# block 1

### Routing congestion, block 1

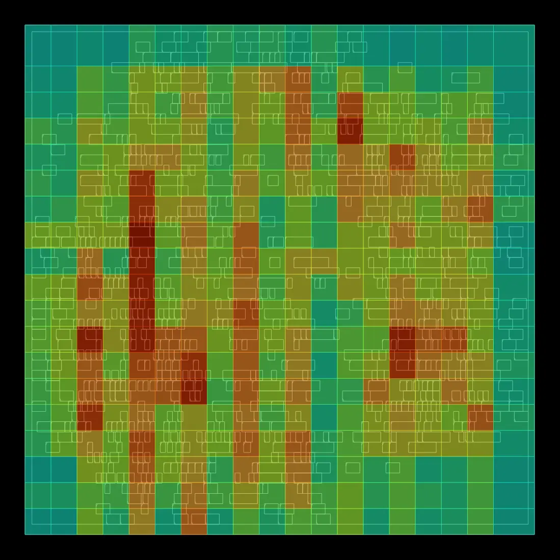

## src/rtl/rv_enc_pkg.sv

```systemverilog
// RV32I instruction-format codes (shared with the sign-extension unit),
// field bit positions and immediate range limits for the encoder.
package rv_enc_pkg;

  typedef enum logic [2:0] {
    FMT_I = 3'b000,
    FMT_S = 3'b001,
    FMT_B = 3'b010,
    FMT_J = 3'b011,
    FMT_U = 3'b100
  } fmt_e;

  localparam int unsigned OPC_LSB = 0;
  localparam int unsigned RD_LSB  = 7;
  localparam int unsigned F3_LSB  = 12;
  localparam int unsigned RS1_LSB = 15;
  localparam int unsigned RS2_LSB = 20;
  localparam int unsigned F7_LSB  = 25;

  localparam int signed IMM_IS_MIN = -2048;
  localparam int signed IMM_IS_MAX = 2047;
  localparam int signed IMM_B_MIN  = -4096;
  localparam int signed IMM_B_MAX  = 4094;
  localparam int signed IMM_J_MIN  = -1048576;
  localparam int signed IMM_J_MAX  = 1048574;

  function automatic logic imm_in_range(input logic [31:0] v, input int signed lo,
                                        input int signed hi);
    return ($signed(v) >= lo) && ($signed(v) <= hi);
  endfunction

endpackage

```

## src/rtl/imm_encoder_pack.sv

```systemverilog
// Combinational packer: format + register fields + immediate -> instruction
// word, plus range/alignment/illegal-format error flag.
module imm_pack
  import rv_enc_pkg::*;
(
  input  logic [2:0]  fmt_i,
  input  logic [6:0]  opcode_i,
  input  logic [4:0]  rd_i,
  input  logic [2:0]  funct3_i,
  input  logic [4:0]  rs1_i,
  input  logic [4:0]  rs2_i,
  input  logic [31:0] imm_i,
  output logic [31:0] inst_o,
  output logic        err_o
);

  always_comb begin
    inst_o                 = '0;
    err_o                  = 1'b0;
    inst_o[OPC_LSB +: 7]   = opcode_i;
    case (fmt_i)
      FMT_I: begin
        inst_o[RD_LSB  +: 5]  = rd_i;
        inst_o[F3_LSB  +: 3]  = funct3_i;
        inst_o[RS1_LSB +: 5]  = rs1_i;
        inst_o[31:20]         = imm_i[11:0];
        err_o = !imm_in_range(imm_i, IMM_IS_MIN, IMM_IS_MAX);
      end
      FMT_S: begin
        inst_o[RD_LSB  +: 5]  = imm_i[4:0];
        inst_o[F3_LSB  +: 3]  = funct3_i;
        inst_o[RS1_LSB +: 5]  = rs1_i;
        inst_o[RS2_LSB +: 5]  = rs2_i;
        inst_o[F7_LSB  +: 7]  = imm_i[11:5];
        err_o = !imm_in_range(imm_i, IMM_IS_MIN, IMM_IS_MAX);
      end
      FMT_B: begin
        inst_o[7]             = imm_i[11];
        inst_o[11:8]          = imm_i[4:1];
        inst_o[F3_LSB  +: 3]  = funct3_i;
        inst_o[RS1_LSB +: 5]  = rs1_i;
        inst_o[RS2_LSB +: 5]  = rs2_i;
        inst_o[30:25]         = imm_i[10:5];
        inst_o[31]            = imm_i[12];
        err_o = !imm_in_range(imm_i, IMM_B_MIN, IMM_B_MAX) || imm_i[0];
      end
      FMT_J: begin
        inst_o[RD_LSB  +: 5]  = rd_i;
        inst_o[19:12]         = imm_i[19:12];
        inst_o[20]            = imm_i[11];
        inst_o[30:21]         = imm_i[10:1];
        inst_o[31]            = imm_i[20];
        err_o = !imm_in_range(imm_i, IMM_J_MIN, IMM_J_MAX) || imm_i[0];
      end
      FMT_U: begin
        inst_o[RD_LSB  +: 5]  = rd_i;
        inst_o[31:12]         = imm_i[31:12];
        err_o = (imm_i[11:0] != 12'd0);
      end
      default: begin
        // illegal format: opcode only
        err_o = 1'b1;
      end
    endcase
  end

endmodule

```

## src/rtl/imm_encoder.sv

```systemverilog
// Two-stage valid/ready instruction encoder with saturating emitted/error
// counters and a sticky error flag for the self-test instruction loader.
module imm_encoder
  import rv_enc_pkg::*;
#(
  parameter int unsigned CNT_W = 16
) (
  input  logic             clk,
  input  logic             rst_n,
  input  logic             in_valid,
  output logic             in_ready,
  input  logic [2:0]       in_fmt,
  input  logic [6:0]       in_opcode,
  input  logic [4:0]       in_rd,
  input  logic [2:0]       in_funct3,
  input  logic [4:0]       in_rs1,
  input  logic [4:0]       in_rs2,
  input  logic [31:0]      in_imm,
  output logic             out_valid,
  input  logic             out_ready,
  output logic [31:0]      out_inst,
  output logic             out_err,
  output logic             err_sticky,
  input  logic             clr,
  output logic [CNT_W-1:0] enc_cnt,
  output logic [CNT_W-1:0] err_cnt
);

  localparam logic [CNT_W-1:0] CNT_ONE = {{(CNT_W-1){1'b0}}, 1'b1};

  logic [31:0]      pack_inst;
  logic             pack_err;
  logic             s1_valid_q, s1_err_q;
  logic [31:0]      s1_inst_q;
  logic             s2_valid_q, s2_err_q;
  logic [31:0]      s2_inst_q;
  logic             sticky_q, sticky_d;
  logic [CNT_W-1:0] enc_cnt_q, enc_cnt_d, err_cnt_q, err_cnt_d;
  logic             s2_load, in_fire, out_fire;

  imm_pack u_pack (
    .fmt_i    (in_fmt),
    .opcode_i (in_opcode),
    .rd_i     (in_rd),
    .funct3_i (in_funct3),
    .rs1_i    (in_rs1),
    .rs2_i    (in_rs2),
    .imm_i    (in_imm),
    .inst_o   (pack_inst),
    .err_o    (pack_err)
  );

  assign s2_load  = s1_valid_q && (!s2_valid_q || out_ready);
  assign in_ready = !s1_valid_q || s2_load;
  assign in_fire  = in_valid && in_ready;
  assign out_fire = s2_valid_q && out_ready;

  // clr takes priority over a simultaneous handshake
  always_comb begin
    enc_cnt_d = enc_cnt_q;
    err_cnt_d = err_cnt_q;
    sticky_d  = sticky_q;
    if (clr) begin
      enc_cnt_d = '0;
      err_cnt_d = '0;
      sticky_d  = 1'b0;
    end else if (out_fire) begin
      if (enc_cnt_q != '1) enc_cnt_d = enc_cnt_q + CNT_ONE;
      if (s2_err_q) begin
        sticky_d = 1'b1;
        if (err_cnt_q != '1) err_cnt_d = err_cnt_q + CNT_ONE;
      end
    end
  end

  always_ff @(posedge clk) begin
    if (!rst_n) begin
      s1_valid_q <= 1'b0;
      s1_inst_q  <= '0;
      s1_err_q   <= 1'b0;
      s2_valid_q <= 1'b0;
      s2_inst_q  <= '0;
      s2_err_q   <= 1'b0;
      sticky_q   <= 1'b0;
      enc_cnt_q  <= '0;
      err_cnt_q  <= '0;
    end else begin
      if (in_fire) begin
        s1_valid_q <= 1'b1;
        s1_inst_q  <= pack_inst;
        s1_err_q   <= pack_err;
      end else if (s2_load) begin
        s1_valid_q <= 1'b0;
      end
      if (s2_load) begin
        s2_valid_q <= 1'b1;
        s2_inst_q  <= s1_inst_q;
        s2_err_q   <= s1_err_q;
      end else if (out_ready) begin
        s2_valid_q <= 1'b0;
      end
      sticky_q  <= sticky_d;
      enc_cnt_q <= enc_cnt_d;
      err_cnt_q <= err_cnt_d;
    end
  end

  assign out_valid  = s2_valid_q;
  assign out_inst   = s2_inst_q;
  assign out_err    = s2_err_q;
  assign err_sticky = sticky_q;
  assign enc_cnt    = enc_cnt_q;
  assign err_cnt    = err_cnt_q;

endmodule
```

## config.mk

```make
export PLATFORM = sky130hd
export DESIGN_NAME = imm_encoder
export DESIGN_NICKNAME = d
export VERILOG_FILES = /design/src/rtl/rv_enc_pkg.sv /design/src/rtl/imm_encoder_pack.sv /design/src/rtl/imm_encoder.sv
export SDC_FILE = /design/constraint.sdc
export NUM_CORES = 1
export LEC_CHECK = 0
export ABC_AREA = 1
export CORE_MARGIN = 1.5
export CORE_UTILIZATION = 29
export DETAILED_ROUTE_END_ITERATION = 10
export PLACE_DENSITY = 0.54
export SLEW_MARGIN = 25
export SYNTH_ARGS = -nofsm -noshare
export SYNTH_HDL_FRONTEND = slang
export SYNTH_SLANG_ARGS = --single-unit
```

## constraint.sdc

```tcl
create_clock -name clk -period 4 [get_ports clk]
set_input_delay 0.8 -clock clk [delete_from_list [all_inputs] [get_ports clk]]
set_output_delay 0.8 -clock clk [all_outputs]
set_load 0.01 [all_outputs]
```

# block 2

### config.mk
export PLATFORM = sky130hd
export DESIGN_NAME = pump_drive_sequencer
export DESIGN_NICKNAME = d
export VERILOG_FILES = /design/src/rtl/pump_drive_sequencer.sv
export SDC_FILE = /design/constraint.sdc
export NUM_CORES = 1
export LEC_CHECK = 0
export CAP_MARGIN = 20
export CORE_ASPECT_RATIO = 0.9
export CORE_MARGIN = 1.5
export CORE_UTILIZATION = 52
export CTS_BUF_LIST = sky130_fd_sc_hd__clkbuf_4
export DETAILED_ROUTE_END_ITERATION = 10
export PLACE_DENSITY = 0.71
export SYNTH_ARGS = -nofsm -noshare
export SYNTH_HDL_FRONTEND = slang
export SYNTH_SLANG_ARGS = --single-unit
export TNS_END_PERCENT = 50
### constraint.sdc
create_clock -name clk -period 4.4 [get_ports clk]
set_clock_uncertainty 0.15 [all_clocks]
set_input_delay 0.44 -clock clk [delete_from_list [all_inputs] [get_ports clk]]
set_output_delay 0.44 -clock clk [all_outputs]
set_load 0.02 [all_outputs]
### src/rtl/pump_drive_sequencer.sv
// rtl/pump_drive_sequencer.sv - single-owner pump duty sequencer with slew limit, dead time and estop
module pump_drive_sequencer #(
  parameter int RAMP_STEP_CYCLES = 500_000,
  parameter int DUTY_STEP        = 5,
  parameter int DEAD_TIME_CYCLES = 25_000_000
) (
  input  logic       clk,
  input  logic       reset_n,
  input  logic [7:0] req_duty_a,
  input  logic [7:0] req_duty_b,
  input  logic       estop,
  output logic [7:0] pwm_duty_a,
  output logic [7:0] pwm_duty_b,
  output logic       busy,
  output logic       settled,
  output logic       conflict
);

  localparam int PW = (RAMP_STEP_CYCLES > 1) ? $clog2(RAMP_STEP_CYCLES) : 1;
  localparam int DW = (DEAD_TIME_CYCLES > 1) ? $clog2(DEAD_TIME_CYCLES) : 1;
  localparam logic [PW-1:0] PRESC_LAST = PW'(RAMP_STEP_CYCLES - 1);
  localparam logic [DW-1:0] DEAD_LAST  = DW'(DEAD_TIME_CYCLES - 1);
  localparam logic [8:0]    STEP9      = 9'(DUTY_STEP);

  typedef enum logic [1:0] {IDLE, RUN_A, RUN_B, DEAD_TIME} state_t;

  state_t          r_state;
  logic [7:0]      r_duty_a;
  logic [7:0]      r_duty_b;
  logic [PW-1:0]   r_presc;
  logic [DW-1:0]   r_dead_cnt;
  logic            r_settled;

  logic [7:0]      w_tgt_a;
  logic [7:0]      w_tgt_b;
  logic [7:0]      w_next_a;
  logic [7:0]      w_next_b;
  logic            w_step;

  // 9-bit arithmetic so the step can neither wrap past 0/255 nor overshoot the target
  function automatic logic [7:0] f_toward(input logic [7:0] duty, input logic [7:0] tgt);
    logic [8:0] w_d;
    logic [8:0] w_t;
    logic [8:0] w_up;
    logic [8:0] w_dn;
    w_d  = {1'b0, duty};
    w_t  = {1'b0, tgt};
    w_up = w_d + STEP9;
    w_dn = w_d - STEP9;
    if (w_t > w_d)
      return ((w_t - w_d) <= STEP9) ? tgt : w_up[7:0];
    else if (w_d > w_t)
      return ((w_d - w_t) <= STEP9) ? tgt : w_dn[7:0];
    else
      return duty;
  endfunction

  assign w_tgt_a  = (req_duty_b == 8'd0) ? req_duty_a : 8'd0;
  assign w_tgt_b  = (req_duty_a == 8'd0) ? req_duty_b : 8'd0;
  assign w_step   = (r_presc == PRESC_LAST);
  assign w_next_a = w_step ? f_toward(r_duty_a, w_tgt_a) : r_duty_a;
  assign w_next_b = w_step ? f_toward(r_duty_b, w_tgt_b) : r_duty_b;

  always_ff @(posedge clk or negedge reset_n) begin
    if (!reset_n) begin
      r_state    <= DEAD_TIME;
      r_duty_a   <= 8'd0;
      r_duty_b   <= 8'd0;
      r_presc    <= '0;
      r_dead_cnt <= '0;
      r_settled  <= 1'b0;
    end else if (estop) begin
      r_state    <= DEAD_TIME;
      r_duty_a   <= 8'd0;
      r_duty_b   <= 8'd0;
      r_presc    <= '0;
      r_dead_cnt <= '0;
      r_settled  <= 1'b0;
    end else begin
      case (r_state)
        IDLE: begin
          r_presc   <= '0;
          r_settled <= 1'b0;
          if (req_duty_a != 8'd0 && req_duty_b == 8'd0)
            r_state <= RUN_A;
          else if (req_duty_b != 8'd0 && req_duty_a == 8'd0)
            r_state <= RUN_B;
        end
        RUN_A: begin
          r_duty_b <= 8'd0;
          if (r_duty_a == 8'd0 && w_tgt_a == 8'd0) begin
            r_state    <= DEAD_TIME;
            r_dead_cnt <= '0;
            r_settled  <= 1'b0;
          end else begin
            r_duty_a  <= w_next_a;
            r_presc   <= w_step ? '0 : r_presc + 1'b1;
            r_settled <= (w_next_a == w_tgt_a);
          end
        end
        RUN_B: begin
          r_duty_a <= 8'd0;
          if (r_duty_b == 8'd0 && w_tgt_b == 8'd0) begin
            r_state    <= DEAD_TIME;
            r_dead_cnt <= '0;
            r_settled  <= 1'b0;
          end else begin
            r_duty_b  <= w_next_b;
            r_presc   <= w_step ? '0 : r_presc + 1'b1;
            r_settled <= (w_next_b == w_tgt_b);
          end
        end
        default: begin
          r_duty_a  <= 8'd0;
          r_duty_b  <= 8'd0;
          r_settled <= 1'b0;
          if (r_dead_cnt == DEAD_LAST)
            r_state <= IDLE;
          else
            r_dead_cnt <= r_dead_cnt + 1'b1;
        end
      endcase
    end
  end

  assign pwm_duty_a = r_duty_a;
  assign pwm_duty_b = r_duty_b;
  assign busy       = (r_state != IDLE);
  assign settled    = r_settled;
  assign conflict   = (r_state == IDLE) && (req_duty_a != 8'd0) && (req_duty_b != 8'd0);

endmodule

# block 3

==> src/rtl/acm_scrub_ctrl_pkg.sv <==
// Shared encodings for the register-file scrub controller (ACM).
// Holds the settings codes, the scrub address range and the controller state type.
package p_hardisc;

   localparam logic [1:0] ACM_OFF    = 2'b00;
   localparam logic [1:0] ACM_DETECT = 2'b01;
   localparam logic [1:0] ACM_FIX    = 2'b10;   // 2'b11 also selects detect-and-fix

   localparam logic [4:0] ACM_ADD_FIRST = 5'd1;
   localparam logic [4:0] ACM_ADD_LAST  = 5'd31;

   typedef enum logic {
      ACM_SCAN,
      ACM_FIX_REQ
   } acm_state;

   function automatic logic [4:0] acm_next_add(input logic [4:0] add);
      return (add == ACM_ADD_LAST) ? ACM_ADD_FIRST : add + 5'd1;
   endfunction

endpackage

==> src/rtl/acm_scrub_ctrl.sv <==
// Background scrubber for the register file: borrows idle read ports to re-read
// entries x1..x31, counts replica/ECC mismatches and requests rewrites.
module acm_scrub_ctrl
   import p_hardisc::*;
(
   input  logic       s_clk_i,
   input  logic       s_resetn_i,
   input  logic [1:0] s_acm_settings_i,
   input  logic [1:0] s_free_rp_i,
   input  logic       s_flush_i,
   input  logic [1:0] s_rp_err_i,
   output logic [4:0] s_acm_add_o,
   output logic [1:0] s_acm_port_o,
   output logic       s_fix_req_o,
   output logic [4:0] s_fix_add_o,
   input  logic       s_fix_gnt_i,
   output logic [7:0] s_err_cnt_o,
   output logic       s_scan_done_o
);

   acm_state   state_q, state_d;
   logic [4:0] add_q, add_d;
   logic       inf_valid_q, inf_valid_d;
   logic [4:0] inf_add_q, inf_add_d;
   logic [1:0] inf_port_q, inf_port_d;
   logic [4:0] fix_add_q, fix_add_d;
   logic [7:0] err_cnt_q, err_cnt_d;
   logic       detect;
   logic       issue;
   logic [1:0] grant;

   always_ff @(posedge s_clk_i or negedge s_resetn_i) begin
      if (!s_resetn_i) begin
         state_q     <= ACM_SCAN;
         add_q       <= ACM_ADD_FIRST;
         inf_valid_q <= 1'b0;
         inf_add_q   <= '0;
         inf_port_q  <= '0;
         fix_add_q   <= '0;
         err_cnt_q   <= '0;
      end else begin
         state_q     <= state_d;
         add_q       <= add_d;
         inf_valid_q <= inf_valid_d;
         inf_add_q   <= inf_add_d;
         inf_port_q  <= inf_port_d;
         fix_add_q   <= fix_add_d;
         err_cnt_q   <= err_cnt_d;
      end
   end

   always_comb begin
      state_d   = state_q;
      add_d     = add_q;
      fix_add_d = fix_add_q;
      err_cnt_d = err_cnt_q;
      grant     = '0;

      // A flushed read is discarded, so its error flag is not meaningful.
      detect = inf_valid_q && !s_flush_i && ((s_rp_err_i & inf_port_q) != 2'b00);

      // Gated by reset so the grant stays quiet while the block is held in reset.
      issue = s_resetn_i && (state_q == ACM_SCAN) && (s_acm_settings_i != ACM_OFF)
              && (s_free_rp_i != 2'b00) && !detect && !s_flush_i;

      if (issue)
         grant = s_free_rp_i[0] ? 2'b01 : 2'b10;

      if (detect && (err_cnt_q != 8'hFF))
         err_cnt_d = err_cnt_q + 8'd1;

      case (state_q)
         ACM_SCAN: begin
            if (detect && ((s_acm_settings_i & ACM_FIX) != 2'b00)) begin
               state_d   = ACM_FIX_REQ;
               fix_add_d = inf_add_q;
            end
         end
         ACM_FIX_REQ: begin
            if (s_fix_gnt_i)
               state_d = ACM_SCAN;
         end
         default: state_d = ACM_SCAN;
      endcase

      // Rewind to the flushed address so it is scrubbed again rather than skipped.
      if (s_flush_i && inf_valid_q)
         add_d = inf_add_q;
      else if (issue)
         add_d = acm_next_add(add_q);

      inf_valid_d = issue;
      inf_add_d   = add_q;
      inf_port_d  = grant;
   end

   assign s_acm_add_o   = add_q;
   assign s_acm_port_o  = grant;
   assign s_fix_req_o   = (state_q == ACM_FIX_REQ);
   assign s_fix_add_o   = fix_add_q;
   assign s_err_cnt_o   = err_cnt_q;
   assign s_scan_done_o = issue && (add_q == ACM_ADD_LAST);

endmodule

==> config.mk <==
export PLATFORM = sky130hd
export DESIGN_NAME = acm_scrub_ctrl
export DESIGN_NICKNAME = d
export VERILOG_FILES = /design/src/rtl/acm_scrub_ctrl_pkg.sv /design/src/rtl/acm_scrub_ctrl.sv
export SDC_FILE = /design/constraint.sdc
export NUM_CORES = 1
export LEC_CHECK = 0
export CAP_MARGIN = 20
export CORE_MARGIN = 2
export CORE_UTILIZATION = 46
export CTS_CLUSTER_SIZE = 14
export DETAILED_ROUTE_END_ITERATION = 16
export MAX_ROUTING_LAYER = met4
export PLACE_DENSITY = 0.75
export SLEW_MARGIN = 10
export SYNTH_ARGS = -nofsm -noshare
export SYNTH_HDL_FRONTEND = slang
export SYNTH_SLANG_ARGS = --single-unit
==> constraint.sdc <==
create_clock -name s_clk_i -period 2.2 [get_ports s_clk_i]
set_clock_uncertainty 0.15 [all_clocks]
set_input_delay 0.33 -clock s_clk_i [delete_from_list [all_inputs] [get_ports s_clk_i]]
set_output_delay 0.33 -clock s_clk_i [all_outputs]
set_load 0.1 [all_outputs]
# block 4

`config.mk`:
```
export PLATFORM = sky130hd
export DESIGN_NAME = bfly_stage_ctrl
export DESIGN_NICKNAME = d
export VERILOG_FILES = /design/src/rtl/bfly_stage_ctrl.sv
export SDC_FILE = /design/constraint.sdc
export NUM_CORES = 1
export LEC_CHECK = 0
export ABC_AREA = 1
export CAP_MARGIN = 20
export CORE_MARGIN = 4
export CORE_UTILIZATION = 30
export DETAILED_ROUTE_END_ITERATION = 8
export PLACE_DENSITY = 0.6
export SETUP_SLACK_MARGIN = 0.02
export SYNTH_ARGS = -nofsm -noshare
export SYNTH_HDL_FRONTEND = slang
export SYNTH_SLANG_ARGS = --single-unit
```
`constraint.sdc`:
```
create_clock -name clk -period 1.72 [get_ports clk]
set_input_delay 0.344 -clock clk [delete_from_list [all_inputs] [get_ports clk]]
set_output_delay 0.344 -clock clk [all_outputs]
set_load 0.03 [all_outputs]
```
`src/rtl/bfly_stage_ctrl.sv`:
```
// Sequencer for one radix-2 SDF FFT stage: counts beats, steers the delay line and butterfly.
// Optional protocol checking is enabled by defining BFLY_STAGE_CTRL_ERR_EN.
module bfly_stage_ctrl #(
    parameter int NUM    = 16,
    parameter int DATA   = 512,
    parameter int COUNT  = DATA / NUM,
    parameter int HALF   = COUNT / 2,
    parameter int BF_LAT = 1,
    localparam int TW_W  = (HALF > 1) ? $clog2(HALF) : 1
) (
    input  logic            clk,
    input  logic            rst,
    input  logic            valid_in,
    output logic            in_ready,
    input  logic            flush_req,
    output logic            sr_write,
    output logic            sr_src,
    output logic            sr_read,
    output logic            bfly_en,
    output logic [TW_W-1:0] tw_idx,
    output logic            out_sel,
    output logic            valid_out,
    output logic            frame_done,
    output logic            busy,
    output logic            err
);

    typedef enum logic [2:0] {IDLE, FILL, CALC, PEND, FLUSH} state_t;

    localparam logic [TW_W-1:0] LAST_BEAT = TW_W'(HALF - 1);

    state_t            state_q, state_d;
    logic [TW_W-1:0]   cnt_q, cnt_d;
    logic              pend_q, pend_d;
    logic [BF_LAT-1:0] vld_q, vld_d;
    logic [BF_LAT-1:0] sel_q, sel_d;
    logic [BF_LAT-1:0] done_q, done_d;

    logic accept;
    logic last_beat;
    logic iss_vld, iss_sel, iss_last;

    assign in_ready  = (state_q != FLUSH);
    // Gating with rst keeps the issue strobes quiet while reset is held.
    assign accept    = valid_in && in_ready && !rst;
    assign last_beat = (cnt_q == LAST_BEAT);
    assign busy      = (state_q != IDLE);

    always_ff @(posedge clk or posedge rst) begin
        if (rst) begin
            state_q <= IDLE;
            cnt_q   <= '0;
            pend_q  <= 1'b0;
        end else begin
            state_q <= state_d;
            cnt_q   <= cnt_d;
            pend_q  <= pend_d;
        end
    end

    always_comb begin
        state_d = state_q;
        cnt_d   = cnt_q;
        pend_d  = pend_q;
        unique case (state_q)
            IDLE, FILL, PEND: begin
                // PEND/IDLE beats are FILL beat 0 (cnt_q is already 0 there).
                if (accept) begin
                    cnt_d = last_beat ? '0 : cnt_q + 1'b1;
                    if (last_beat) begin
                        state_d = CALC;
                        pend_d  = 1'b0;
                    end else begin
                        state_d = FILL;
                    end
                end else if (state_q == PEND && flush_req) begin
                    state_d = FLUSH;
                end
            end
            CALC: begin
                if (accept) begin
                    cnt_d = last_beat ? '0 : cnt_q + 1'b1;
                    if (last_beat) begin
                        state_d = PEND;
                        pend_d  = 1'b1;
                    end
                end
            end
            FLUSH: begin
                cnt_d = last_beat ? '0 : cnt_q + 1'b1;
                if (last_beat) begin
                    state_d = IDLE;
                    pend_d  = 1'b0;
                end
            end
            default: state_d = IDLE;
        endcase
    end

    always_comb begin
        sr_write = 1'b0;
        sr_src   = 1'b0;
        sr_read  = 1'b0;
        bfly_en  = 1'b0;
        tw_idx   = '0;
        iss_vld  = 1'b0;
        iss_sel  = 1'b0;
        iss_last = 1'b0;
        unique case (state_q)
            IDLE, FILL, PEND: begin
                if (accept) begin
                    sr_write = 1'b1;
                    if (pend_q) begin
                        sr_read  = 1'b1;
                        iss_vld  = 1'b1;
                        iss_sel  = 1'b1;
                        iss_last = last_beat;
                    end
                end
            end
            CALC: begin
                tw_idx = cnt_q;
                if (accept) begin
                    sr_read  = 1'b1;
                    bfly_en  = 1'b1;
                    sr_write = 1'b1;
                    sr_src   = 1'b1;
                    iss_vld  = 1'b1;
                end
            end
            FLUSH: begin
                sr_read  = 1'b1;
                sr_write = 1'b1;
                iss_vld  = 1'b1;
                iss_sel  = 1'b1;
                iss_last = last_beat;
            end
            default: ;
        endcase
    end

    // Output-side flags follow the butterfly latency.
    always_comb begin
        vld_d     = vld_q;
        sel_d     = sel_q;
        done_d    = done_q;
        vld_d[0]  = iss_vld;
        sel_d[0]  = iss_vld && iss_sel;
        done_d[0] = iss_vld && iss_last;
        for (int i = 1; i < BF_LAT; i++) begin
            vld_d[i]  = vld_q[i-1];
            sel_d[i]  = sel_q[i-1];
            done_d[i] = done_q[i-1];
        end
    end

    always_ff @(posedge clk or posedge rst) begin
        if (rst) begin
            vld_q  <= '0;
            sel_q  <= '0;
            done_q <= '0;
        end else begin
            vld_q  <= vld_d;
            sel_q  <= sel_d;
            done_q <= done_d;
        end
    end

    assign valid_out  = vld_q[BF_LAT-1];
    assign out_sel    = sel_q[BF_LAT-1];
    assign frame_done = done_q[BF_LAT-1];

`ifdef BFLY_STAGE_CTRL_ERR_EN
    logic err_q, err_d;

    always_comb begin
        err_d = err_q
              | (valid_in && !in_ready)
              | (flush_req && (state_q == FILL || state_q == CALC));
    end

    always_ff @(posedge clk or posedge rst) begin
        if (rst) begin
            err_q <= 1'b0;
        end else begin
            err_q <= err_d;
        end
    end

    assign err = err_q;
`else
    assign err = 1'b0;
`endif

endmodule

```

==> layout pictures side by side <==
Wires at chosen ports, followed through buffers.
(a)
Bar = 50 microns.
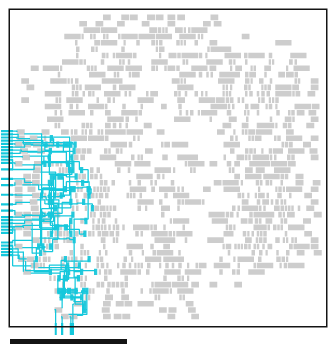
(b)
Bar = 50 microns.
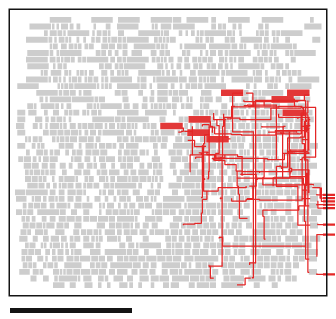
(c)
Bar = 20 microns.
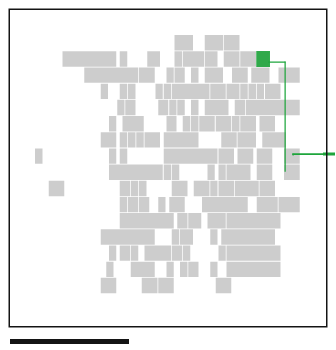
(d)
Bar = 20 microns.
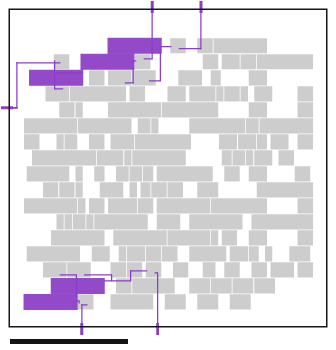
(a) is block 1.
(b) is block 2.
(c) is block 4.
(d) is block 3.

### Where the registers sit, block 1

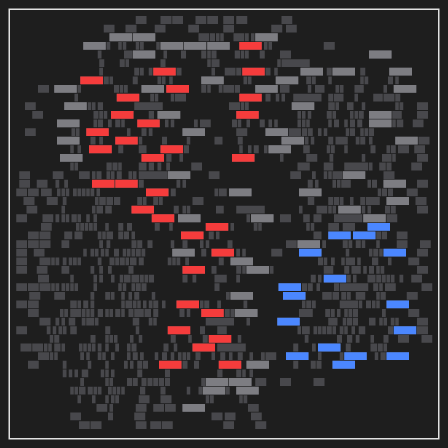
colour	name in the netlist	flops
blue	err_cnt	16
red	s1_inst_q	32
not coloured	53
register area: 2020 sq um
fraction of area in registers: 29.4%
Seq power: 1.07 mW
Util after Layout: 40.0%

About 'Routing congestion' of block 1:
met3 Resource Use GR: 2.67%
busiest grt layer: met2
GRT met1 Usage: 22.4%
Total Routing Usage GR: 17.1%
Routed WL per cell: 13.4 microns

==> results.tsv, block 1 <==
metric	value	unit
clk pwr	0.889	mW
# IOs	133	
delay-heaviest family, CP	buffers and inverters	
clk buf depth	2	
core area	17200	sq um
# Cells Yosys	775	
Synth Instances	775	
setup_tns	0	ns
NonClk Buf Share	20.0	%
flop count	101	
clock tree cell share of total cell area	4.37	%
WS Path Type	input pin to output pin	
grt ovf	0	
Floorplan Nets	842	
largest net degree at the start of global routing	41	
Crit path largest cell delay	0.55	ns
Startpoint Class	input pin	
WP depth	4	
sequential share of power	46.8	%
status	finished, final reports clean	
dpl hpwl	11500	microns
area post-placement	6570	sq um
r2r setup slk	1.89	ns
Pwr per Cell Area	333	nW/um^2
Worst path most repeated cell	clkdlybuf4s50_1	
flip-flops with a built-in enable	0	
multi-input combinational area share	37.8	%
layout cells sized above 1	4.21	%
met2 global-route usage	28.0	%
Cell Int Power	1.65	mW
Worst setup endpoint	in_ready	
CTS Hold Bufs	0	
Worst EP required	3.20	ns
top-count cell post-synth	nand2_1	
std cell rows	48	
Ys Warns	0	
via count	5313	
final std cells w/o fill	1128	
RSZ-0062 raised after global routing	no	
Comb power frac	14.4	%
Top logic family	simple AND/OR/NAND/NOR gates	
Post-CTS Resized	0	
VDD IR-drop max	0.218	mV
total power	2.29	mW
R2R cell count	9	
clock network fraction of design power	38.9	%
antenna violation net count after detailed routing	0	
clock root cell	clkbuf_16	
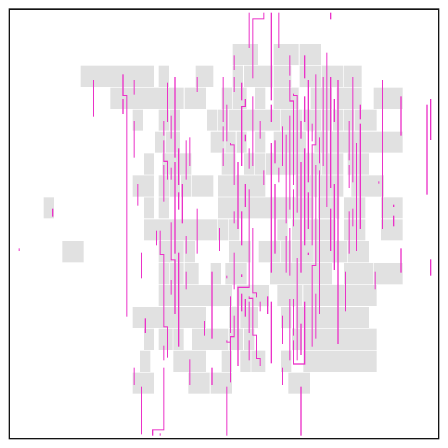
*Signal wires on met2, block 4*
longest straight run	32.6 microns
share of all routed wire	50%

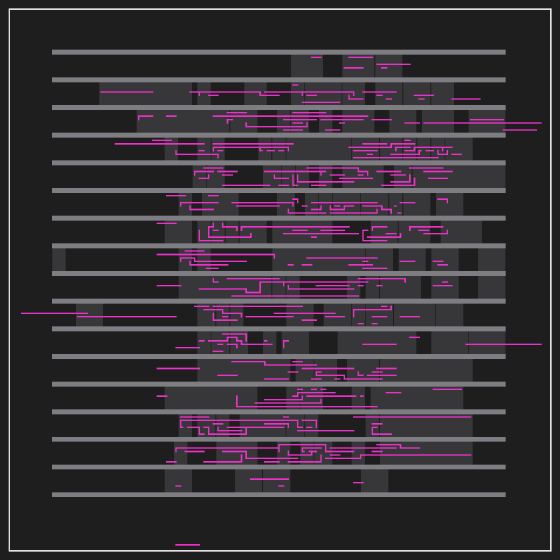
*Met1 routing, block 4*
Supply wires on this layer in grey.
nets with wire on the layer	118
wire length on this layer	749 microns
main direction	horizontal
DRT Wirelength: 1720 microns
via count: 681
GRT met1 Usage: 16.5%

==> results.tsv, block 4 <==
metric	value	unit
status	finished, final reports clean	
DRC	0	
Die Width	53.1	microns
Hold Fails Final Rpt	0	
Final period util	97.0	%
P_comb	1.36	mW
Regs by FF count	cnt_q (4), state_q (3)	
Cell Int Power	1.10	mW
post-place setup slack	-0.120	ns
fraction of area in registers	26.8	%
tool warnings	28	
Top logic family	simple AND/OR/NAND/NOR gates	
Post-synth seq share	45.1	%
top-count cell post-synth	nand2_1	
initial antenna violation count	0	
setup_tns	0	ns
Crit path largest cell delay	0.43	ns
Slowest-stage cell, CP	dfrtp_1	
Clock Sinks	11	
Ys Warns	0	
Post-synth top cells	nand2_1, inv_1, nor2_1	
RR Startpoint	state_q[2]	
register area	275	sq um
total power	1.99	mW
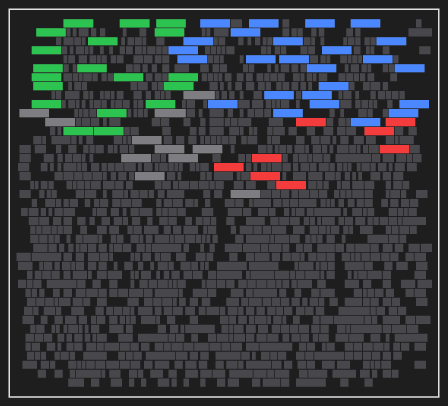
*Where the registers sit, block 2*
colour	name in the netlist	flops
red	pwm_duty_a	8
green	r_presc	19
blue	r_dead_cnt	25
register area: 1580 sq um
Seq power: 0.633 mW
fraction of area in registers: 15.3%

==> results.tsv, block 2 <==
metric	value	unit
Area growth, synth to finish	37.3	%
cell type taking the most area	multi-input combinational cells	
Slowest-stage cell, CP	or4_4	
crit path launch	req_duty_b[6]	
nets@finish	1298	
area post-placement	9640	sq um
final design instance area without fill	10300	sq um
Port Buffers	37	
status	finished, final reports clean	
FP Util	53.3	%
# diodes	0	
P_comb	0.689	mW
Die Width	130	microns
total die area	15100	sq um
Slew Limit Headroom	35.9	%
met3 routed WL	2110	microns
Die Y	117	microns
Post-Syn Area per Cell	7.46	sq um
worst path buffer plus inverter count	3	
busiest grt layer	met2	
Adder Share, Synth	7.88	%
R2R cell count	15	
Dominant Register Cell	dfrtp_1	
fillers	1120	
r2r setup slk	0.47	ns
Yosys cell types	93	
Util after Layout	73.2	%
top area contributor share	20.4	%
first-pass GRT wire length	41400	microns
WS Path Type	input pin to flip-flop	
clk buf depth	2	
Worst path most repeated cell	nor2_4	
CTS tree	done	
initial antenna violation count	0	
yosys simple share	27.4	%
Cell Int Power	1.05	mW
H-tree depth	3	
met3 Resource Use GR	7.14	%
Combinational Area	5950	sq um
Num CTS Buffers	9	
Pwr per Cell Area	166	nW/um^2
worst setup margin	0.0989	ns
Cell Chain, Critical Path	clkbuf_2, or4_4, nor2_4, buf_12, nand2_4, ha_4, nand3b_1, buf_4, a2111oi_4, nor3_2, xnor2_1, a2111o_4, nor2_4, mux2_4, a211oi_4, and3b_1, a211oi_2, o32ai_2	
Post-CTS Setup Bufs	13	
WP depth	18	
max reg flops	25	
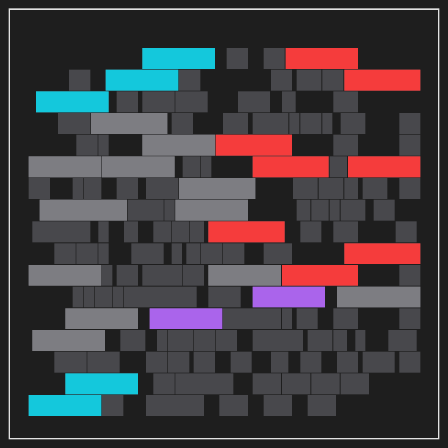
*Where the registers sit, block 3*
colour	name in the netlist	flops
red	s_err_cnt_o	8
purple	inf_port_q	2
cyan	s_fix_add_o	5
not coloured	12
Seq power: 0.707 mW
Util after Layout: 72.5%
fraction of area in registers: 42.1%
register area: 694 sq um

==> results.tsv, block 3 <==
metric	value	unit
status	finished with violations	
failing checks	negative setup slack	
Synth Instances	94	
tool warnings	29	
max-slew violation count	0	
Slew Limit Headroom	74.3	%
DRC	0	
Slowest-stage cell, CP	dfrtp_4	
sequential share of power	41.7	%
clk pwr	0.224	mW
std cell rows	17	
Tmin final	2.37	ns
flop count	27	
multi-input combinational area share	30.0	%
post-synth top area cell	dfrtp_1	
Largest cells by area	dfrtp_1, mux2_2, xor2_1	
Post-CTS Resized	3	
Dominant Register Cell	dfrtp_1	
yosys xor share	5.40	%
drt initial violations	5	
Routed WL per cell	14.0	microns
Pwr per Cell Area	1030	nW/um^2
Port Buffers	31	
Clock transition at path regs	0.16	ns
Comb gates	64	
r2r setup slk	0.02	ns
post-place setup slack	-0.230	ns
initial antenna violation count	0	
clk buf depth	2	
worst setup margin	-0.168	ns
max reg flops	8	
placer's final routability congestion estimate	0.744	
Die Y	53.7	microns
RR Endpoint	s_acm_add_o[2]	
met1 WL	1050	microns
total power	1.69	mW
vias in the first global route	856	
Leakage	0.788	nW
P_comb	0.763	mW
met2 WL	1180	microns
delay-heaviest family, CP	simple AND/OR/NAND/NOR gates	
Crit path largest cell delay	0.50	ns
R2R cell count	5	
# Cells Yosys	94	
worst path buffer plus inverter count	2	
# setup viols final	3	
final std cells w/o fill	167	
Yosys cell types	27	
dpl hpwl	1730	microns
met3 Resource Use GR	3.89	%
layout cells sized above 1	45.3	%
Setup crit end kind	output pin	
most frequent cells in the layout	buf_4, dfrtp_1, clkdlybuf4s50_1, nor2_1, dfrtp_2	
synthesized area	1130	sq um
CTS Hold Bufs	0	
Comb power frac	45.0	%
setup_tns	-0.431	ns
Die Width	53.7	microns
via count	884	
RSZ-0062 raised after global routing	yes	
worst-path fanout max	3	
RR Startpoint	s_fix_req_o	
met2 global-route usage	30.7	%
GRT met1 Usage	22.2	%
Fmax	422	MHz
crit path launch	s_fix_req_o	
WP depth	5	
Worst-Margin Slew	0.381	ns
cell type taking the most area	registers	

# block 5

### Signal wires on met2, block 5

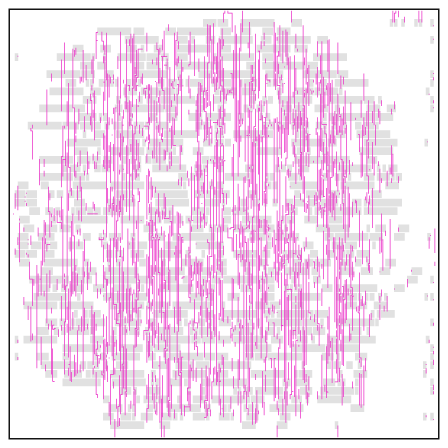

===== src/rtl/hazard_scoreboard.sv =====
// hazard_scoreboard
//   Hazard controller for the in-order RV64I pipeline, sitting beside ID.
//   Keeps a per-register latency scoreboard (one down-counter per architectural
//   register, x0 never tracked) and drives PC, IF/ID and ID/EX controls for
//   data-hazard stalls, EX redirect flushes and whole-pipeline memory stalls.
//
//   Optional feature macro: HAZARD_PERF_CNT_EN
//     defined   : o_perf_stall_cnt / o_perf_flush_cnt are live wrapping counters
//     undefined : both ports tied to 0, no counter flops
//
// Ports
//   i_clk, i_rst           clock (rising edge), synchronous active-high reset
//   i_id_*                 ID-stage instruction: valid, sources, destination, latency
//   i_ex_redirect          taken branch/jump resolved in EX
//   i_mem_stall            data memory not ready, freeze whole pipeline
//   o_stall_if/o_stall_id  hold PC / hold IF/ID
//   o_hold_ex              hold ID/EX and later (memory stall only)
//   o_bubble_ex            load NOP into ID/EX
//   o_flush_if_id/_id_ex   clear IF/ID / ID/EX
//   o_issue                ID instruction advances to EX this cycle
//   o_perf_stall_cnt       data-hazard stall cycles
//   o_perf_flush_cnt       redirect flushes applied
module hazard_scoreboard #(
  parameter int NREGS   = 32,
  parameter int REG_AW  = 5,
  parameter int MAX_LAT = 4,
  parameter int LAT_W   = 3,
  parameter int CNT_W   = 16
) (
  input  logic              i_clk,
  input  logic              i_rst,
  input  logic              i_id_valid,
  input  logic [REG_AW-1:0] i_id_rs1,
  input  logic              i_id_rs1_used,
  input  logic [REG_AW-1:0] i_id_rs2,
  input  logic              i_id_rs2_used,
  input  logic [REG_AW-1:0] i_id_rd,
  input  logic              i_id_rd_we,
  input  logic [LAT_W-1:0]  i_id_lat,
  input  logic              i_ex_redirect,
  input  logic              i_mem_stall,
  output logic              o_stall_if,
  output logic              o_stall_id,
  output logic              o_hold_ex,
  output logic              o_bubble_ex,
  output logic              o_flush_if_id,
  output logic              o_flush_id_ex,
  output logic              o_issue,
  output logic [CNT_W-1:0]  o_perf_stall_cnt,
  output logic [CNT_W-1:0]  o_perf_flush_cnt
);

  // Entry 0 is cleared on reset and never written afterwards, so x0 reads idle.
  logic [LAT_W-1:0] r_busy [NREGS];

  logic             w_rs1_busy;
  logic             w_rs2_busy;
  logic             w_dep;
  logic             w_dep_stall;
  logic             w_flush;
  logic [LAT_W-1:0] w_lat_sat;

  assign w_rs1_busy = i_id_rs1_used && (r_busy[i_id_rs1] != '0);
  assign w_rs2_busy = i_id_rs2_used && (r_busy[i_id_rs2] != '0);
  assign w_dep      = i_id_valid && (w_rs1_busy || w_rs2_busy);
  assign w_lat_sat  = (i_id_lat > LAT_W'(MAX_LAT)) ? LAT_W'(MAX_LAT) : i_id_lat;

  // Priority: reset > memory stall > redirect > data hazard > issue.
  always_comb begin
    o_stall_if    = 1'b0;
    o_stall_id    = 1'b0;
    o_hold_ex     = 1'b0;
    o_bubble_ex   = 1'b0;
    o_flush_if_id = 1'b0;
    o_flush_id_ex = 1'b0;
    o_issue       = 1'b0;
    w_dep_stall   = 1'b0;
    w_flush       = 1'b0;
    if (!i_rst) begin
      if (i_mem_stall) begin
        o_stall_if = 1'b1;
        o_stall_id = 1'b1;
        o_hold_ex  = 1'b1;
      end else if (i_ex_redirect) begin
        o_flush_if_id = 1'b1;
        o_flush_id_ex = 1'b1;
        w_flush       = 1'b1;
      end else if (w_dep) begin
        o_stall_if  = 1'b1;
        o_stall_id  = 1'b1;
        o_bubble_ex = 1'b1;
        w_dep_stall = 1'b1;
      end else begin
        o_issue = i_id_valid;
      end
    end
  end

  // A fresh set from the issuing instruction wins over the decrement, so a
  // newer zero-latency write to the same rd clears the entry (WAW).
  always_ff @(posedge i_clk) begin
    if (i_rst) begin
      for (int r = 0; r < NREGS; r++) r_busy[r] <= '0;
    end else if (!i_mem_stall) begin
      for (int r = 1; r < NREGS; r++) begin
        if (o_issue && i_id_rd_we && (i_id_rd == REG_AW'(r)))
          r_busy[r] <= w_lat_sat;
        else if (r_busy[r] != '0)
          r_busy[r] <= r_busy[r] - LAT_W'(1);
      end
    end
  end

`ifdef HAZARD_PERF_CNT_EN
  logic [CNT_W-1:0] r_perf_stall;
  logic [CNT_W-1:0] r_perf_flush;

  always_ff @(posedge i_clk) begin
    if (i_rst) begin
      r_perf_stall <= '0;
      r_perf_flush <= '0;
    end else begin
      if (w_dep_stall) r_perf_stall <= r_perf_stall + CNT_W'(1);
      if (w_flush)     r_perf_flush <= r_perf_flush + CNT_W'(1);
    end
  end

  assign o_perf_stall_cnt = r_perf_stall;
  assign o_perf_flush_cnt = r_perf_flush;
`else
  logic w_unused_perf;
  assign w_unused_perf    = w_dep_stall ^ w_flush;
  assign o_perf_stall_cnt = '0;
  assign o_perf_flush_cnt = '0;
`endif

endmodule

===== config.mk =====
export PLATFORM = sky130hd
export DESIGN_NAME = hazard_scoreboard
export DESIGN_NICKNAME = d
export VERILOG_FILES = /design/src/rtl/hazard_scoreboard.sv
export SDC_FILE = /design/constraint.sdc
export NUM_CORES = 1
export LEC_CHECK = 0
export CAP_MARGIN = 20
export CORE_MARGIN = 1
export CORE_UTILIZATION = 45
export CTS_CLUSTER_DIAMETER = 100
export CTS_CLUSTER_SIZE = 16
export DETAILED_ROUTE_END_ITERATION = 10
export PLACE_DENSITY = 0.63
export SYNTH_ARGS = -nofsm -noshare
export SYNTH_HDL_FRONTEND = slang
export SYNTH_SLANG_ARGS = --single-unit

===== constraint.sdc =====
create_clock -name i_clk -period 10.5 [get_ports i_clk]
set_clock_uncertainty 0.15 [all_clocks]
set_input_delay 2.625 -clock i_clk [delete_from_list [all_inputs] [get_ports i_clk]]
set_output_delay 2.625 -clock i_clk [all_outputs]
set_load 0.02 [all_outputs]

# block 6

## config.mk

```make
export PLATFORM = sky130hd
export DESIGN_NAME = instr_seq
export DESIGN_NICKNAME = d
export VERILOG_FILES = /design/src/rtl/instr_seq_pkg.sv /design/src/rtl/instr_seq_timeout.sv /design/src/rtl/instr_seq.sv
export SDC_FILE = /design/constraint.sdc
export NUM_CORES = 1
export LEC_CHECK = 0
export CELL_PAD_IN_SITES_DETAIL_PLACEMENT = 1
export CELL_PAD_IN_SITES_GLOBAL_PLACEMENT = 1
export CORE_AREA = 2 2 58 60
export CTS_CLUSTER_SIZE = 12
export DETAILED_ROUTE_END_ITERATION = 8
export DIE_AREA = 0 0 60 62
export HOLD_SLACK_MARGIN = 0.05
export PLACE_DENSITY_LB_ADDON = 0.1
export SYNTH_ARGS = -nofsm -noshare
export SYNTH_HDL_FRONTEND = slang
export SYNTH_HIERARCHICAL = 1
export SYNTH_SLANG_ARGS = --single-unit
```

## constraint.sdc

```tcl
create_clock -name clk -period 3.6 [get_ports clk]
set_input_delay 0.54 -clock clk [delete_from_list [all_inputs] [get_ports clk]]
set_output_delay 0.54 -clock clk [all_outputs]
set_load 0.02 [all_outputs]
```

## src/rtl/instr_seq_pkg.sv

```systemverilog
// Shared state encodings and default timing parameters for the nibble CPU sequencer.
// Types and constants only; no logic, no latency, no flow control.
package instr_seq_pkg;

  typedef enum logic [2:0] {
    ST_IDLE   = 3'd0,
    ST_FETCH  = 3'd1,
    ST_DECODE = 3'd2,
    ST_MEM    = 3'd3,
    ST_EXEC   = 3'd4,
    ST_HALT   = 3'd5,
    ST_STEP   = 3'd6
  } seq_state_t;

  localparam int MEM_TIMEOUT_DEF = 15;
  localparam int TMO_W_DEF       = 8;

endpackage

```

## src/rtl/instr_seq_timeout.sv

```systemverilog
// seq_timeout: loadable saturating wait counter; expired is combinational, same cycle as en.
// No handshake: clr beats ld beats en; the count saturates at all-ones and never wraps.
module seq_timeout #(
  parameter int W = 8
) (
  input  logic         clk,
  input  logic         rst,
  input  logic         clr,
  input  logic         ld,
  input  logic [W-1:0] ld_val,
  input  logic         en,
  input  logic [W-1:0] limit,
  output logic         expired
);

  localparam logic [W-1:0] CNT_MAX = '1;

  logic [W-1:0] count;

  always_ff @(posedge clk) begin
    if (rst) begin
      count <= '0;
    end else if (clr) begin
      count <= '0;
    end else if (ld) begin
      count <= ld_val;
    end else if (en && (count != CNT_MAX)) begin
      count <= count + W'(1);
    end
  end

  // Fires in the cycle whose increment would reach limit, so a wait lasts exactly limit cycles.
  assign expired = en && (({1'b0, count} + (W+1)'(1)) >= {1'b0, limit});

endmodule

```

## src/rtl/instr_seq.sv

```systemverilog
// instr_seq: fetch/decode/mem/exec sequencer; 2-cycle minimum instruction, memory waits on mem_rdy.
// Stalls in FETCH/MEM until mem_rdy or timeout; optional single-step via INSTR_SEQ_SINGLE_STEP_EN.
module instr_seq
  import instr_seq_pkg::*;
#(
  parameter int MEM_TIMEOUT = MEM_TIMEOUT_DEF,
  parameter int TMO_W       = TMO_W_DEF
) (
  input  logic       clk,
  input  logic       rst,
  input  logic       run,
  input  logic       halt_req,
  input  logic       dec_mem,
  input  logic       dec_we,
  input  logic       dec_arith,
  input  logic       mem_rdy,
`ifdef INSTR_SEQ_SINGLE_STEP_EN
  input  logic       step,
`endif
  output logic       mem_req,
  output logic       mem_we,
  output logic       ir_load,
  output logic       pc_inc,
  output logic       alu_en,
  output logic       busy,
  output logic       bus_err,
  output logic [2:0] state
);

  seq_state_t state_q;
  seq_state_t state_d;
  seq_state_t boundary;
  logic       bus_err_q;
  logic       tmo_en;
  logic       tmo_clr;
  logic       tmo_exp;

  assign tmo_en  = ((state_q == ST_FETCH) || (state_q == ST_MEM)) && !mem_rdy;
  assign tmo_clr = mem_rdy || (state_d != state_q);

  seq_timeout #(
    .W (TMO_W)
  ) u_tmo (
    .clk     (clk),
    .rst     (rst),
    .clr     (tmo_clr),
    .ld      (1'b0),
    .ld_val  ('0),
    .en      (tmo_en),
    .limit   (TMO_W'(MEM_TIMEOUT)),
    .expired (tmo_exp)
  );

  always_ff @(posedge clk) begin
    if (rst) begin
      state_q   <= ST_IDLE;
      bus_err_q <= 1'b0;
    end else begin
      state_q <= state_d;
      if (tmo_exp) begin
        bus_err_q <= 1'b1;
      end
    end
  end

  always_comb begin
    // Where a completed instruction goes next; halt only ever takes effect here.
    if (halt_req) begin
      boundary = ST_HALT;
    end else if (!run) begin
      boundary = ST_IDLE;
    end else begin
`ifdef INSTR_SEQ_SINGLE_STEP_EN
      boundary = ST_STEP;
`else
      boundary = ST_FETCH;
`endif
    end

    state_d = ST_IDLE;
    mem_req = 1'b0;
    mem_we  = 1'b0;
    ir_load = 1'b0;
    pc_inc  = 1'b0;
    alu_en  = 1'b0;
    busy    = 1'b1;

    case (state_q)
      ST_IDLE: begin
        busy    = 1'b0;
        state_d = (run && !halt_req) ? ST_FETCH : ST_IDLE;
      end
      ST_FETCH: begin
        mem_req = 1'b1;
        ir_load = mem_rdy;
        pc_inc  = mem_rdy;
        if (mem_rdy)      state_d = ST_DECODE;
        else if (tmo_exp) state_d = ST_HALT;
        else              state_d = ST_FETCH;
      end
      ST_DECODE: begin
        if (dec_mem)        state_d = ST_MEM;
        else if (dec_arith) state_d = ST_EXEC;
        else                state_d = boundary;
      end
      ST_MEM: begin
        mem_req = 1'b1;
        mem_we  = dec_we;
        if (mem_rdy)      state_d = boundary;
        else if (tmo_exp) state_d = ST_HALT;
        else              state_d = ST_MEM;
      end
      ST_EXEC: begin
        alu_en  = 1'b1;
        state_d = boundary;
      end
      ST_HALT: begin
        busy    = 1'b0;
        state_d = (halt_req || bus_err_q) ? ST_HALT : ST_IDLE;
      end
`ifdef INSTR_SEQ_SINGLE_STEP_EN
      ST_STEP: begin
        busy = 1'b0;
        if (halt_req)  state_d = ST_HALT;
        else if (step) state_d = ST_FETCH;
        else           state_d = ST_STEP;
      end
`endif
      default: begin
        state_d = ST_IDLE;
      end
    endcase
  end

  assign bus_err = bus_err_q;
  assign state   = state_q;

endmodule

```

# block 7

==> src/rtl/dest_demux_d0d1_pkg.sv <==
// Shared definitions for the D0/D1 destination demultiplexer.
// Holds the FSM state encoding and the destination-bit meaning.
package dest_demux_d0d1_pkg;

  typedef enum logic [1:0] {
    ST_RESET  = 2'd0,
    ST_INIT   = 2'd1,
    ST_IDLE   = 2'd2,
    ST_ACTIVE = 2'd3
  } state_t;

  localparam logic DEST_D0 = 1'b0;
  localparam logic DEST_D1 = 1'b1;

endpackage

==> src/rtl/dest_demux_d0d1.sv <==
// Pops words from the VC-arbiter output FIFO and steers each to the D0 or D1 egress FIFO,
// throttling on the target's almost_full and counting words written per destination.
module dest_demux_d0d1
  import dest_demux_d0d1_pkg::*;
#(
  parameter int BW       = 6,
  parameter int DEST_BIT = 4,
  parameter int CNT_W    = 5
) (
  input  logic             clk,
  input  logic             reset_L,
  input  logic             init,
  input  logic [BW-1:0]    src_data_in,
  input  logic             src_empty,
  output logic             src_rd,
  input  logic             D0_almost_full,
  input  logic             D1_almost_full,
  input  logic             D0_full,
  input  logic             D1_full,
  output logic             D0_wr,
  output logic             D1_wr,
  output logic [BW-1:0]    D_data_out,
  output logic [CNT_W-1:0] cnt_D0,
  output logic [CNT_W-1:0] cnt_D1,
  output logic             idle_out,
  output logic             error_out
);

  state_t state, next_state;
  logic   dest;
  logic   af;
  logic   clr;

  assign dest     = src_data_in[DEST_BIT];
  assign af       = (dest == DEST_D1) ? D1_almost_full : D0_almost_full;
  // Pop straight from IDLE so the first word of a burst costs no bubble.
  assign src_rd   = ((state == ST_IDLE) || (state == ST_ACTIVE)) & ~src_empty & ~af & ~init;
  assign idle_out = (state == ST_IDLE);
  // Clearing on init itself (not only in INIT) drops the trailing write from the count.
  assign clr      = init | (state == ST_INIT);

  // NOTE: sequential state uses non-blocking (<=) so every register samples pre-edge values.
  always_ff @(posedge clk or negedge reset_L) begin
    if (!reset_L) state <= ST_RESET;
    else          state <= next_state;
  end

  // NOTE: next_state gets a default before the case so no path can infer a latch.
  always_comb begin
    next_state = state;
    if (init) begin
      next_state = ST_INIT;
    end else begin
      case (state)
        ST_RESET:  next_state = ST_INIT;
        ST_INIT:   next_state = ST_IDLE;
        ST_IDLE:   if (!src_empty) next_state = ST_ACTIVE;
        ST_ACTIVE: if (src_empty && !D0_wr && !D1_wr) next_state = ST_IDLE;
        default:   next_state = ST_RESET;
      endcase
    end
  end

  // Data register holds its last value when nothing is popped.
  always_ff @(posedge clk or negedge reset_L) begin
    if (!reset_L) begin
      D0_wr      <= 1'b0;
      D1_wr      <= 1'b0;
      D_data_out <= '0;
    end else if (src_rd) begin
      D0_wr      <= (dest == DEST_D0);
      D1_wr      <= (dest == DEST_D1);
      D_data_out <= src_data_in;
    end else begin
      D0_wr      <= 1'b0;
      D1_wr      <= 1'b0;
    end
  end

  always_ff @(posedge clk or negedge reset_L) begin
    if (!reset_L) begin
      cnt_D0    <= '0;
      cnt_D1    <= '0;
      error_out <= 1'b0;
    end else if (clr) begin
      cnt_D0    <= '0;
      cnt_D1    <= '0;
      error_out <= 1'b0;
    end else begin
      if (D0_wr) cnt_D0 <= cnt_D0 + CNT_W'(1);
      if (D1_wr) cnt_D1 <= cnt_D1 + CNT_W'(1);
      // Writing into a full FIFO means the almost_full threshold is misconfigured.
      if ((D0_wr && D0_full) || (D1_wr && D1_full)) error_out <= 1'b1;
    end
  end

endmodule

==> config.mk <==
export PLATFORM = sky130hd
export DESIGN_NAME = dest_demux_d0d1
export DESIGN_NICKNAME = d
export VERILOG_FILES = /design/src/rtl/dest_demux_d0d1_pkg.sv /design/src/rtl/dest_demux_d0d1.sv
export SDC_FILE = /design/constraint.sdc
export NUM_CORES = 1
export LEC_CHECK = 0
export CAP_MARGIN = 20
export CORE_UTILIZATION = 41
export DETAILED_ROUTE_END_ITERATION = 8
export GPL_TIMING_DRIVEN = 0
export PLACE_DENSITY = 0.79
export SETUP_SLACK_MARGIN = 0.15
export SLEW_MARGIN = 5
export SYNTH_ARGS = -nofsm -noshare
export SYNTH_HDL_FRONTEND = slang
export SYNTH_SLANG_ARGS = --single-unit
==> constraint.sdc <==
create_clock -name clk -period 1.2 [get_ports clk]
set_input_delay 0.24 -clock clk [delete_from_list [all_inputs] [get_ports clk]]
set_output_delay 0.24 -clock clk [all_outputs]
set_load 0.005 [all_outputs]
# block 8

<file path="src/rtl/branch_resolve_pkg.sv">
// Shared definitions for branch resolution: op-code encodings, the
// output-register FSM state encodings and a decode helper.
package branch_resolve_pkg;

   localparam logic [3:0] OP_NONE = 4'd0;
   localparam logic [3:0] OP_BEQ  = 4'd1;
   localparam logic [3:0] OP_BNE  = 4'd2;
   localparam logic [3:0] OP_BLT  = 4'd3;
   localparam logic [3:0] OP_BGE  = 4'd4;
   localparam logic [3:0] OP_BLTU = 4'd5;
   localparam logic [3:0] OP_BGEU = 4'd6;
   localparam logic [3:0] OP_JAL  = 4'd7;
   localparam logic [3:0] OP_JALR = 4'd8;

   localparam logic [0:0] ST_EMPTY = 1'b0;
   localparam logic [0:0] ST_FULL  = 1'b1;

   // Only the six conditional branches feed the statistics counters.
   function automatic logic isCondBranch(input logic [3:0] op);
      return (op >= OP_BEQ) && (op <= OP_BGEU);
   endfunction

endpackage

</file>
<file path="src/rtl/branch_resolve_if.sv">
// Request/result handshake bundle between the issue stage (master) and
// the branch resolution unit (slave).
interface branch_resolve_if #(
   parameter int XLEN = 32
);
   logic            in_valid;
   logic            in_ready;
   logic [3:0]      in_op;
   logic [XLEN-1:0] in_pc;
   logic [XLEN-1:0] in_rs1;
   logic [XLEN-1:0] in_rs2;
   logic [XLEN-1:0] in_imm;
   logic            flush;
   logic            out_valid;
   logic            out_ready;
   logic            out_taken;
   logic [XLEN-1:0] out_target;
   logic [XLEN-1:0] out_link;
   logic            out_misaligned;

   modport master (
      output in_valid, in_op, in_pc, in_rs1, in_rs2, in_imm, flush, out_ready,
      input  in_ready, out_valid, out_taken, out_target, out_link, out_misaligned
   );

   modport slave (
      input  in_valid, in_op, in_pc, in_rs1, in_rs2, in_imm, flush, out_ready,
      output in_ready, out_valid, out_taken, out_target, out_link, out_misaligned
   );
endinterface

</file>
<file path="src/rtl/branch_resolve_cond.sv">
// Purely combinational branch condition evaluation and next-PC calculation.
module branch_cond
   import branch_resolve_pkg::*;
#(
   parameter int XLEN   = 32,
   parameter int IALIGN = 32
) (
   input  logic [3:0]      op_i,
   input  logic [XLEN-1:0] pc_i,
   input  logic [XLEN-1:0] rs1_i,
   input  logic [XLEN-1:0] rs2_i,
   input  logic [XLEN-1:0] imm_i,
   output logic            taken_o,
   output logic [XLEN-1:0] target_o,
   output logic [XLEN-1:0] link_o,
   output logic            misaligned_o,
   output logic            isBranch_o
);

   logic [XLEN-1:0] jalrTarget;

   always_comb begin
      taken_o = 1'b0;
      case (op_i)
         OP_BEQ:           taken_o = (rs1_i == rs2_i);
         OP_BNE:           taken_o = (rs1_i != rs2_i);
         OP_BLT:           taken_o = ($signed(rs1_i) <  $signed(rs2_i));
         OP_BGE:           taken_o = ($signed(rs1_i) >= $signed(rs2_i));
         OP_BLTU:          taken_o = (rs1_i <  rs2_i);
         OP_BGEU:          taken_o = (rs1_i >= rs2_i);
         OP_JAL, OP_JALR:  taken_o = 1'b1;
         default:          taken_o = 1'b0;
      endcase
   end

   assign link_o     = pc_i + XLEN'(4);
   assign jalrTarget = (rs1_i + imm_i) & ~XLEN'(1);

   always_comb begin
      target_o = link_o;
      if (taken_o) begin
         target_o = (op_i == OP_JALR) ? jalrTarget : (pc_i + imm_i);
      end
   end

   // With compressed instructions enabled every halfword target is legal.
   assign misaligned_o = (IALIGN == 32) ? (taken_o & target_o[1]) : 1'b0;
   assign isBranch_o   = isCondBranch(op_i);

endmodule

</file>
<file path="src/rtl/branch_resolve.sv">
// Branch resolution unit: one-entry result register with valid/ready
// handshake, flush support and saturating branch statistics.
module branch_resolve
   import branch_resolve_pkg::*;
#(
   parameter int XLEN   = 32,
   parameter int IALIGN = 32,
   parameter int CNT_W  = 16
) (
   input  logic              clk,
   input  logic              rst,
   branch_resolve_if.slave   bus,
   output logic [CNT_W-1:0]  stat_branches,
   output logic [CNT_W-1:0]  stat_taken
);

   logic [0:0]       state_q, state_d;
   logic             taken_q, taken_d;
   logic             misaligned_q, misaligned_d;
   logic [XLEN-1:0]  target_q, target_d;
   logic [XLEN-1:0]  link_q, link_d;
   logic [CNT_W-1:0] statBranches_q, statBranches_d;
   logic [CNT_W-1:0] statTaken_q, statTaken_d;

   logic             condTaken, condMisaligned, condIsBranch;
   logic [XLEN-1:0]  condTarget, condLink;
   logic             accept;

   branch_cond #(
      .XLEN   (XLEN),
      .IALIGN (IALIGN)
   ) uCond (
      .op_i         (bus.in_op),
      .pc_i         (bus.in_pc),
      .rs1_i        (bus.in_rs1),
      .rs2_i        (bus.in_rs2),
      .imm_i        (bus.in_imm),
      .taken_o      (condTaken),
      .target_o     (condTarget),
      .link_o       (condLink),
      .misaligned_o (condMisaligned),
      .isBranch_o   (condIsBranch)
   );

   // Reset forces ready so upstream never stalls against a stale FULL state.
   assign bus.out_valid = (state_q == ST_FULL);
   assign bus.in_ready  = rst || !bus.out_valid || bus.out_ready;
   assign accept        = bus.in_valid && bus.in_ready && !bus.flush;

   always_comb begin
      state_d        = state_q;
      taken_d        = taken_q;
      misaligned_d   = misaligned_q;
      target_d       = target_q;
      link_d         = link_q;
      statBranches_d = statBranches_q;
      statTaken_d    = statTaken_q;
      if (bus.flush) begin
         state_d = ST_EMPTY;
      end else if (accept) begin
         state_d      = ST_FULL;
         taken_d      = condTaken;
         misaligned_d = condMisaligned;
         target_d     = condTarget;
         link_d       = condLink;
         if (condIsBranch) begin
            if (statBranches_q != {CNT_W{1'b1}}) statBranches_d = statBranches_q + 1'b1;
            if (condTaken && (statTaken_q != {CNT_W{1'b1}})) statTaken_d = statTaken_q + 1'b1;
         end
      end else if (bus.out_ready) begin
         state_d = ST_EMPTY;
      end
   end

   always_ff @(posedge clk) begin
      if (rst) begin
         state_q        <= ST_EMPTY;
         taken_q        <= 1'b0;
         misaligned_q   <= 1'b0;
         target_q       <= '0;
         link_q         <= '0;
         statBranches_q <= '0;
         statTaken_q    <= '0;
      end else begin
         state_q        <= state_d;
         taken_q        <= taken_d;
         misaligned_q   <= misaligned_d;
         target_q       <= target_d;
         link_q         <= link_d;
         statBranches_q <= statBranches_d;
         statTaken_q    <= statTaken_d;
      end
   end

   assign bus.out_taken      = taken_q;
   assign bus.out_target     = target_q;
   assign bus.out_link       = link_q;
   assign bus.out_misaligned = misaligned_q;
   assign stat_branches      = statBranches_q;
   assign stat_taken         = statTaken_q;

endmodule

</file>
<file path="src/flat_wrapper.sv">
// flat-port wrapper written by rule: the top's interface ports become plain ports
module branch_resolve_flat import branch_resolve_pkg::*;
#(
   parameter int XLEN   = 32,
   parameter int IALIGN = 32,
   parameter int CNT_W  = 16
)
  (clk, rst, stat_branches, stat_taken, bus_in_valid, bus_in_op, bus_in_pc, bus_in_rs1, bus_in_rs2, bus_in_imm, bus_flush, bus_out_ready, bus_in_ready, bus_out_valid, bus_out_taken, bus_out_target, bus_out_link, bus_out_misaligned);
  branch_resolve_if #(.XLEN(XLEN)) bus_i ();
  input  logic clk;
  input  logic rst;
  output logic [CNT_W-1:0] stat_branches;
  output logic [CNT_W-1:0] stat_taken;
  input wire logic [$bits(bus_i.in_valid)-1:0] bus_in_valid;
  input wire logic [$bits(bus_i.in_op)-1:0] bus_in_op;
  input wire logic [$bits(bus_i.in_pc)-1:0] bus_in_pc;
  input wire logic [$bits(bus_i.in_rs1)-1:0] bus_in_rs1;
  input wire logic [$bits(bus_i.in_rs2)-1:0] bus_in_rs2;
  input wire logic [$bits(bus_i.in_imm)-1:0] bus_in_imm;
  input wire logic [$bits(bus_i.flush)-1:0] bus_flush;
  input wire logic [$bits(bus_i.out_ready)-1:0] bus_out_ready;
  output wire logic [$bits(bus_i.in_ready)-1:0] bus_in_ready;
  output wire logic [$bits(bus_i.out_valid)-1:0] bus_out_valid;
  output wire logic [$bits(bus_i.out_taken)-1:0] bus_out_taken;
  output wire logic [$bits(bus_i.out_target)-1:0] bus_out_target;
  output wire logic [$bits(bus_i.out_link)-1:0] bus_out_link;
  output wire logic [$bits(bus_i.out_misaligned)-1:0] bus_out_misaligned;
  assign bus_i.in_valid = bus_in_valid;
  assign bus_i.in_op = bus_in_op;
  assign bus_i.in_pc = bus_in_pc;
  assign bus_i.in_rs1 = bus_in_rs1;
  assign bus_i.in_rs2 = bus_in_rs2;
  assign bus_i.in_imm = bus_in_imm;
  assign bus_i.flush = bus_flush;
  assign bus_i.out_ready = bus_out_ready;
  assign bus_in_ready = bus_i.in_ready;
  assign bus_out_valid = bus_i.out_valid;
  assign bus_out_taken = bus_i.out_taken;
  assign bus_out_target = bus_i.out_target;
  assign bus_out_link = bus_i.out_link;
  assign bus_out_misaligned = bus_i.out_misaligned;
  branch_resolve #(.XLEN(XLEN), .IALIGN(IALIGN), .CNT_W(CNT_W)) u_core (.clk(clk), .rst(rst), .bus(bus_i), .stat_branches(stat_branches), .stat_taken(stat_taken));
endmodule
</file>
<file path="config.mk">
export PLATFORM = sky130hd
export DESIGN_NAME = branch_resolve_flat
export DESIGN_NICKNAME = d
export VERILOG_FILES = /design/src/rtl/branch_resolve_pkg.sv /design/src/rtl/branch_resolve_if.sv /design/src/rtl/branch_resolve_cond.sv /design/src/rtl/branch_resolve.sv /design/src/flat_wrapper.sv
export SDC_FILE = /design/constraint.sdc
export NUM_CORES = 1
export LEC_CHECK = 0
export CAP_MARGIN = 20
export CELL_PAD_IN_SITES_DETAIL_PLACEMENT = 0
export CELL_PAD_IN_SITES_GLOBAL_PLACEMENT = 1
export CORE_MARGIN = 4
export CORE_UTILIZATION = 39
export DETAILED_ROUTE_END_ITERATION = 10
export PLACE_DENSITY_LB_ADDON = 0.1
export REMOVE_ABC_BUFFERS = 1
export SKIP_LAST_GASP = 1
export SLEW_MARGIN = 20
export SYNTH_ARGS = -nofsm -noshare
export SYNTH_HDL_FRONTEND = slang
export SYNTH_SLANG_ARGS = --single-unit
</file>
<file path="constraint.sdc">
create_clock -name clk -period 5.27 [get_ports clk]
set_clock_uncertainty 0.15 [all_clocks]
set_input_delay 0.527 -clock clk [delete_from_list [all_inputs] [get_ports clk]]
set_output_delay 0.527 -clock clk [all_outputs]
set_load 0.005 [all_outputs]
</file>
### Routing congestion, block 7

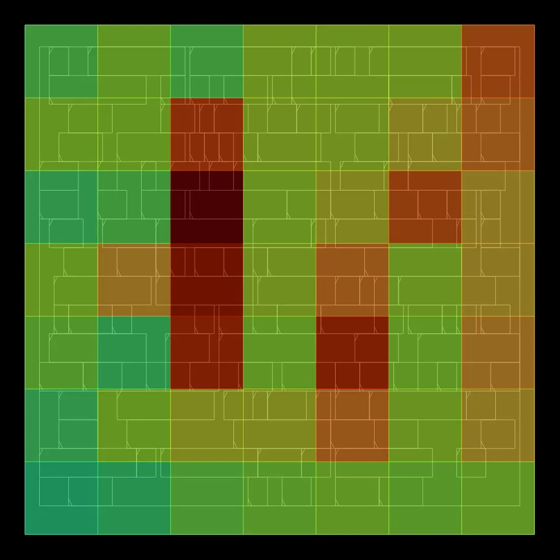
Util after Layout: 79.0%
Routed WL per cell: 14.5 microns
GRT met1 Usage: 26.2%
Total Routing Usage GR: 22.6%
met2 global-route usage: 39.9%

==> results.tsv, block 7 <==
metric	value	unit
status	finished with violations	
failing checks	negative setup slack	
Regs by FF count	D_data_out (6), cnt_D0 (5), cnt_D1 (5)	
largest net degree at the start of global routing	22	
Via density	4.85	
drt initial violations	16	
Startpoint Class	flip-flop	
Post-synth seq share	59.7	%
met3 routed WL	128	microns
antenna violation net count after detailed routing	0	
Combinational Area	442	sq um
yosys xor share	7.97	%
grt ovf	0	
Crit path largest cell delay	0.43	ns
flip-flops with a built-in enable	0	
dpl hpwl	1340	microns
Largest cells by area	dfrtp_1, mux2_2, nor2_1	
setup_tns	-0.424	ns
fillers	128	
heaviest power group	registers	
# diodes	0	
final std cells w/o fill	166	
most frequent cells in the layout	dfrtp_1, buf_2, buf_6, buf_4, nor2_1	
Worst-Margin Slew	0.925	ns
Fmax	755	MHz
worst setup margin	-0.125	ns
num tapcells	27	
Final Skew	0.00483	ns
# setup viols final	8	
WS Path Type	flip-flop to output pin	
total die area	2330	sq um
met3 Resource Use GR	4.72	%
# Cells Yosys	75	
core area	1980	sq um
clock tree cell share of total cell area	1.68	%
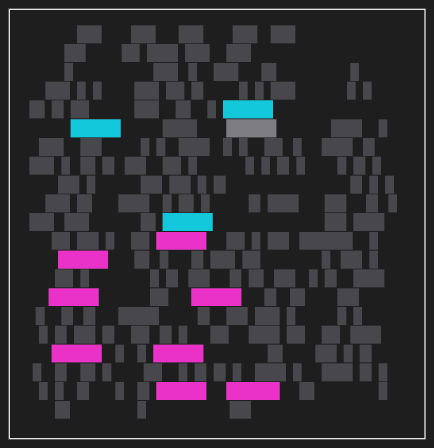
*Where the registers sit, block 6*
colour	name in the netlist	flops
cyan	state	3
magenta	u_tmo/count	8
not coloured	1

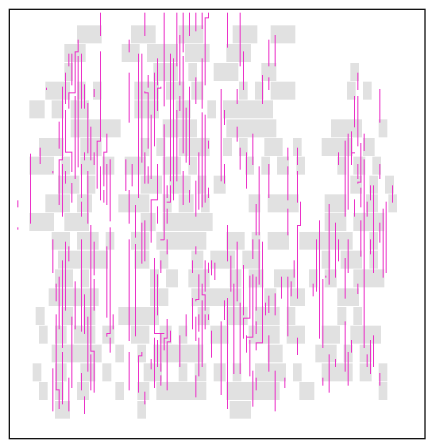
*Signal wires on met2, block 6*
nets with wire on the layer	168
share of all routed wire	48%
wire length on this layer	1450 microns
main direction	vertical

==> results.tsv, block 6 <==
metric	value	unit
status	finished, final reports clean	
worst-path fanout max	4	
yosys stat area	1120	sq um
CTS Hold Bufs	0	
clock tree cell share of total cell area	2.54	%
First-pass DRT Iterations	4	
# IOs	18	
Net Sw Frac	34.0	%
R2R cell count	15	
busiest grt layer	met2	
most frequent cells in the layout	conb_1, nor2_1, clkdlybuf4s50_1, nand2_1	
Clock transition at path regs	0.08	ns
CP arrival	3.50	ns
CTS tree	done	
Final period util	92.1	%
Adder Share, Synth	10.1	%
crit path launch	u_tmo/count[1]	
Port Buffers	17	
DRT Wirelength	3030	microns
top logic cell by instance count in the layout	conb_1	
Worst-Margin Slew	0.588	ns
core area	3180	sq um
post-synth top area cell	dfxtp_1	
HP Class	flip-flop to flip-flop	
Pwr per Cell Area	272	nW/um^2
clk buf depth	2	
# Cells Yosys	148	
Routed WL per cell	13.3	microns
Crit path largest cell delay	0.38	ns
# setup viols final	0	
flop count	12	
total power	0.388	mW
NonClk Buf Share	14.5	%
max-slew violation count	0	
area post-placement	1380	sq um
drt initial violations	13	
heaviest power group	registers	
Post-CTS Resized	0	
top area contributor share	21.5	%
Leakage	0.604	nW
clock network fraction of design power	27.8	%
Comb gates	133	
met1 WL	1500	microns
Post-Syn Area per Cell	7.55	sq um
cell type taking the most area	multi-input combinational cells	
synthesized area	1120	sq um
Worst Hold Launch	u_tmo/count[1]	
Area growth, synth to finish	27.8	%
max reg flops	8	
met3 routed WL	82	microns
nets@finish	200	
register area	241	sq um
Die Y	62	microns
top sig layer	met3	
clock root cell	clkbuf_4	
WS Path Type	flip-flop to flip-flop	
H-tree depth	1	
fraction of area in registers	16.9	%
std cell rows	21	
Util after Layout	44.9	%
Synth Instances	148	
met2 WL	1450	microns
largest net degree at the start of global routing	14	
vias in the first global route	1167	
layout cells sized above 1	9.89	%
multi-input combinational area share	59.1	%
ys flops	12	
r2r setup slk	0.28	ns
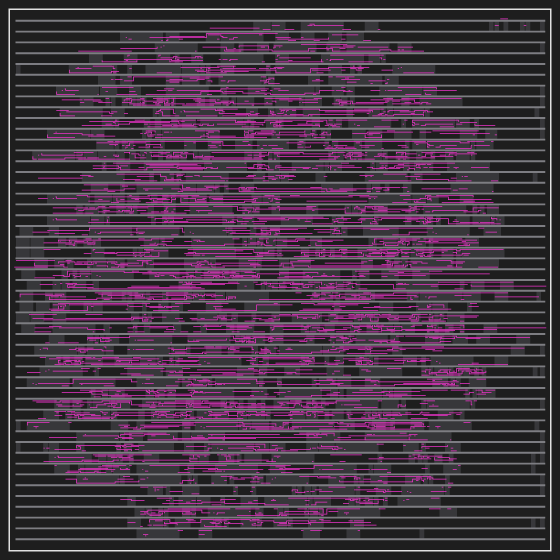
*Met1 routing, block 5*
Supply wires on this layer in grey.
main direction	horizontal
share of all routed wire	46%
wire length on this layer	9380 microns
longest straight run	40.5 microns
nets with wire on the layer	841
DRT Wirelength: 20300 microns
via count: 6176
GRT met1 Usage: 31.8%

About 'Signal wires on met2' of block 5:
wire length on this layer	9340 microns
longest straight run	52.4 microns
main direction	vertical

==> results.tsv, block 5 <==
metric	value	unit
worst-path fanout max	25	
# Cells Yosys	851	
Biggest register	r_busy	
Total Routing Usage GR	23.5	%
Post-CTS Setup Bufs	0	
HP Class	flip-flop to flip-flop	
area post-placement	8440	sq um
max-slew violation count	0	
r2r setup slk	6.37	ns
DRC	0	
final hold slack	0.469	ns
synthesized area	8080	sq um
status	finished, final reports clean	
Seq power	0.535	mW
mux share	15.7	%
total die area	18500	sq um
Post-synth seq share	34.6	%
met2 WL	9340	microns
Cell Int Power	0.792	mW
flip-flops with a built-in enable	93	
nets@finish	949	
num tapcells	225	
top area contributor share	34.6	%
CP arrival	6.12	ns
clock root cell	clkbuf_16	
Net Sw Frac	34.6	%
largest net degree at the start of global routing	50	
dpl hpwl	14700	microns
clock tree cell share of total cell area	2.98	%
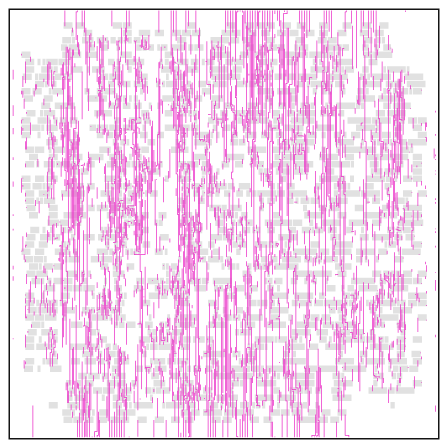
*Signal wires on met2, block 8*
wire length on this layer	12700 microns
nets with wire on the layer	1290
main direction	vertical
longest straight run	81.6 microns
share of all routed wire	43%

==> results.tsv, block 8 <==
metric	value	unit
synthesized area	8950	sq um
total die area	25400	sq um
dpl hpwl	24300	microns
total power	2.32	mW
DRC	0	
Cell Chain, Critical Path	clkdlybuf4s50_1, ha_1, nand4_1, nor4_4, and3_1, o31ai_1, and4_1, a21oi_2, a21o_2, nand4_2, or3_1, a21oi_1	
Slew Limit Headroom	45.7	%
Worst Hold Launch	u_core.bus.out_target[9]	
WS Path Type	input pin to flip-flop	
CP arrival	4.11	ns
Port Buffers	236	
busiest grt layer	met2	
RR Startpoint	u_core.bus.out_valid	
most frequent cells in the layout	clkdlybuf4s50_1, nor2_1, nand2_1, a21oi_1, dfxtp_1	
Top logic family	AND-OR/OR-AND gates	
first-pass GRT wire length	46700	microns
Leakage	4.73	nW
Largest cells by area	dfxtp_1, ha_1, a21oi_1	
Cell Int Power	1.52	mW
largest net degree at the start of global routing	48	
Net Sw Power	0.800	mW
Die Width	159	microns
CTS tree	done	
clk latency late pin	0.35	ns
P_comb	0.894	mW
Slowest-stage cell, CP	a21o_2	
Combinational Area	6570	sq um
WP depth	12	
top sig layer	met5	
Pwr per Cell Area	196	nW/um^2
clk pwr	0.624	mW
setup_tns	0	ns
antenna violation net count after detailed routing	0	
final std cells w/o fill	1690	
ys flops	99	
post-place setup slack	0.898	ns
# setup viols final	0	
Die Y	159	microns
yosys simple share	23.6	%
Post-CTS Setup Bufs	0	
Post-Syn Area per Cell	7.53	sq um
clock root cell	clkbuf_16	
Clock Sinks	99	
drt initial violations	729	
Fmax	251	MHz
clk buf depth	2	
Logic inverters	60	
yosys xor share	8.91	%
met3 routed WL	1860	microns
asr flop ratio synth	0	%
multi-input combinational area share	55.5	%
Net Sw Frac	34.4	%
num tapcells	285	
met2 WL	12700	microns
hold path depth	2	
std cell rows	55	
top-count cell post-synth	nor2_1	
Hold Path Sink	u_core.bus.out_target[9]	
RR Endpoint	u_core.stat_branches[14]	
worst setup margin	1.28	ns
top logic cell by instance count in the layout	clkdlybuf4s50_1	
Seq power	0.805	mW
max-capacitance violation count	0	
clock tree cell share of total cell area	2.32	%
placer's final routability congestion estimate	0.925	
Worst setup endpoint	u_core.stat_taken[9]	
layout cells sized above 1	3.70	%
Post-synth top cells	nor2_1, nand2_1, a21oi_1	
status	finished, final reports clean	

# block 9

### Signal wires on met2, block 9

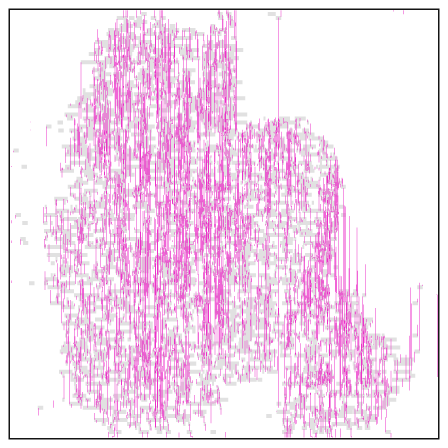

[config.mk]
export PLATFORM = sky130hd
export DESIGN_NAME = fir_mac_engine
export DESIGN_NICKNAME = d
export VERILOG_FILES = /design/src/rtl/fir_pkg.sv /design/src/rtl/fir_mac_engine_mult.sv /design/src/rtl/fir_mac_engine.sv
export SDC_FILE = /design/constraint.sdc
export NUM_CORES = 1
export LEC_CHECK = 0
export CORE_UTILIZATION = 30
export DETAILED_ROUTE_END_ITERATION = 12
export PLACE_DENSITY = 0.54
export REMOVE_ABC_BUFFERS = 1
export SLEW_MARGIN = 20
export SYNTH_ARGS = -nofsm -noshare
export SYNTH_HDL_FRONTEND = slang
export SYNTH_SLANG_ARGS = --single-unit
[constraint.sdc]
create_clock -name clk -period 16.95 [get_ports clk]
set_clock_uncertainty 0.15 [all_clocks]
set_input_delay 3.39 -clock clk [delete_from_list [all_inputs] [get_ports clk]]
set_output_delay 3.39 -clock clk [all_outputs]
set_load 0.01 [all_outputs]
[src/rtl/fir_pkg.sv]
// Shared definitions for the FIR multiply-accumulate engine.
//   fir_state_e  : engine FSM states
//   N_DEFAULT    : default sample/coefficient width (signed Q(N/2).(N/2))
//   TAPS_DEFAULT : default filter length
//   Q_SAT_POS/NEG: saturation limits for the default 16-bit Q8.8 format
package fir_pkg;

  localparam int unsigned N_DEFAULT    = 16;
  localparam int unsigned TAPS_DEFAULT = 8;

  localparam logic [15:0] Q_SAT_POS = 16'h7FFF;
  localparam logic [15:0] Q_SAT_NEG = 16'h8000;

  typedef enum logic [1:0] {
    IDLE = 2'd0,
    MAC  = 2'd1,
    HOLD = 2'd2
  } fir_state_e;

endpackage

[src/rtl/fir_mac_engine_mult.sv]
// Multiplication: combinational signed Q(N/2).(N/2) multiplier.
//   a, b : signed Q operands (N bits)
//   p    : product, truncated by N/2 fractional LSBs and saturated to
//          +max (0x7FFF for N=16) or -max (0x8001) when it overflows N bits.
//          Exactly zero when either operand is zero.
module Multiplication #(
  parameter int unsigned N = 16
) (
  input  logic signed [N-1:0] a,
  input  logic signed [N-1:0] b,
  output logic signed [N-1:0] p
);

  localparam int unsigned FRAC = N / 2;
  localparam logic [N-1:0] P_MAX = {1'b0, {(N-1){1'b1}}};
  // Negative overflow clamps symmetric to the positive limit, not to the
  // most negative code.
  localparam logic [N-1:0] P_MIN = {1'b1, {(N-2){1'b0}}, 1'b1};

  logic signed [2*N-1:0] full;
  logic signed [2*N-1:0] shifted;
  logic                  fits;

  always_comb begin
    full    = (2*N)'(a) * (2*N)'(b);
    shifted = full >>> FRAC;
    // Result fits in N bits when all bits above the N-bit sign agree with it.
    fits    = (&shifted[2*N-1:N-1]) | ~(|shifted[2*N-1:N-1]);
    if (a == '0 || b == '0) begin
      p = '0;
    end else if (fits) begin
      p = shifted[N-1:0];
    end else if (shifted[2*N-1]) begin
      p = P_MIN;
    end else begin
      p = P_MAX;
    end
  end

endmodule

[src/rtl/fir_mac_engine.sv]
// fir_mac_engine: sequential single-multiplier FIR filter.
//   clk, rst_n          : clock, asynchronous active-low reset
//   in_valid/in_ready   : sample handshake (ready only when idle)
//   in_sample           : signed Q input sample
//   coef_we/addr/data   : coefficient write port, honoured only when idle
//   out_valid/out_ready : result handshake; result held until accepted
//   out_sample          : saturated filter output
//   busy                : engine is computing or holding a result
// One tap is multiplied and accumulated per cycle; the result is saturated
// to N bits when the last tap is added.
module fir_mac_engine
  import fir_pkg::*;
#(
  parameter int unsigned N    = N_DEFAULT,
  parameter int unsigned TAPS = TAPS_DEFAULT
) (
  input  logic                    clk,
  input  logic                    rst_n,
  input  logic                    in_valid,
  output logic                    in_ready,
  input  logic [N-1:0]            in_sample,
  input  logic                    coef_we,
  input  logic [$clog2(TAPS)-1:0] coef_addr,
  input  logic [N-1:0]            coef_data,
  output logic                    out_valid,
  input  logic                    out_ready,
  output logic [N-1:0]            out_sample,
  output logic                    busy
);

  localparam int unsigned IW = $clog2(TAPS);
  localparam int unsigned AW = N + IW + 1;
  localparam logic [N-1:0]  SAT_POS  = {1'b0, {(N-1){1'b1}}};
  localparam logic [N-1:0]  SAT_NEG  = {1'b1, {(N-1){1'b0}}};
  localparam logic [IW-1:0] LAST_IDX = IW'(TAPS - 1);

  fir_state_e            state_q, state_d;
  logic [IW-1:0]         idx_q, idx_d;
  logic signed [AW-1:0]  acc_q, acc_d;
  logic signed [AW-1:0]  acc_sum;
  logic                  sum_fits;
  logic signed [N-1:0]   x_q [TAPS];
  logic signed [N-1:0]   x_d [TAPS];
  logic signed [N-1:0]   h_q [TAPS];
  logic signed [N-1:0]   h_d [TAPS];
  logic [N-1:0]          out_q, out_d;
  logic signed [N-1:0]   prod;

  Multiplication #(.N(N)) u_mult (
    .a (x_q[idx_q]),
    .b (h_q[idx_q]),
    .p (prod)
  );

  always_comb begin
    acc_sum  = acc_q + AW'(prod);
    sum_fits = (&acc_sum[AW-1:N-1]) | ~(|acc_sum[AW-1:N-1]);
  end

  always_comb begin
    state_d = state_q;
    idx_d   = idx_q;
    acc_d   = acc_q;
    out_d   = out_q;
    x_d     = x_q;
    h_d     = h_q;
    case (state_q)
      IDLE: begin
        // The write lands in h_q at the same edge as the transfer, so the
        // first MAC cycle already sees the new coefficient.
        if (coef_we) begin
          h_d[coef_addr] = coef_data;
        end
        if (in_valid) begin
          x_d[0] = in_sample;
          for (int unsigned k = 1; k < TAPS; k++) begin
            x_d[k] = x_q[k-1];
          end
          acc_d   = '0;
          idx_d   = '0;
          state_d = MAC;
        end
      end
      MAC: begin
        acc_d = acc_sum;
        idx_d = idx_q + IW'(1);
        if (idx_q == LAST_IDX) begin
          // Saturate the final sum (including this cycle's product) directly.
          idx_d   = '0;
          state_d = HOLD;
          out_d   = sum_fits ? acc_sum[N-1:0]
                             : (acc_sum[AW-1] ? SAT_NEG : SAT_POS);
        end
      end
      HOLD: begin
        if (out_ready) begin
          state_d = IDLE;
        end
      end
      default: state_d = IDLE;
    endcase
  end

  always_ff @(posedge clk or negedge rst_n) begin
    if (!rst_n) begin
      state_q <= IDLE;
      idx_q   <= '0;
      acc_q   <= '0;
      out_q   <= '0;
      for (int unsigned k = 0; k < TAPS; k++) begin
        x_q[k] <= '0;
        h_q[k] <= '0;
      end
    end else begin
      state_q <= state_d;
      idx_q   <= idx_d;
      acc_q   <= acc_d;
      out_q   <= out_d;
      x_q     <= x_d;
      h_q     <= h_d;
    end
  end

  always_comb begin
    in_ready   = (state_q == IDLE);
    out_valid  = (state_q == HOLD);
    busy       = (state_q != IDLE);
    out_sample = out_q;
  end

endmodule

# block 10

<file path="config.mk">
export PLATFORM = sky130hd
export DESIGN_NAME = mbus_master_flat
export DESIGN_NICKNAME = d
export VERILOG_FILES = /design/src/rtl/mbus_pkg.sv /design/src/rtl/mbus_if.sv /design/src/rtl/mbus_wait_cnt.sv /design/src/rtl/mbus_master.sv /design/src/flat_wrapper.sv
export SDC_FILE = /design/constraint.sdc
export NUM_CORES = 1
export LEC_CHECK = 0
export ABC_CLOCK_PERIOD_IN_PS = 7000
export CAP_MARGIN = 0
export CORE_AREA = 2 2 96 98
export DETAILED_ROUTE_END_ITERATION = 12
export DIE_AREA = 0 0 98 100
export PLACE_DENSITY = 0.77
export SKIP_LAST_GASP = 1
export SYNTH_ARGS = -nofsm -noshare
export SYNTH_HDL_FRONTEND = slang
export SYNTH_HIERARCHICAL = 1
export SYNTH_SLANG_ARGS = --single-unit
export TNS_END_PERCENT = 5
</file>
<file path="constraint.sdc">
create_clock -name clk -period 7 [get_ports clk]
set_clock_uncertainty 0.05 [all_clocks]
set_input_delay 1.4 -clock clk [delete_from_list [all_inputs] [get_ports clk]]
set_output_delay 1.4 -clock clk [all_outputs]
set_load 0.05 [all_outputs]
</file>
<file path="src/rtl/mbus_pkg.sv">
// Shared types and widths for the multiplexed-bus master.
package mbus_pkg;

  localparam int ADDR_W = 20;
  localparam int DATA_W = 16;
  localparam int WCNT_W = 4;

  typedef enum logic [2:0] {
    ST_IDLE = 3'd0,
    ST_T1   = 3'd1,
    ST_T2   = 3'd2,
    ST_T3   = 3'd3,
    ST_T4   = 3'd4
  } state_e;

endpackage

</file>
<file path="src/rtl/mbus_if.sv">
// Core request/response handshake plus the muxed address/data bus pins.
interface mbus_if;
  import mbus_pkg::*;

  logic              req;
  logic              req_we;
  logic [ADDR_W-1:0] req_addr;
  logic [DATA_W-1:0] req_wdata;
  logic              busy;
  logic              done;
  logic [DATA_W-1:0] rdata;
  logic [ADDR_W-1:0] ad_o;
  logic [DATA_W-1:0] ad_i;
  logic              ad_lo_oe;
  logic              ad_hi_oe;
  logic              ale;
  logic              oe_n;
  logic              we_n;
  logic              pio;

  modport master (
    input  req, req_we, req_addr, req_wdata, ad_i,
    output busy, done, rdata, ad_o, ad_lo_oe, ad_hi_oe, ale, oe_n, we_n, pio
  );

  modport slave (
    output req, req_we, req_addr, req_wdata, ad_i,
    input  busy, done, rdata, ad_o, ad_lo_oe, ad_hi_oe, ale, oe_n, we_n, pio
  );

endinterface

</file>
<file path="src/rtl/mbus_wait_cnt.sv">
// Wait-state down-counter: load at T3 entry, decrement each extra T3 cycle.
module mbus_wait_cnt
  import mbus_pkg::*;
(
  input  logic              clk,
  input  logic              rst_n,
  input  logic              load,
  input  logic [WCNT_W-1:0] load_val,
  input  logic              dec,
  output logic              zero
);

  logic [WCNT_W-1:0] cnt_q;
  logic [WCNT_W-1:0] cnt_d;

  // Load has priority; decrement stops at zero.
  always_comb begin
    cnt_d = cnt_q;
    if (load) begin
      cnt_d = load_val;
    end else if (dec && (cnt_q != {WCNT_W{1'b0}})) begin
      cnt_d = cnt_q - WCNT_W'(1);
    end else begin
      cnt_d = cnt_q;
    end
  end

  // Counter register.
  always_ff @(posedge clk or negedge rst_n) begin
    if (!rst_n) begin
      cnt_q <= {WCNT_W{1'b0}};
    end else begin
      cnt_q <= cnt_d;
    end
  end

  assign zero = (cnt_q == {WCNT_W{1'b0}});

endmodule

</file>
<file path="src/rtl/mbus_master.sv">
// Four-phase (T1..T4) multiplexed address/data bus master with programmable wait states.
module mbus_master
  import mbus_pkg::*;
#(
  parameter int unsigned WAIT_STATES = 1
)(
  input  logic   clk,
  input  logic   rst_n,
  mbus_if.master bus
);

  localparam logic [WCNT_W-1:0] WS_LOAD = WCNT_W'(WAIT_STATES);

  state_e            state_q, state_d;
  logic              we_q, we_d;
  logic [ADDR_W-1:0] addr_q, addr_d;
  logic [DATA_W-1:0] wdata_q, wdata_d;
  logic [DATA_W-1:0] rdata_q, rdata_d;
  logic              busy_q, busy_d;
  logic              done_q, done_d;
  logic [ADDR_W-1:0] ad_o_q, ad_o_d;
  logic              ad_lo_oe_q, ad_lo_oe_d;
  logic              ad_hi_oe_q, ad_hi_oe_d;
  logic              ale_q, ale_d;
  logic              oe_n_q, oe_n_d;
  logic              we_n_q, we_n_d;
  logic              pio_q, pio_d;
  logic              accept_s;
  logic              strobe_s;
  logic              wc_load_s, wc_dec_s, wc_zero_s;

  mbus_wait_cnt u_wait_cnt (
    .clk      (clk),
    .rst_n    (rst_n),
    .load     (wc_load_s),
    .load_val (WS_LOAD),
    .dec      (wc_dec_s),
    .zero     (wc_zero_s)
  );

  // Next state, request capture, and the bus outputs implied by the next state.
  always_comb begin
    state_d   = state_q;
    we_d      = we_q;
    addr_d    = addr_q;
    wdata_d   = wdata_q;
    rdata_d   = rdata_q;
    wc_load_s = 1'b0;
    wc_dec_s  = 1'b0;
    accept_s  = bus.req && ((state_q == ST_IDLE) || (state_q == ST_T4));

    case (state_q)
      ST_IDLE: state_d = accept_s ? ST_T1 : ST_IDLE;
      ST_T1:   state_d = ST_T2;
      ST_T2: begin
        state_d   = ST_T3;
        wc_load_s = 1'b1;
      end
      ST_T3: begin
        if (wc_zero_s) begin
          state_d = ST_T4;
          rdata_d = we_q ? rdata_q : bus.ad_i;
        end else begin
          state_d  = ST_T3;
          wc_dec_s = 1'b1;
        end
      end
      ST_T4:   state_d = accept_s ? ST_T1 : ST_IDLE;
      default: state_d = ST_IDLE;
    endcase

    if (accept_s) begin
      we_d    = bus.req_we;
      addr_d  = bus.req_addr;
      wdata_d = bus.req_wdata;
    end else begin
      we_d    = we_q;
      addr_d  = addr_q;
      wdata_d = wdata_q;
    end

    // Outputs are derived from the state being entered so they register cleanly.
    strobe_s   = (state_d == ST_T3);
    busy_d     = (state_d == ST_T1) || (state_d == ST_T2) || (state_d == ST_T3);
    done_d     = (state_d == ST_T4);
    ale_d      = (state_d == ST_T1);
    oe_n_d     = !strobe_s;
    pio_d      = strobe_s;
    we_n_d     = !(strobe_s && we_d);
    ad_hi_oe_d = (state_d != ST_IDLE);
    ad_lo_oe_d = (state_d == ST_T1) || ((state_d != ST_IDLE) && we_d);

    case (state_d)
      ST_IDLE: ad_o_d = {ADDR_W{1'b0}};
      ST_T1:   ad_o_d = addr_d;
      default: ad_o_d = {addr_d[19:16], (we_d ? wdata_d : addr_d[15:0])};
    endcase
  end

  // State, captured request and registered bus outputs.
  always_ff @(posedge clk or negedge rst_n) begin
    if (!rst_n) begin
      state_q    <= ST_IDLE;
      we_q       <= 1'b0;
      addr_q     <= {ADDR_W{1'b0}};
      wdata_q    <= {DATA_W{1'b0}};
      rdata_q    <= {DATA_W{1'b0}};
      busy_q     <= 1'b0;
      done_q     <= 1'b0;
      ad_o_q     <= {ADDR_W{1'b0}};
      ad_lo_oe_q <= 1'b0;
      ad_hi_oe_q <= 1'b0;
      ale_q      <= 1'b0;
      oe_n_q     <= 1'b1;
      we_n_q     <= 1'b1;
      pio_q      <= 1'b0;
    end else begin
      state_q    <= state_d;
      we_q       <= we_d;
      addr_q     <= addr_d;
      wdata_q    <= wdata_d;
      rdata_q    <= rdata_d;
      busy_q     <= busy_d;
      done_q     <= done_d;
      ad_o_q     <= ad_o_d;
      ad_lo_oe_q <= ad_lo_oe_d;
      ad_hi_oe_q <= ad_hi_oe_d;
      ale_q      <= ale_d;
      oe_n_q     <= oe_n_d;
      we_n_q     <= we_n_d;
      pio_q      <= pio_d;
    end
  end

  assign bus.busy     = busy_q;
  assign bus.done     = done_q;
  assign bus.rdata    = rdata_q;
  assign bus.ad_o     = ad_o_q;
  assign bus.ad_lo_oe = ad_lo_oe_q;
  assign bus.ad_hi_oe = ad_hi_oe_q;
  assign bus.ale      = ale_q;
  assign bus.oe_n     = oe_n_q;
  assign bus.we_n     = we_n_q;
  assign bus.pio      = pio_q;

endmodule

</file>
<file path="src/flat_wrapper.sv">
// flat-port wrapper written by rule: the top's interface ports become plain ports
module mbus_master_flat import mbus_pkg::*;
#(
  parameter int unsigned WAIT_STATES = 1
)
  (clk, rst_n, bus_req, bus_req_we, bus_req_addr, bus_req_wdata, bus_ad_i, bus_busy, bus_done, bus_rdata, bus_ad_o, bus_ad_lo_oe, bus_ad_hi_oe, bus_ale, bus_oe_n, bus_we_n, bus_pio);
  mbus_if bus_i ();
  input  logic clk;
  input  logic rst_n;
  input wire logic [$bits(bus_i.req)-1:0] bus_req;
  input wire logic [$bits(bus_i.req_we)-1:0] bus_req_we;
  input wire logic [$bits(bus_i.req_addr)-1:0] bus_req_addr;
  input wire logic [$bits(bus_i.req_wdata)-1:0] bus_req_wdata;
  input wire logic [$bits(bus_i.ad_i)-1:0] bus_ad_i;
  output wire logic [$bits(bus_i.busy)-1:0] bus_busy;
  output wire logic [$bits(bus_i.done)-1:0] bus_done;
  output wire logic [$bits(bus_i.rdata)-1:0] bus_rdata;
  output wire logic [$bits(bus_i.ad_o)-1:0] bus_ad_o;
  output wire logic [$bits(bus_i.ad_lo_oe)-1:0] bus_ad_lo_oe;
  output wire logic [$bits(bus_i.ad_hi_oe)-1:0] bus_ad_hi_oe;
  output wire logic [$bits(bus_i.ale)-1:0] bus_ale;
  output wire logic [$bits(bus_i.oe_n)-1:0] bus_oe_n;
  output wire logic [$bits(bus_i.we_n)-1:0] bus_we_n;
  output wire logic [$bits(bus_i.pio)-1:0] bus_pio;
  assign bus_i.req = bus_req;
  assign bus_i.req_we = bus_req_we;
  assign bus_i.req_addr = bus_req_addr;
  assign bus_i.req_wdata = bus_req_wdata;
  assign bus_i.ad_i = bus_ad_i;
  assign bus_busy = bus_i.busy;
  assign bus_done = bus_i.done;
  assign bus_rdata = bus_i.rdata;
  assign bus_ad_o = bus_i.ad_o;
  assign bus_ad_lo_oe = bus_i.ad_lo_oe;
  assign bus_ad_hi_oe = bus_i.ad_hi_oe;
  assign bus_ale = bus_i.ale;
  assign bus_oe_n = bus_i.oe_n;
  assign bus_we_n = bus_i.we_n;
  assign bus_pio = bus_i.pio;
  mbus_master #(.WAIT_STATES(WAIT_STATES)) u_core (.clk(clk), .rst_n(rst_n), .bus(bus_i));
endmodule
</file>
### Wires at chosen ports, followed through buffers, block 9

Bar = 100 microns.
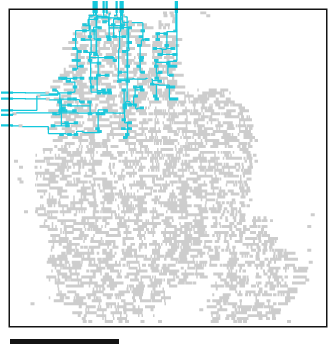
colour	port	bits	direction	end cells	wire
cyan	coef_data	16	input	128	1870 microns

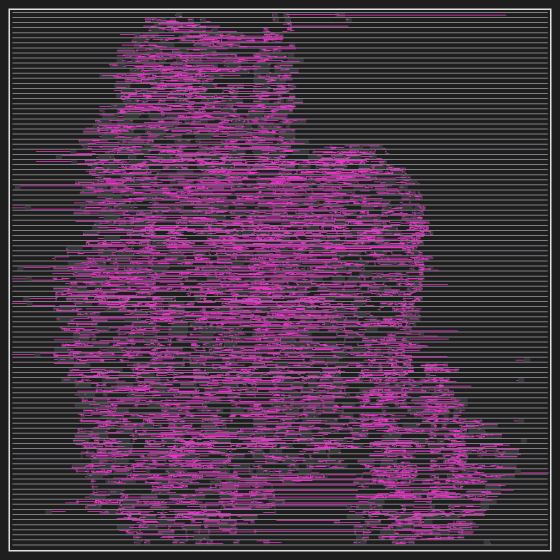
*Met1 routing, block 9*
Supply wires on this layer in grey.
longest straight run	90.6 microns
wire length on this layer	30.5 mm
main direction	horizontal
DRT Wirelength: 66600 microns
GRT met1 Usage: 22.6%

## Picture notes: 'Signal wires on met2' of block 9
longest straight run	138 microns
nets with wire on the layer	2376
wire length on this layer	31.6 mm
main direction	vertical
share of all routed wire	47%
met2 global-route usage: 26.7%
via count: 17813

==> results.tsv, block 9 <==
metric	value	unit
status	finished, final reports clean	
Hold Path Sink	x_q[5]	
Post-CTS Resized	0	
final hold slack	0.314	ns
Crit path largest cell delay	0.84	ns
Startpoint Class	flip-flop	
met3 Resource Use GR	2.28	%
Adder Share, Synth	26.2	%
CP arrival	13.57	ns
Slowest-stage cell, CP	dfrtp_4	
final std cells w/o fill	3661	
H-tree depth	2	
Post-synth top cells	nand2_1, inv_1, dfrtp_1	
top sig layer	met4	
Routed WL per cell	18.2	microns
Regs by FF count	h_q (128), x_q (128), acc_q (20)	
Worst-Margin Slew	1.10	ns
drt initial violations	1248	
# IOs	59	
Logic inverters	309	
met2 WL	31600	microns
crit path launch	idx_q[2]	
Port Buffers	58	
HP Class	flip-flop to flip-flop	
hold path depth	2	
Dominant Register Cell	dfrtp_1	
num tapcells	1070	
Total Routing Usage GR	16.3	%
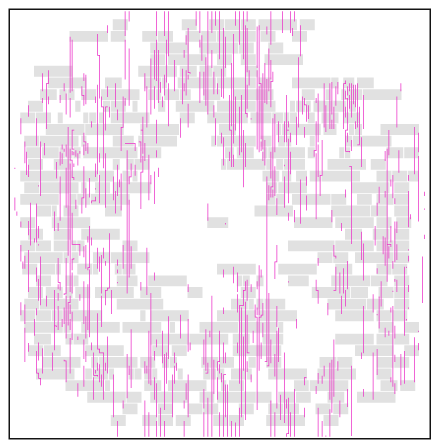
*Signal wires on met2, block 10*
longest straight run	43.2 microns
nets with wire on the layer	364
share of all routed wire	48%
wire length on this layer	3210 microns

==> results.tsv, block 10 <==
metric	value	unit
placed insts	466	
Cell Chain, Critical Path	clkdlybuf4s50_1	
cell type taking the most area	registers	
Adder Share, Synth	0.363	%
CTS Hold Bufs	0	
WP depth	1	
Num CTS Buffers	9	
Yosys cell types	35	
RSZ-0062 raised after global routing	no	
synthesized area	3450	sq um
status	finished, final reports clean	
max-slew violation count	0	
vias in the first global route	2359	
RR Endpoint	u_core/bus.rdata[1]	
Final period util	44.6	%
final std cells w/o fill	482	
via count	2298	
Port Buffers	99	
std cell rows	35	
mux share	16.7	%
crit path launch	u_core/bus.we_n	
Worst setup endpoint	bus_we_n	
First-pass DRT Iterations	4	
Post-CTS Setup Bufs	0	
top sig layer	met4	
final hold slack	0.453	ns
busiest grt layer	met2	
Fmax	321	MHz
clock root cell	clkbuf_8	
clk latency late pin	0.34	ns
drt initial violations	57	
layout cells sized above 1	17.3	%
fraction of area in registers	46.3	%
met3 routed WL	428	microns
WS Path Type	flip-flop to output pin	
Post-synth top cells	dfrtp_1, mux2_2, o21ai_0	
Startpoint Class	flip-flop	
ys flops	88	
DRC	0	
Comb gates	146	
hold path depth	1	
Clock Sinks	88	
NonClk Buf Share	21.1	%
first-pass GRT wire length	11300	microns
max-capacitance violation count	0	
Largest cells by area	dfrtp_1, mux2_2, o21ai_0	
largest net degree at the start of global routing	89	
Total Routing Usage GR	14.2	%
Post-Syn Area per Cell	13.1	sq um
placer's final routability congestion estimate	0.719	
top logic cell by instance count in the layout	clkdlybuf4s50_1	
HP Class	flip-flop to flip-flop	
yosys xor share	0	%
flip-flops with a built-in enable	0	
dpl hpwl	4380	microns
RR Startpoint	u_core/u_wait_cnt/cnt_q[0]	
yosys simple share	6.86	%
Signal buffers	101	
Hold Fails Final Rpt	0	
R2R cell count	6	

# block 11

### Signal wires on met2, block 11

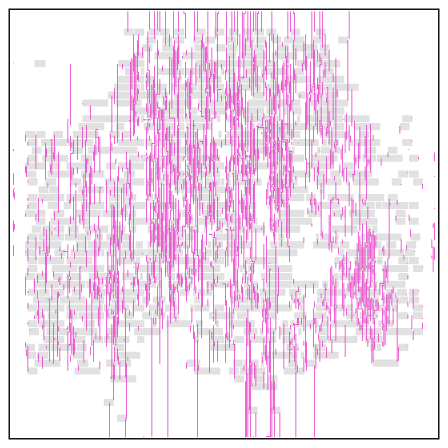

==> src/rtl/line_clear_engine.sv <==
// ---------------------------------------------------------------------------
// line_clear_engine
//
// Removes every full row from a ROWS x COLS board in one multi-cycle pass and
// compacts the surviving rows toward the bottom. The rows left empty at the
// top are zero-filled. It then checks the spawn region for a collision and
// adds the cleared count to a saturating running total.
//
// Control is a start/done handshake driven by the game FSM. Row r of a board
// vector occupies bits [r*COLS+COLS-1 : r*COLS]. Row 0 is the top (spawn)
// row and row ROWS-1 is the bottom row.
//
// Ports
//   clka          in   1          system clock, all state on posedge
//   restart_n     in   1          asynchronous active-low reset
//   start         in   1          request a clear pass (honoured in IDLE only)
//   new_game      in   1          synchronous soft clear, beats start
//   board_in      in   ROWS*COLS  board to process, captured on the start edge
//   spawn_mask    in   ROWS*COLS  next-piece cells, captured with board_in
//   busy          out  1          pass in flight (COMPACT or CHECK)
//   done          out  1          one-cycle pulse, results valid from here
//   board_out     out  ROWS*COLS  compacted board, held until next done
//   lines_cleared out  LC_W       full rows removed by the last pass
//   total_lines   out  SCORE_W    saturating sum of lines_cleared
//   game_over     out  1          compacted board overlaps spawn_mask
// ---------------------------------------------------------------------------
module line_clear_engine #(
    parameter int ROWS    = 8,
    parameter int COLS    = 4,
    parameter int SCORE_W = 16
) (
    input  logic                         clka,
    input  logic                         restart_n,
    input  logic                         start,
    input  logic                         new_game,
    input  logic [ROWS*COLS-1:0]         board_in,
    input  logic [ROWS*COLS-1:0]         spawn_mask,
    output logic                         busy,
    output logic                         done,
    output logic [ROWS*COLS-1:0]         board_out,
    output logic [$clog2(ROWS+1)-1:0]    lines_cleared,
    output logic [SCORE_W-1:0]           total_lines,
    output logic                         game_over
);

    localparam int LC_W  = $clog2(ROWS+1);
    localparam int BW    = ROWS * COLS;
    localparam int RD_W  = (ROWS > 1) ? $clog2(ROWS) : 1;
    localparam int SUM_W = (SCORE_W + 1 > LC_W) ? SCORE_W + 1 : LC_W + 1;

    typedef enum logic [1:0] {
        S_IDLE    = 2'd0,
        S_COMPACT = 2'd1,
        S_CHECK   = 2'd2
    } state_t;

    state_t              r_state;
    state_t              w_next;
    logic                w_accept;
    logic                w_busy;

    logic [BW-1:0]       r_src;
    logic [BW-1:0]       r_msk;
    logic [BW-1:0]       r_work;
    logic [RD_W-1:0]     r_rd;
    logic [RD_W-1:0]     r_wr;
    logic [LC_W-1:0]     r_count;

    logic [BW-1:0]       r_board_out;
    logic [LC_W-1:0]     r_lines;
    logic [SCORE_W-1:0]  r_total;
    logic                r_game_over;
    logic                r_done;

    logic [COLS-1:0]     w_src_row;
    logic                w_row_full;

    // Add at a wider width first, then clamp to the all-ones maximum.
    function automatic logic [SCORE_W-1:0] sat_add(
        input logic [SCORE_W-1:0] acc,
        input logic [LC_W-1:0]    inc
    );
        logic [SUM_W-1:0] sum;
        sum = SUM_W'(acc) + SUM_W'(inc);
        if (sum > SUM_W'({SCORE_W{1'b1}}))
            return {SCORE_W{1'b1}};
        else
            return sum[SCORE_W-1:0];
    endfunction

    assign w_src_row  = r_src[r_rd*COLS +: COLS];
    assign w_row_full = &w_src_row;

    // ---------------- state register ----------------
    always_ff @(posedge clka or negedge restart_n) begin
        if (!restart_n)
            r_state <= S_IDLE;
        else
            r_state <= w_next;
    end

    // ---------------- next state / control ----------------
    always_comb begin
        w_next   = r_state;
        w_accept = 1'b0;
        w_busy   = 1'b0;
        case (r_state)
            S_IDLE: begin
                if (start) begin
                    w_accept = 1'b1;
                    w_next   = S_COMPACT;
                end
            end
            S_COMPACT: begin
                w_busy = 1'b1;
                // rd counts down from ROWS-1; row 0 is the last one visited
                if (r_rd == '0)
                    w_next = S_CHECK;
            end
            S_CHECK: begin
                w_busy = 1'b1;
                w_next = S_IDLE;
            end
            default: begin
                w_next = S_IDLE;
            end
        endcase
        // A soft clear overrides everything, including a same-cycle start.
        if (new_game) begin
            w_next   = S_IDLE;
            w_accept = 1'b0;
        end
    end

    // ---------------- datapath and result registers ----------------
    always_ff @(posedge clka or negedge restart_n) begin
        if (!restart_n) begin
            r_src       <= '0;
            r_msk       <= '0;
            r_work      <= '0;
            r_rd        <= '0;
            r_wr        <= '0;
            r_count     <= '0;
            r_board_out <= '0;
            r_lines     <= '0;
            r_total     <= '0;
            r_game_over <= 1'b0;
            r_done      <= 1'b0;
        end else begin
            r_done <= 1'b0;
            if (new_game) begin
                r_board_out <= '0;
                r_lines     <= '0;
                r_total     <= '0;
                r_game_over <= 1'b0;
                r_work      <= '0;
                r_count     <= '0;
            end else begin
                case (r_state)
                    S_IDLE: begin
                        if (w_accept) begin
                            r_src   <= board_in;
                            r_msk   <= spawn_mask;
                            // Starting from an empty work board means rows
                            // above the final write pointer are already zero.
                            r_work  <= '0;
                            r_rd    <= RD_W'(ROWS-1);
                            r_wr    <= RD_W'(ROWS-1);
                            r_count <= '0;
                        end
                    end
                    S_COMPACT: begin
                        if (w_row_full) begin
                            r_count <= r_count + 1'b1;
                        end else begin
                            r_work[r_wr*COLS +: COLS] <= w_src_row;
                            r_wr <= r_wr - 1'b1;
                        end
                        r_rd <= r_rd - 1'b1;
                    end
                    S_CHECK: begin
                        r_board_out <= r_work;
                        r_lines     <= r_count;
                        r_game_over <= |(r_work & r_msk);
                        r_total     <= sat_add(r_total, r_count);
                        r_done      <= 1'b1;
                    end
                    default: begin
                    end
                endcase
            end
        end
    end

    assign busy          = w_busy;
    assign done          = r_done;
    assign board_out     = r_board_out;
    assign lines_cleared = r_lines;
    assign total_lines   = r_total;
    assign game_over     = r_game_over;

endmodule

==> config.mk <==
export PLATFORM = sky130hd
export DESIGN_NAME = line_clear_engine
export DESIGN_NICKNAME = d
export VERILOG_FILES = /design/src/rtl/line_clear_engine.sv
export SDC_FILE = /design/constraint.sdc
export NUM_CORES = 1
export LEC_CHECK = 0
export CORE_MARGIN = 5
export CORE_UTILIZATION = 40
export CTS_BUF_LIST = sky130_fd_sc_hd__clkbuf_16
export CTS_CLUSTER_SIZE = 28
export DETAILED_ROUTE_END_ITERATION = 10
export HOLD_SLACK_MARGIN = 0.08
export PLACE_DENSITY = 0.74
export SLEW_MARGIN = 10
export SYNTH_ARGS = -nofsm -noshare
export SYNTH_HDL_FRONTEND = slang
export SYNTH_SLANG_ARGS = --single-unit
==> constraint.sdc <==
create_clock -name clka -period 2.78 [get_ports clka]
set_input_delay 0.556 -clock clka [delete_from_list [all_inputs] [get_ports clka]]
set_output_delay 0.556 -clock clka [all_outputs]
set_load 0.005 [all_outputs]
# block 12

File: src/rtl/seq_cmp_if.sv
// Handshake and operand/result bundle for the multi-cycle magnitude comparator.
interface seq_cmp_if #(
  parameter int WIDTH = 8
);
  logic             start;
  logic [WIDTH-1:0] x;
  logic [WIDTH-1:0] y;
  logic             is_signed;
  logic             busy;
  logic             done;
  logic             eq;
  logic             lt;
  logic             gt;

  modport master (
    output start, x, y, is_signed,
    input  busy, done, eq, lt, gt
  );

  modport slave (
    input  start, x, y, is_signed,
    output busy, done, eq, lt, gt
  );
endinterface

File: src/rtl/seq_cmp.sv
// Multi-cycle magnitude comparator: walks CHUNK-bit slices MSB-first, one per clock,
// and stops at the first differing slice. Supports unsigned and two's-complement modes.
module seq_cmp #(
  parameter int WIDTH = 8,
  parameter int CHUNK = 2
) (
  input  logic     clk,
  input  logic     rst_n,
  seq_cmp_if.slave bus
);
  localparam int NSLICE = WIDTH / CHUNK;
  localparam int IW     = $clog2(NSLICE) + 1;

  localparam logic [0:0] IDLE = 1'b0;
  localparam logic [0:0] CMP  = 1'b1;

  logic [0:0]       state;
  logic [IW-1:0]    idx;
  logic [WIDTH-1:0] x_q;
  logic [WIDTH-1:0] y_q;
  logic             sgn_q;
  logic             done_q;
  logic             eq_q;
  logic             lt_q;
  logic             gt_q;

  logic [WIDTH-1:0] x_k;
  logic [WIDTH-1:0] y_k;
  logic [CHUNK-1:0] x_s;
  logic [CHUNK-1:0] y_s;
  logic             last;

  // The MSB lives only in slice 0, so flipping it unconditionally in signed mode
  // biases the top slice and leaves every other slice an unsigned compare.
  always_comb begin
    x_k = {x_q[WIDTH-1] ^ sgn_q, x_q[WIDTH-2:0]};
    y_k = {y_q[WIDTH-1] ^ sgn_q, y_q[WIDTH-2:0]};
    x_s = '0;
    y_s = '0;
    for (int unsigned i = 0; i < NSLICE; i++) begin
      if (idx == IW'(i)) begin
        x_s = x_k[WIDTH-1-i*CHUNK -: CHUNK];
        y_s = y_k[WIDTH-1-i*CHUNK -: CHUNK];
      end
    end
    last = (idx == IW'(NSLICE - 1));
  end

  always_ff @(posedge clk or negedge rst_n) begin
    if (!rst_n) begin
      state  <= IDLE;
      idx    <= '0;
      x_q    <= '0;
      y_q    <= '0;
      sgn_q  <= 1'b0;
      done_q <= 1'b0;
      eq_q   <= 1'b0;
      lt_q   <= 1'b0;
      gt_q   <= 1'b0;
    end else begin
      done_q <= 1'b0;
      case (state)
        IDLE: begin
          if (bus.start) begin
            state <= CMP;
            idx   <= '0;
            x_q   <= bus.x;
            y_q   <= bus.y;
            sgn_q <= bus.is_signed;
          end
        end
        CMP: begin
          if (x_s != y_s) begin
            gt_q   <= (x_s > y_s);
            lt_q   <= (x_s < y_s);
            eq_q   <= 1'b0;
            done_q <= 1'b1;
            state  <= IDLE;
          end else if (last) begin
            gt_q   <= 1'b0;
            lt_q   <= 1'b0;
            eq_q   <= 1'b1;
            done_q <= 1'b1;
            state  <= IDLE;
          end else begin
            idx <= idx + 1'b1;
          end
        end
        default: state <= IDLE;
      endcase
    end
  end

  assign bus.busy = (state == CMP);
  assign bus.done = done_q;
  assign bus.eq   = eq_q;
  assign bus.lt   = lt_q;
  assign bus.gt   = gt_q;
endmodule
File: src/flat_wrapper.sv
// flat-port wrapper written by rule: the top's interface ports become plain ports
module seq_cmp_flat 
#(
  parameter int WIDTH = 8,
  parameter int CHUNK = 2
)
  (clk, rst_n, bus_start, bus_x, bus_y, bus_is_signed, bus_busy, bus_done, bus_eq, bus_lt, bus_gt);
  seq_cmp_if #(.WIDTH(WIDTH)) bus_i ();
  input  logic clk;
  input  logic rst_n;
  input wire logic [$bits(bus_i.start)-1:0] bus_start;
  input wire logic [$bits(bus_i.x)-1:0] bus_x;
  input wire logic [$bits(bus_i.y)-1:0] bus_y;
  input wire logic [$bits(bus_i.is_signed)-1:0] bus_is_signed;
  output wire logic [$bits(bus_i.busy)-1:0] bus_busy;
  output wire logic [$bits(bus_i.done)-1:0] bus_done;
  output wire logic [$bits(bus_i.eq)-1:0] bus_eq;
  output wire logic [$bits(bus_i.lt)-1:0] bus_lt;
  output wire logic [$bits(bus_i.gt)-1:0] bus_gt;
  assign bus_i.start = bus_start;
  assign bus_i.x = bus_x;
  assign bus_i.y = bus_y;
  assign bus_i.is_signed = bus_is_signed;
  assign bus_busy = bus_i.busy;
  assign bus_done = bus_i.done;
  assign bus_eq = bus_i.eq;
  assign bus_lt = bus_i.lt;
  assign bus_gt = bus_i.gt;
  seq_cmp #(.WIDTH(WIDTH), .CHUNK(CHUNK)) u_core (.clk(clk), .rst_n(rst_n), .bus(bus_i));
endmodule
File: config.mk
export PLATFORM = sky130hd
export DESIGN_NAME = seq_cmp_flat
export DESIGN_NICKNAME = d
export VERILOG_FILES = /design/src/rtl/seq_cmp_if.sv /design/src/rtl/seq_cmp.sv /design/src/flat_wrapper.sv
export SDC_FILE = /design/constraint.sdc
export NUM_CORES = 1
export LEC_CHECK = 0
export ABC_AREA = 1
export CAP_MARGIN = 10
export CORE_MARGIN = 4
export CORE_UTILIZATION = 51
export CTS_CLUSTER_SIZE = 40
export DETAILED_ROUTE_END_ITERATION = 8
export PLACE_DENSITY = 0.87
export SLEW_MARGIN = 10
export SYNTH_ARGS = -nofsm -noshare
export SYNTH_HDL_FRONTEND = slang
export SYNTH_SLANG_ARGS = --single-unit
File: constraint.sdc
create_clock -name clk -period 2.15 [get_ports clk]
set_input_delay 0.215 -clock clk [delete_from_list [all_inputs] [get_ports clk]]
set_output_delay 0.215 -clock clk [all_outputs]
set_load 0.005 [all_outputs]
### Routing congestion, block 11

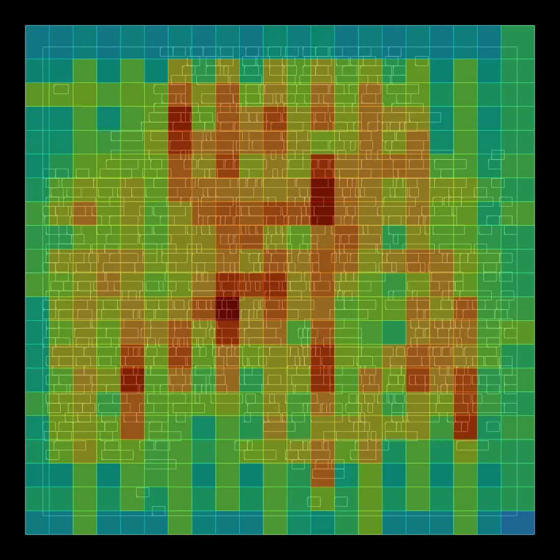
busiest grt layer: met2
met2 global-route usage: 28.4%
met3 Resource Use GR: 4.78%
Util after Layout: 52.1%
Total Routing Usage GR: 17.5%

Notes on 'Signal wires on met2' of block 11 above:
main direction	vertical
share of all routed wire	49%
wire length on this layer	9110 microns
nets with wire on the layer	730
via count: 5620
DRT Wirelength: 18700 microns

==> results.tsv, block 11 <==
metric	value	unit
status	finished, final reports clean	
fraction of area in registers	41.6	%
flop count	162	
top area contributor share	53.4	%
total die area	21800	sq um
Worst EP required	3.06	ns
Cell Chain, Critical Path	inv_1, ha_1, ha_1, or4b_2, a21oi_1, nand2_1, a21oi_1, o22ai_1	
final design instance area without fill	9750	sq um
Comb power frac	22.1	%
synthesized area	7580	sq um
tool warnings	33	
First-pass DRT Iterations	5	
max-slew violation count	0	
Compound Share, Synth	10.8	%
Top logic family	multiplexers	
multi-input combinational area share	34.0	%
Startpoint Class	flip-flop	
Net Sw Power	1.88	mW
# IOs	123	
Worst setup endpoint	r_work[19]	
Setup crit end kind	flip-flop	
yosys xor share	0.231	%
Crit path largest cell delay	0.58	ns
grt ovf	0	
Combinational Area	3310	sq um
yosys simple share	11.2	%
sequential share of power	42.3	%
NonClk Buf Share	14.7	%
# setup viols final	0	
met2 WL	9110	microns
yosys stat area	7580	sq um
heaviest power group	registers	
Hold Fails Final Rpt	0	
Post-synth seq share	53.4	%
layout cells sized above 1	17.5	%
RSZ-0062 raised after global routing	no	
r2r setup slk	0.28	ns
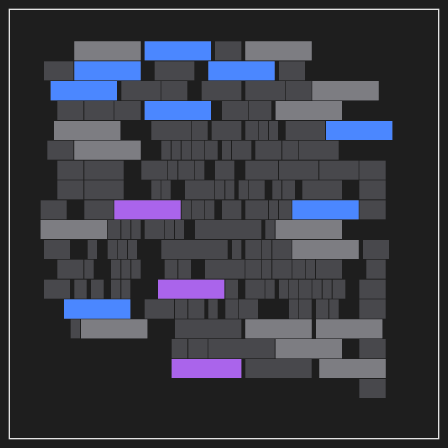
*Where the registers sit, block 12*
colour	name in the netlist	flops
purple	u_core.idx	3
blue	u_core.x_q	8
not coloured	14

==> results.tsv, block 12 <==
metric	value	unit
status	finished, final reports clean	
clock network fraction of design power	8.3	%
Cell Chain, Critical Path	ha_4, inv_4, nand2_1, nor2_2, nand2_1, nand2_1, nand2_1, a21oi_2, ha_4, nand4_1, nand3_1, o21ai_0	
FP Util	53.3	%
R2R cell count	12	
WP depth	12	
Post-synth top cells	nand2_1, dfrtp_1, inv_1, mux2_4, nand3_1	
Comb power frac	57.8	%
Tmin final	2.10	ns
Signal buffers	29	
delay-heaviest family, CP	simple AND/OR/NAND/NOR gates	
synthesized area	1310	sq um
crit path launch	u_core.idx[0]	
cell type taking the most area	multi-input combinational cells	
top logic cell by instance count in the layout	nand2_1	
Area growth, synth to finish	31.5	%
max-capacitance violation count	0	
core area	2450	sq um
yosys stat area	1310	sq um
Routed WL per cell	14.3	microns
top area contributor share	47.8	%
drt initial violations	27	
GRT met1 Usage	18.4	%
Die Y	58.7	microns
clk pwr	0.209	mW


==> notes/layouts.md <==
Pictures saved along the way, in no particular order.

Met1 routing.
Supply wires on this layer in grey.
image #1
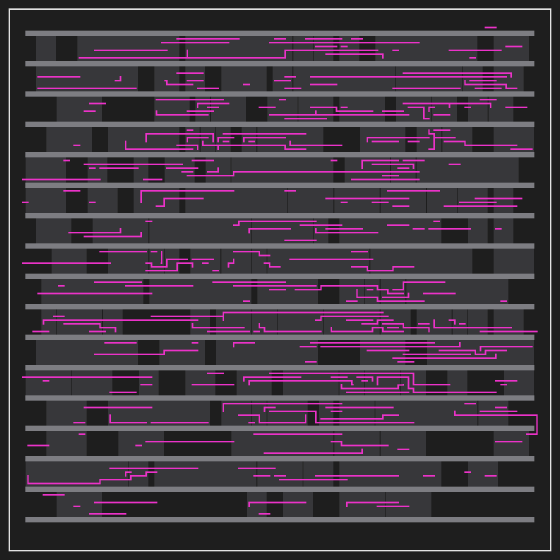
image #2
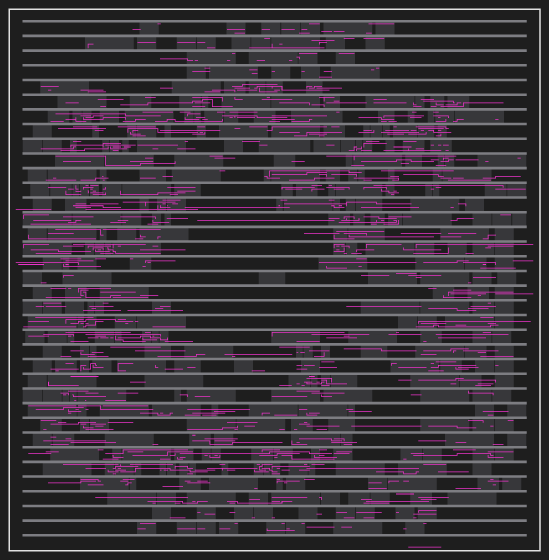
image #3
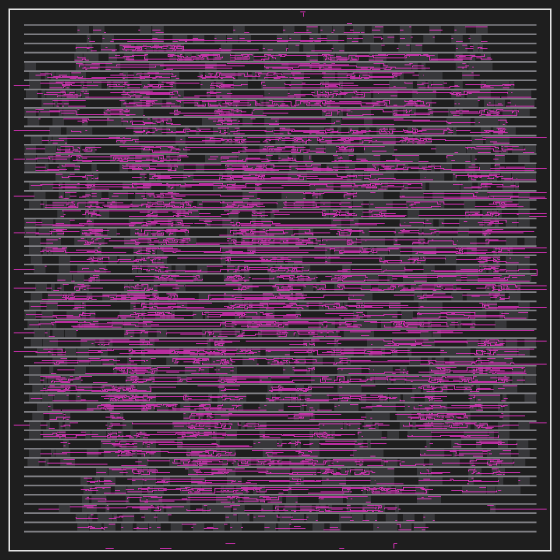
image #4
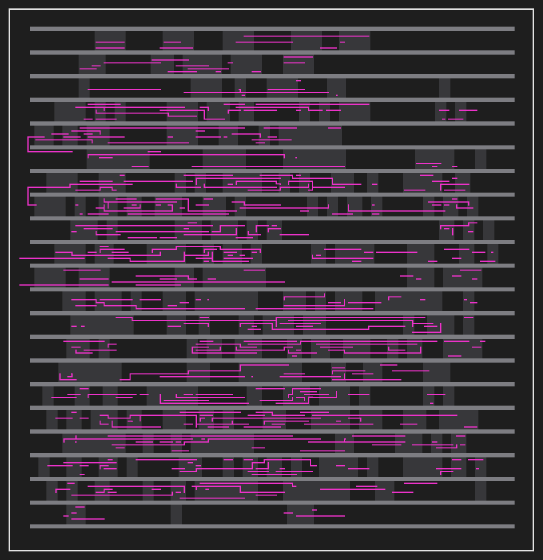
image #5
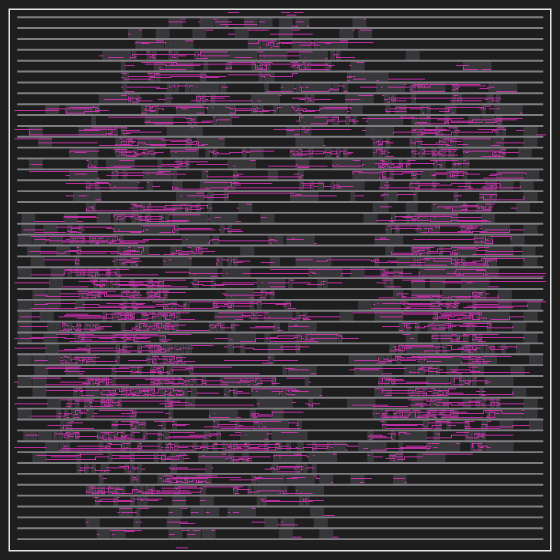
image #6
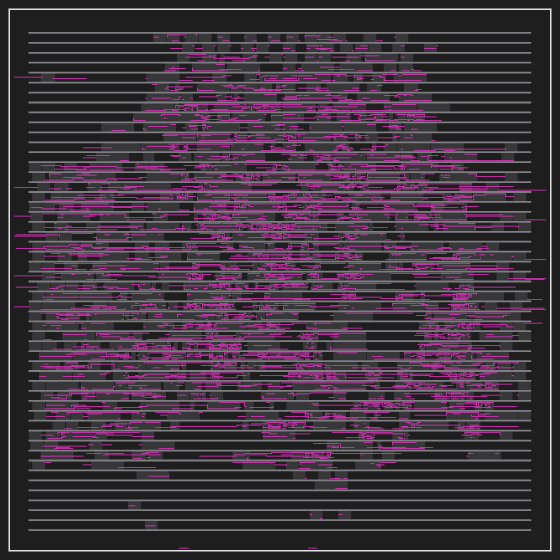
block 11 -> image #6
block 6 -> image #4
block 8 -> image #3
block 10 -> image #2
block 7 -> image #1
block 1 -> image #5

Key to image #3:
share of all routed wire	49%
wire length on this layer	14600 microns
longest straight run	48.8 microns
nets with wire on the layer	1511


==> gallery <==
Met1 routing.
Supply wires on this layer in grey.
shot_01.png
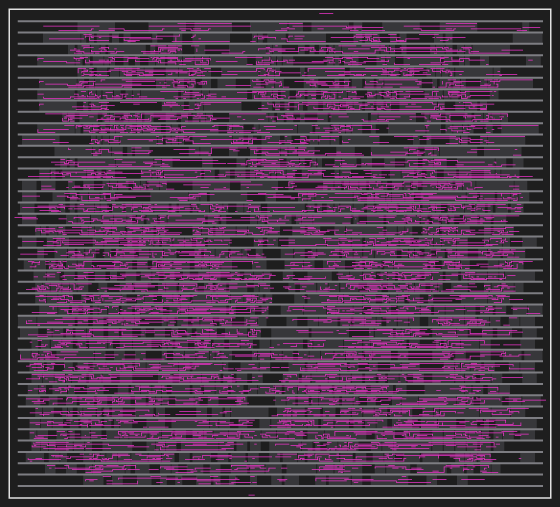
shot_02.png
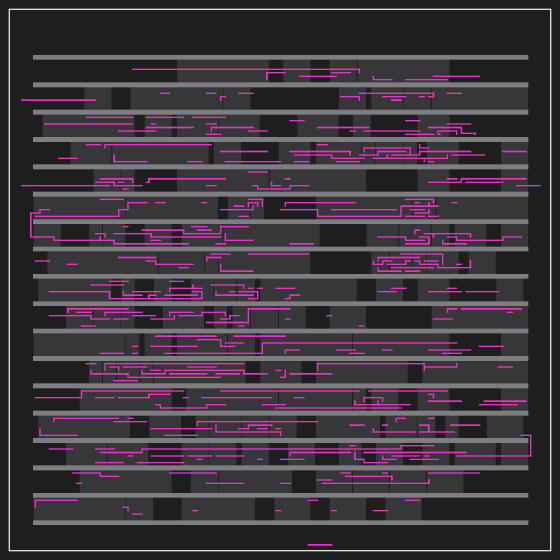
shot_03.png
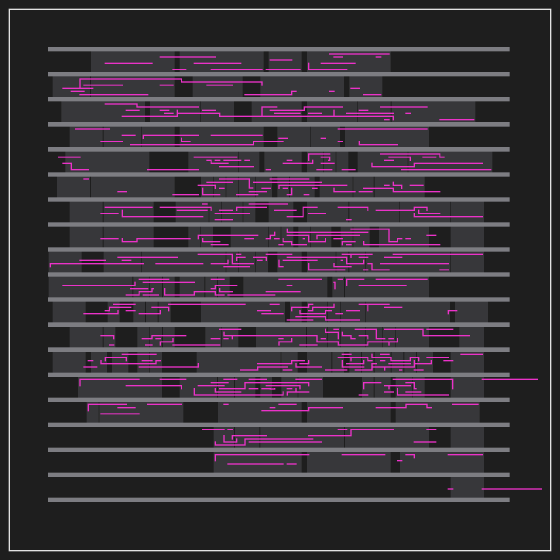
shot_03.png: block 12
shot_01.png: block 2
shot_02.png: block 3

Power is estimated from default activity; no workload was simulated.
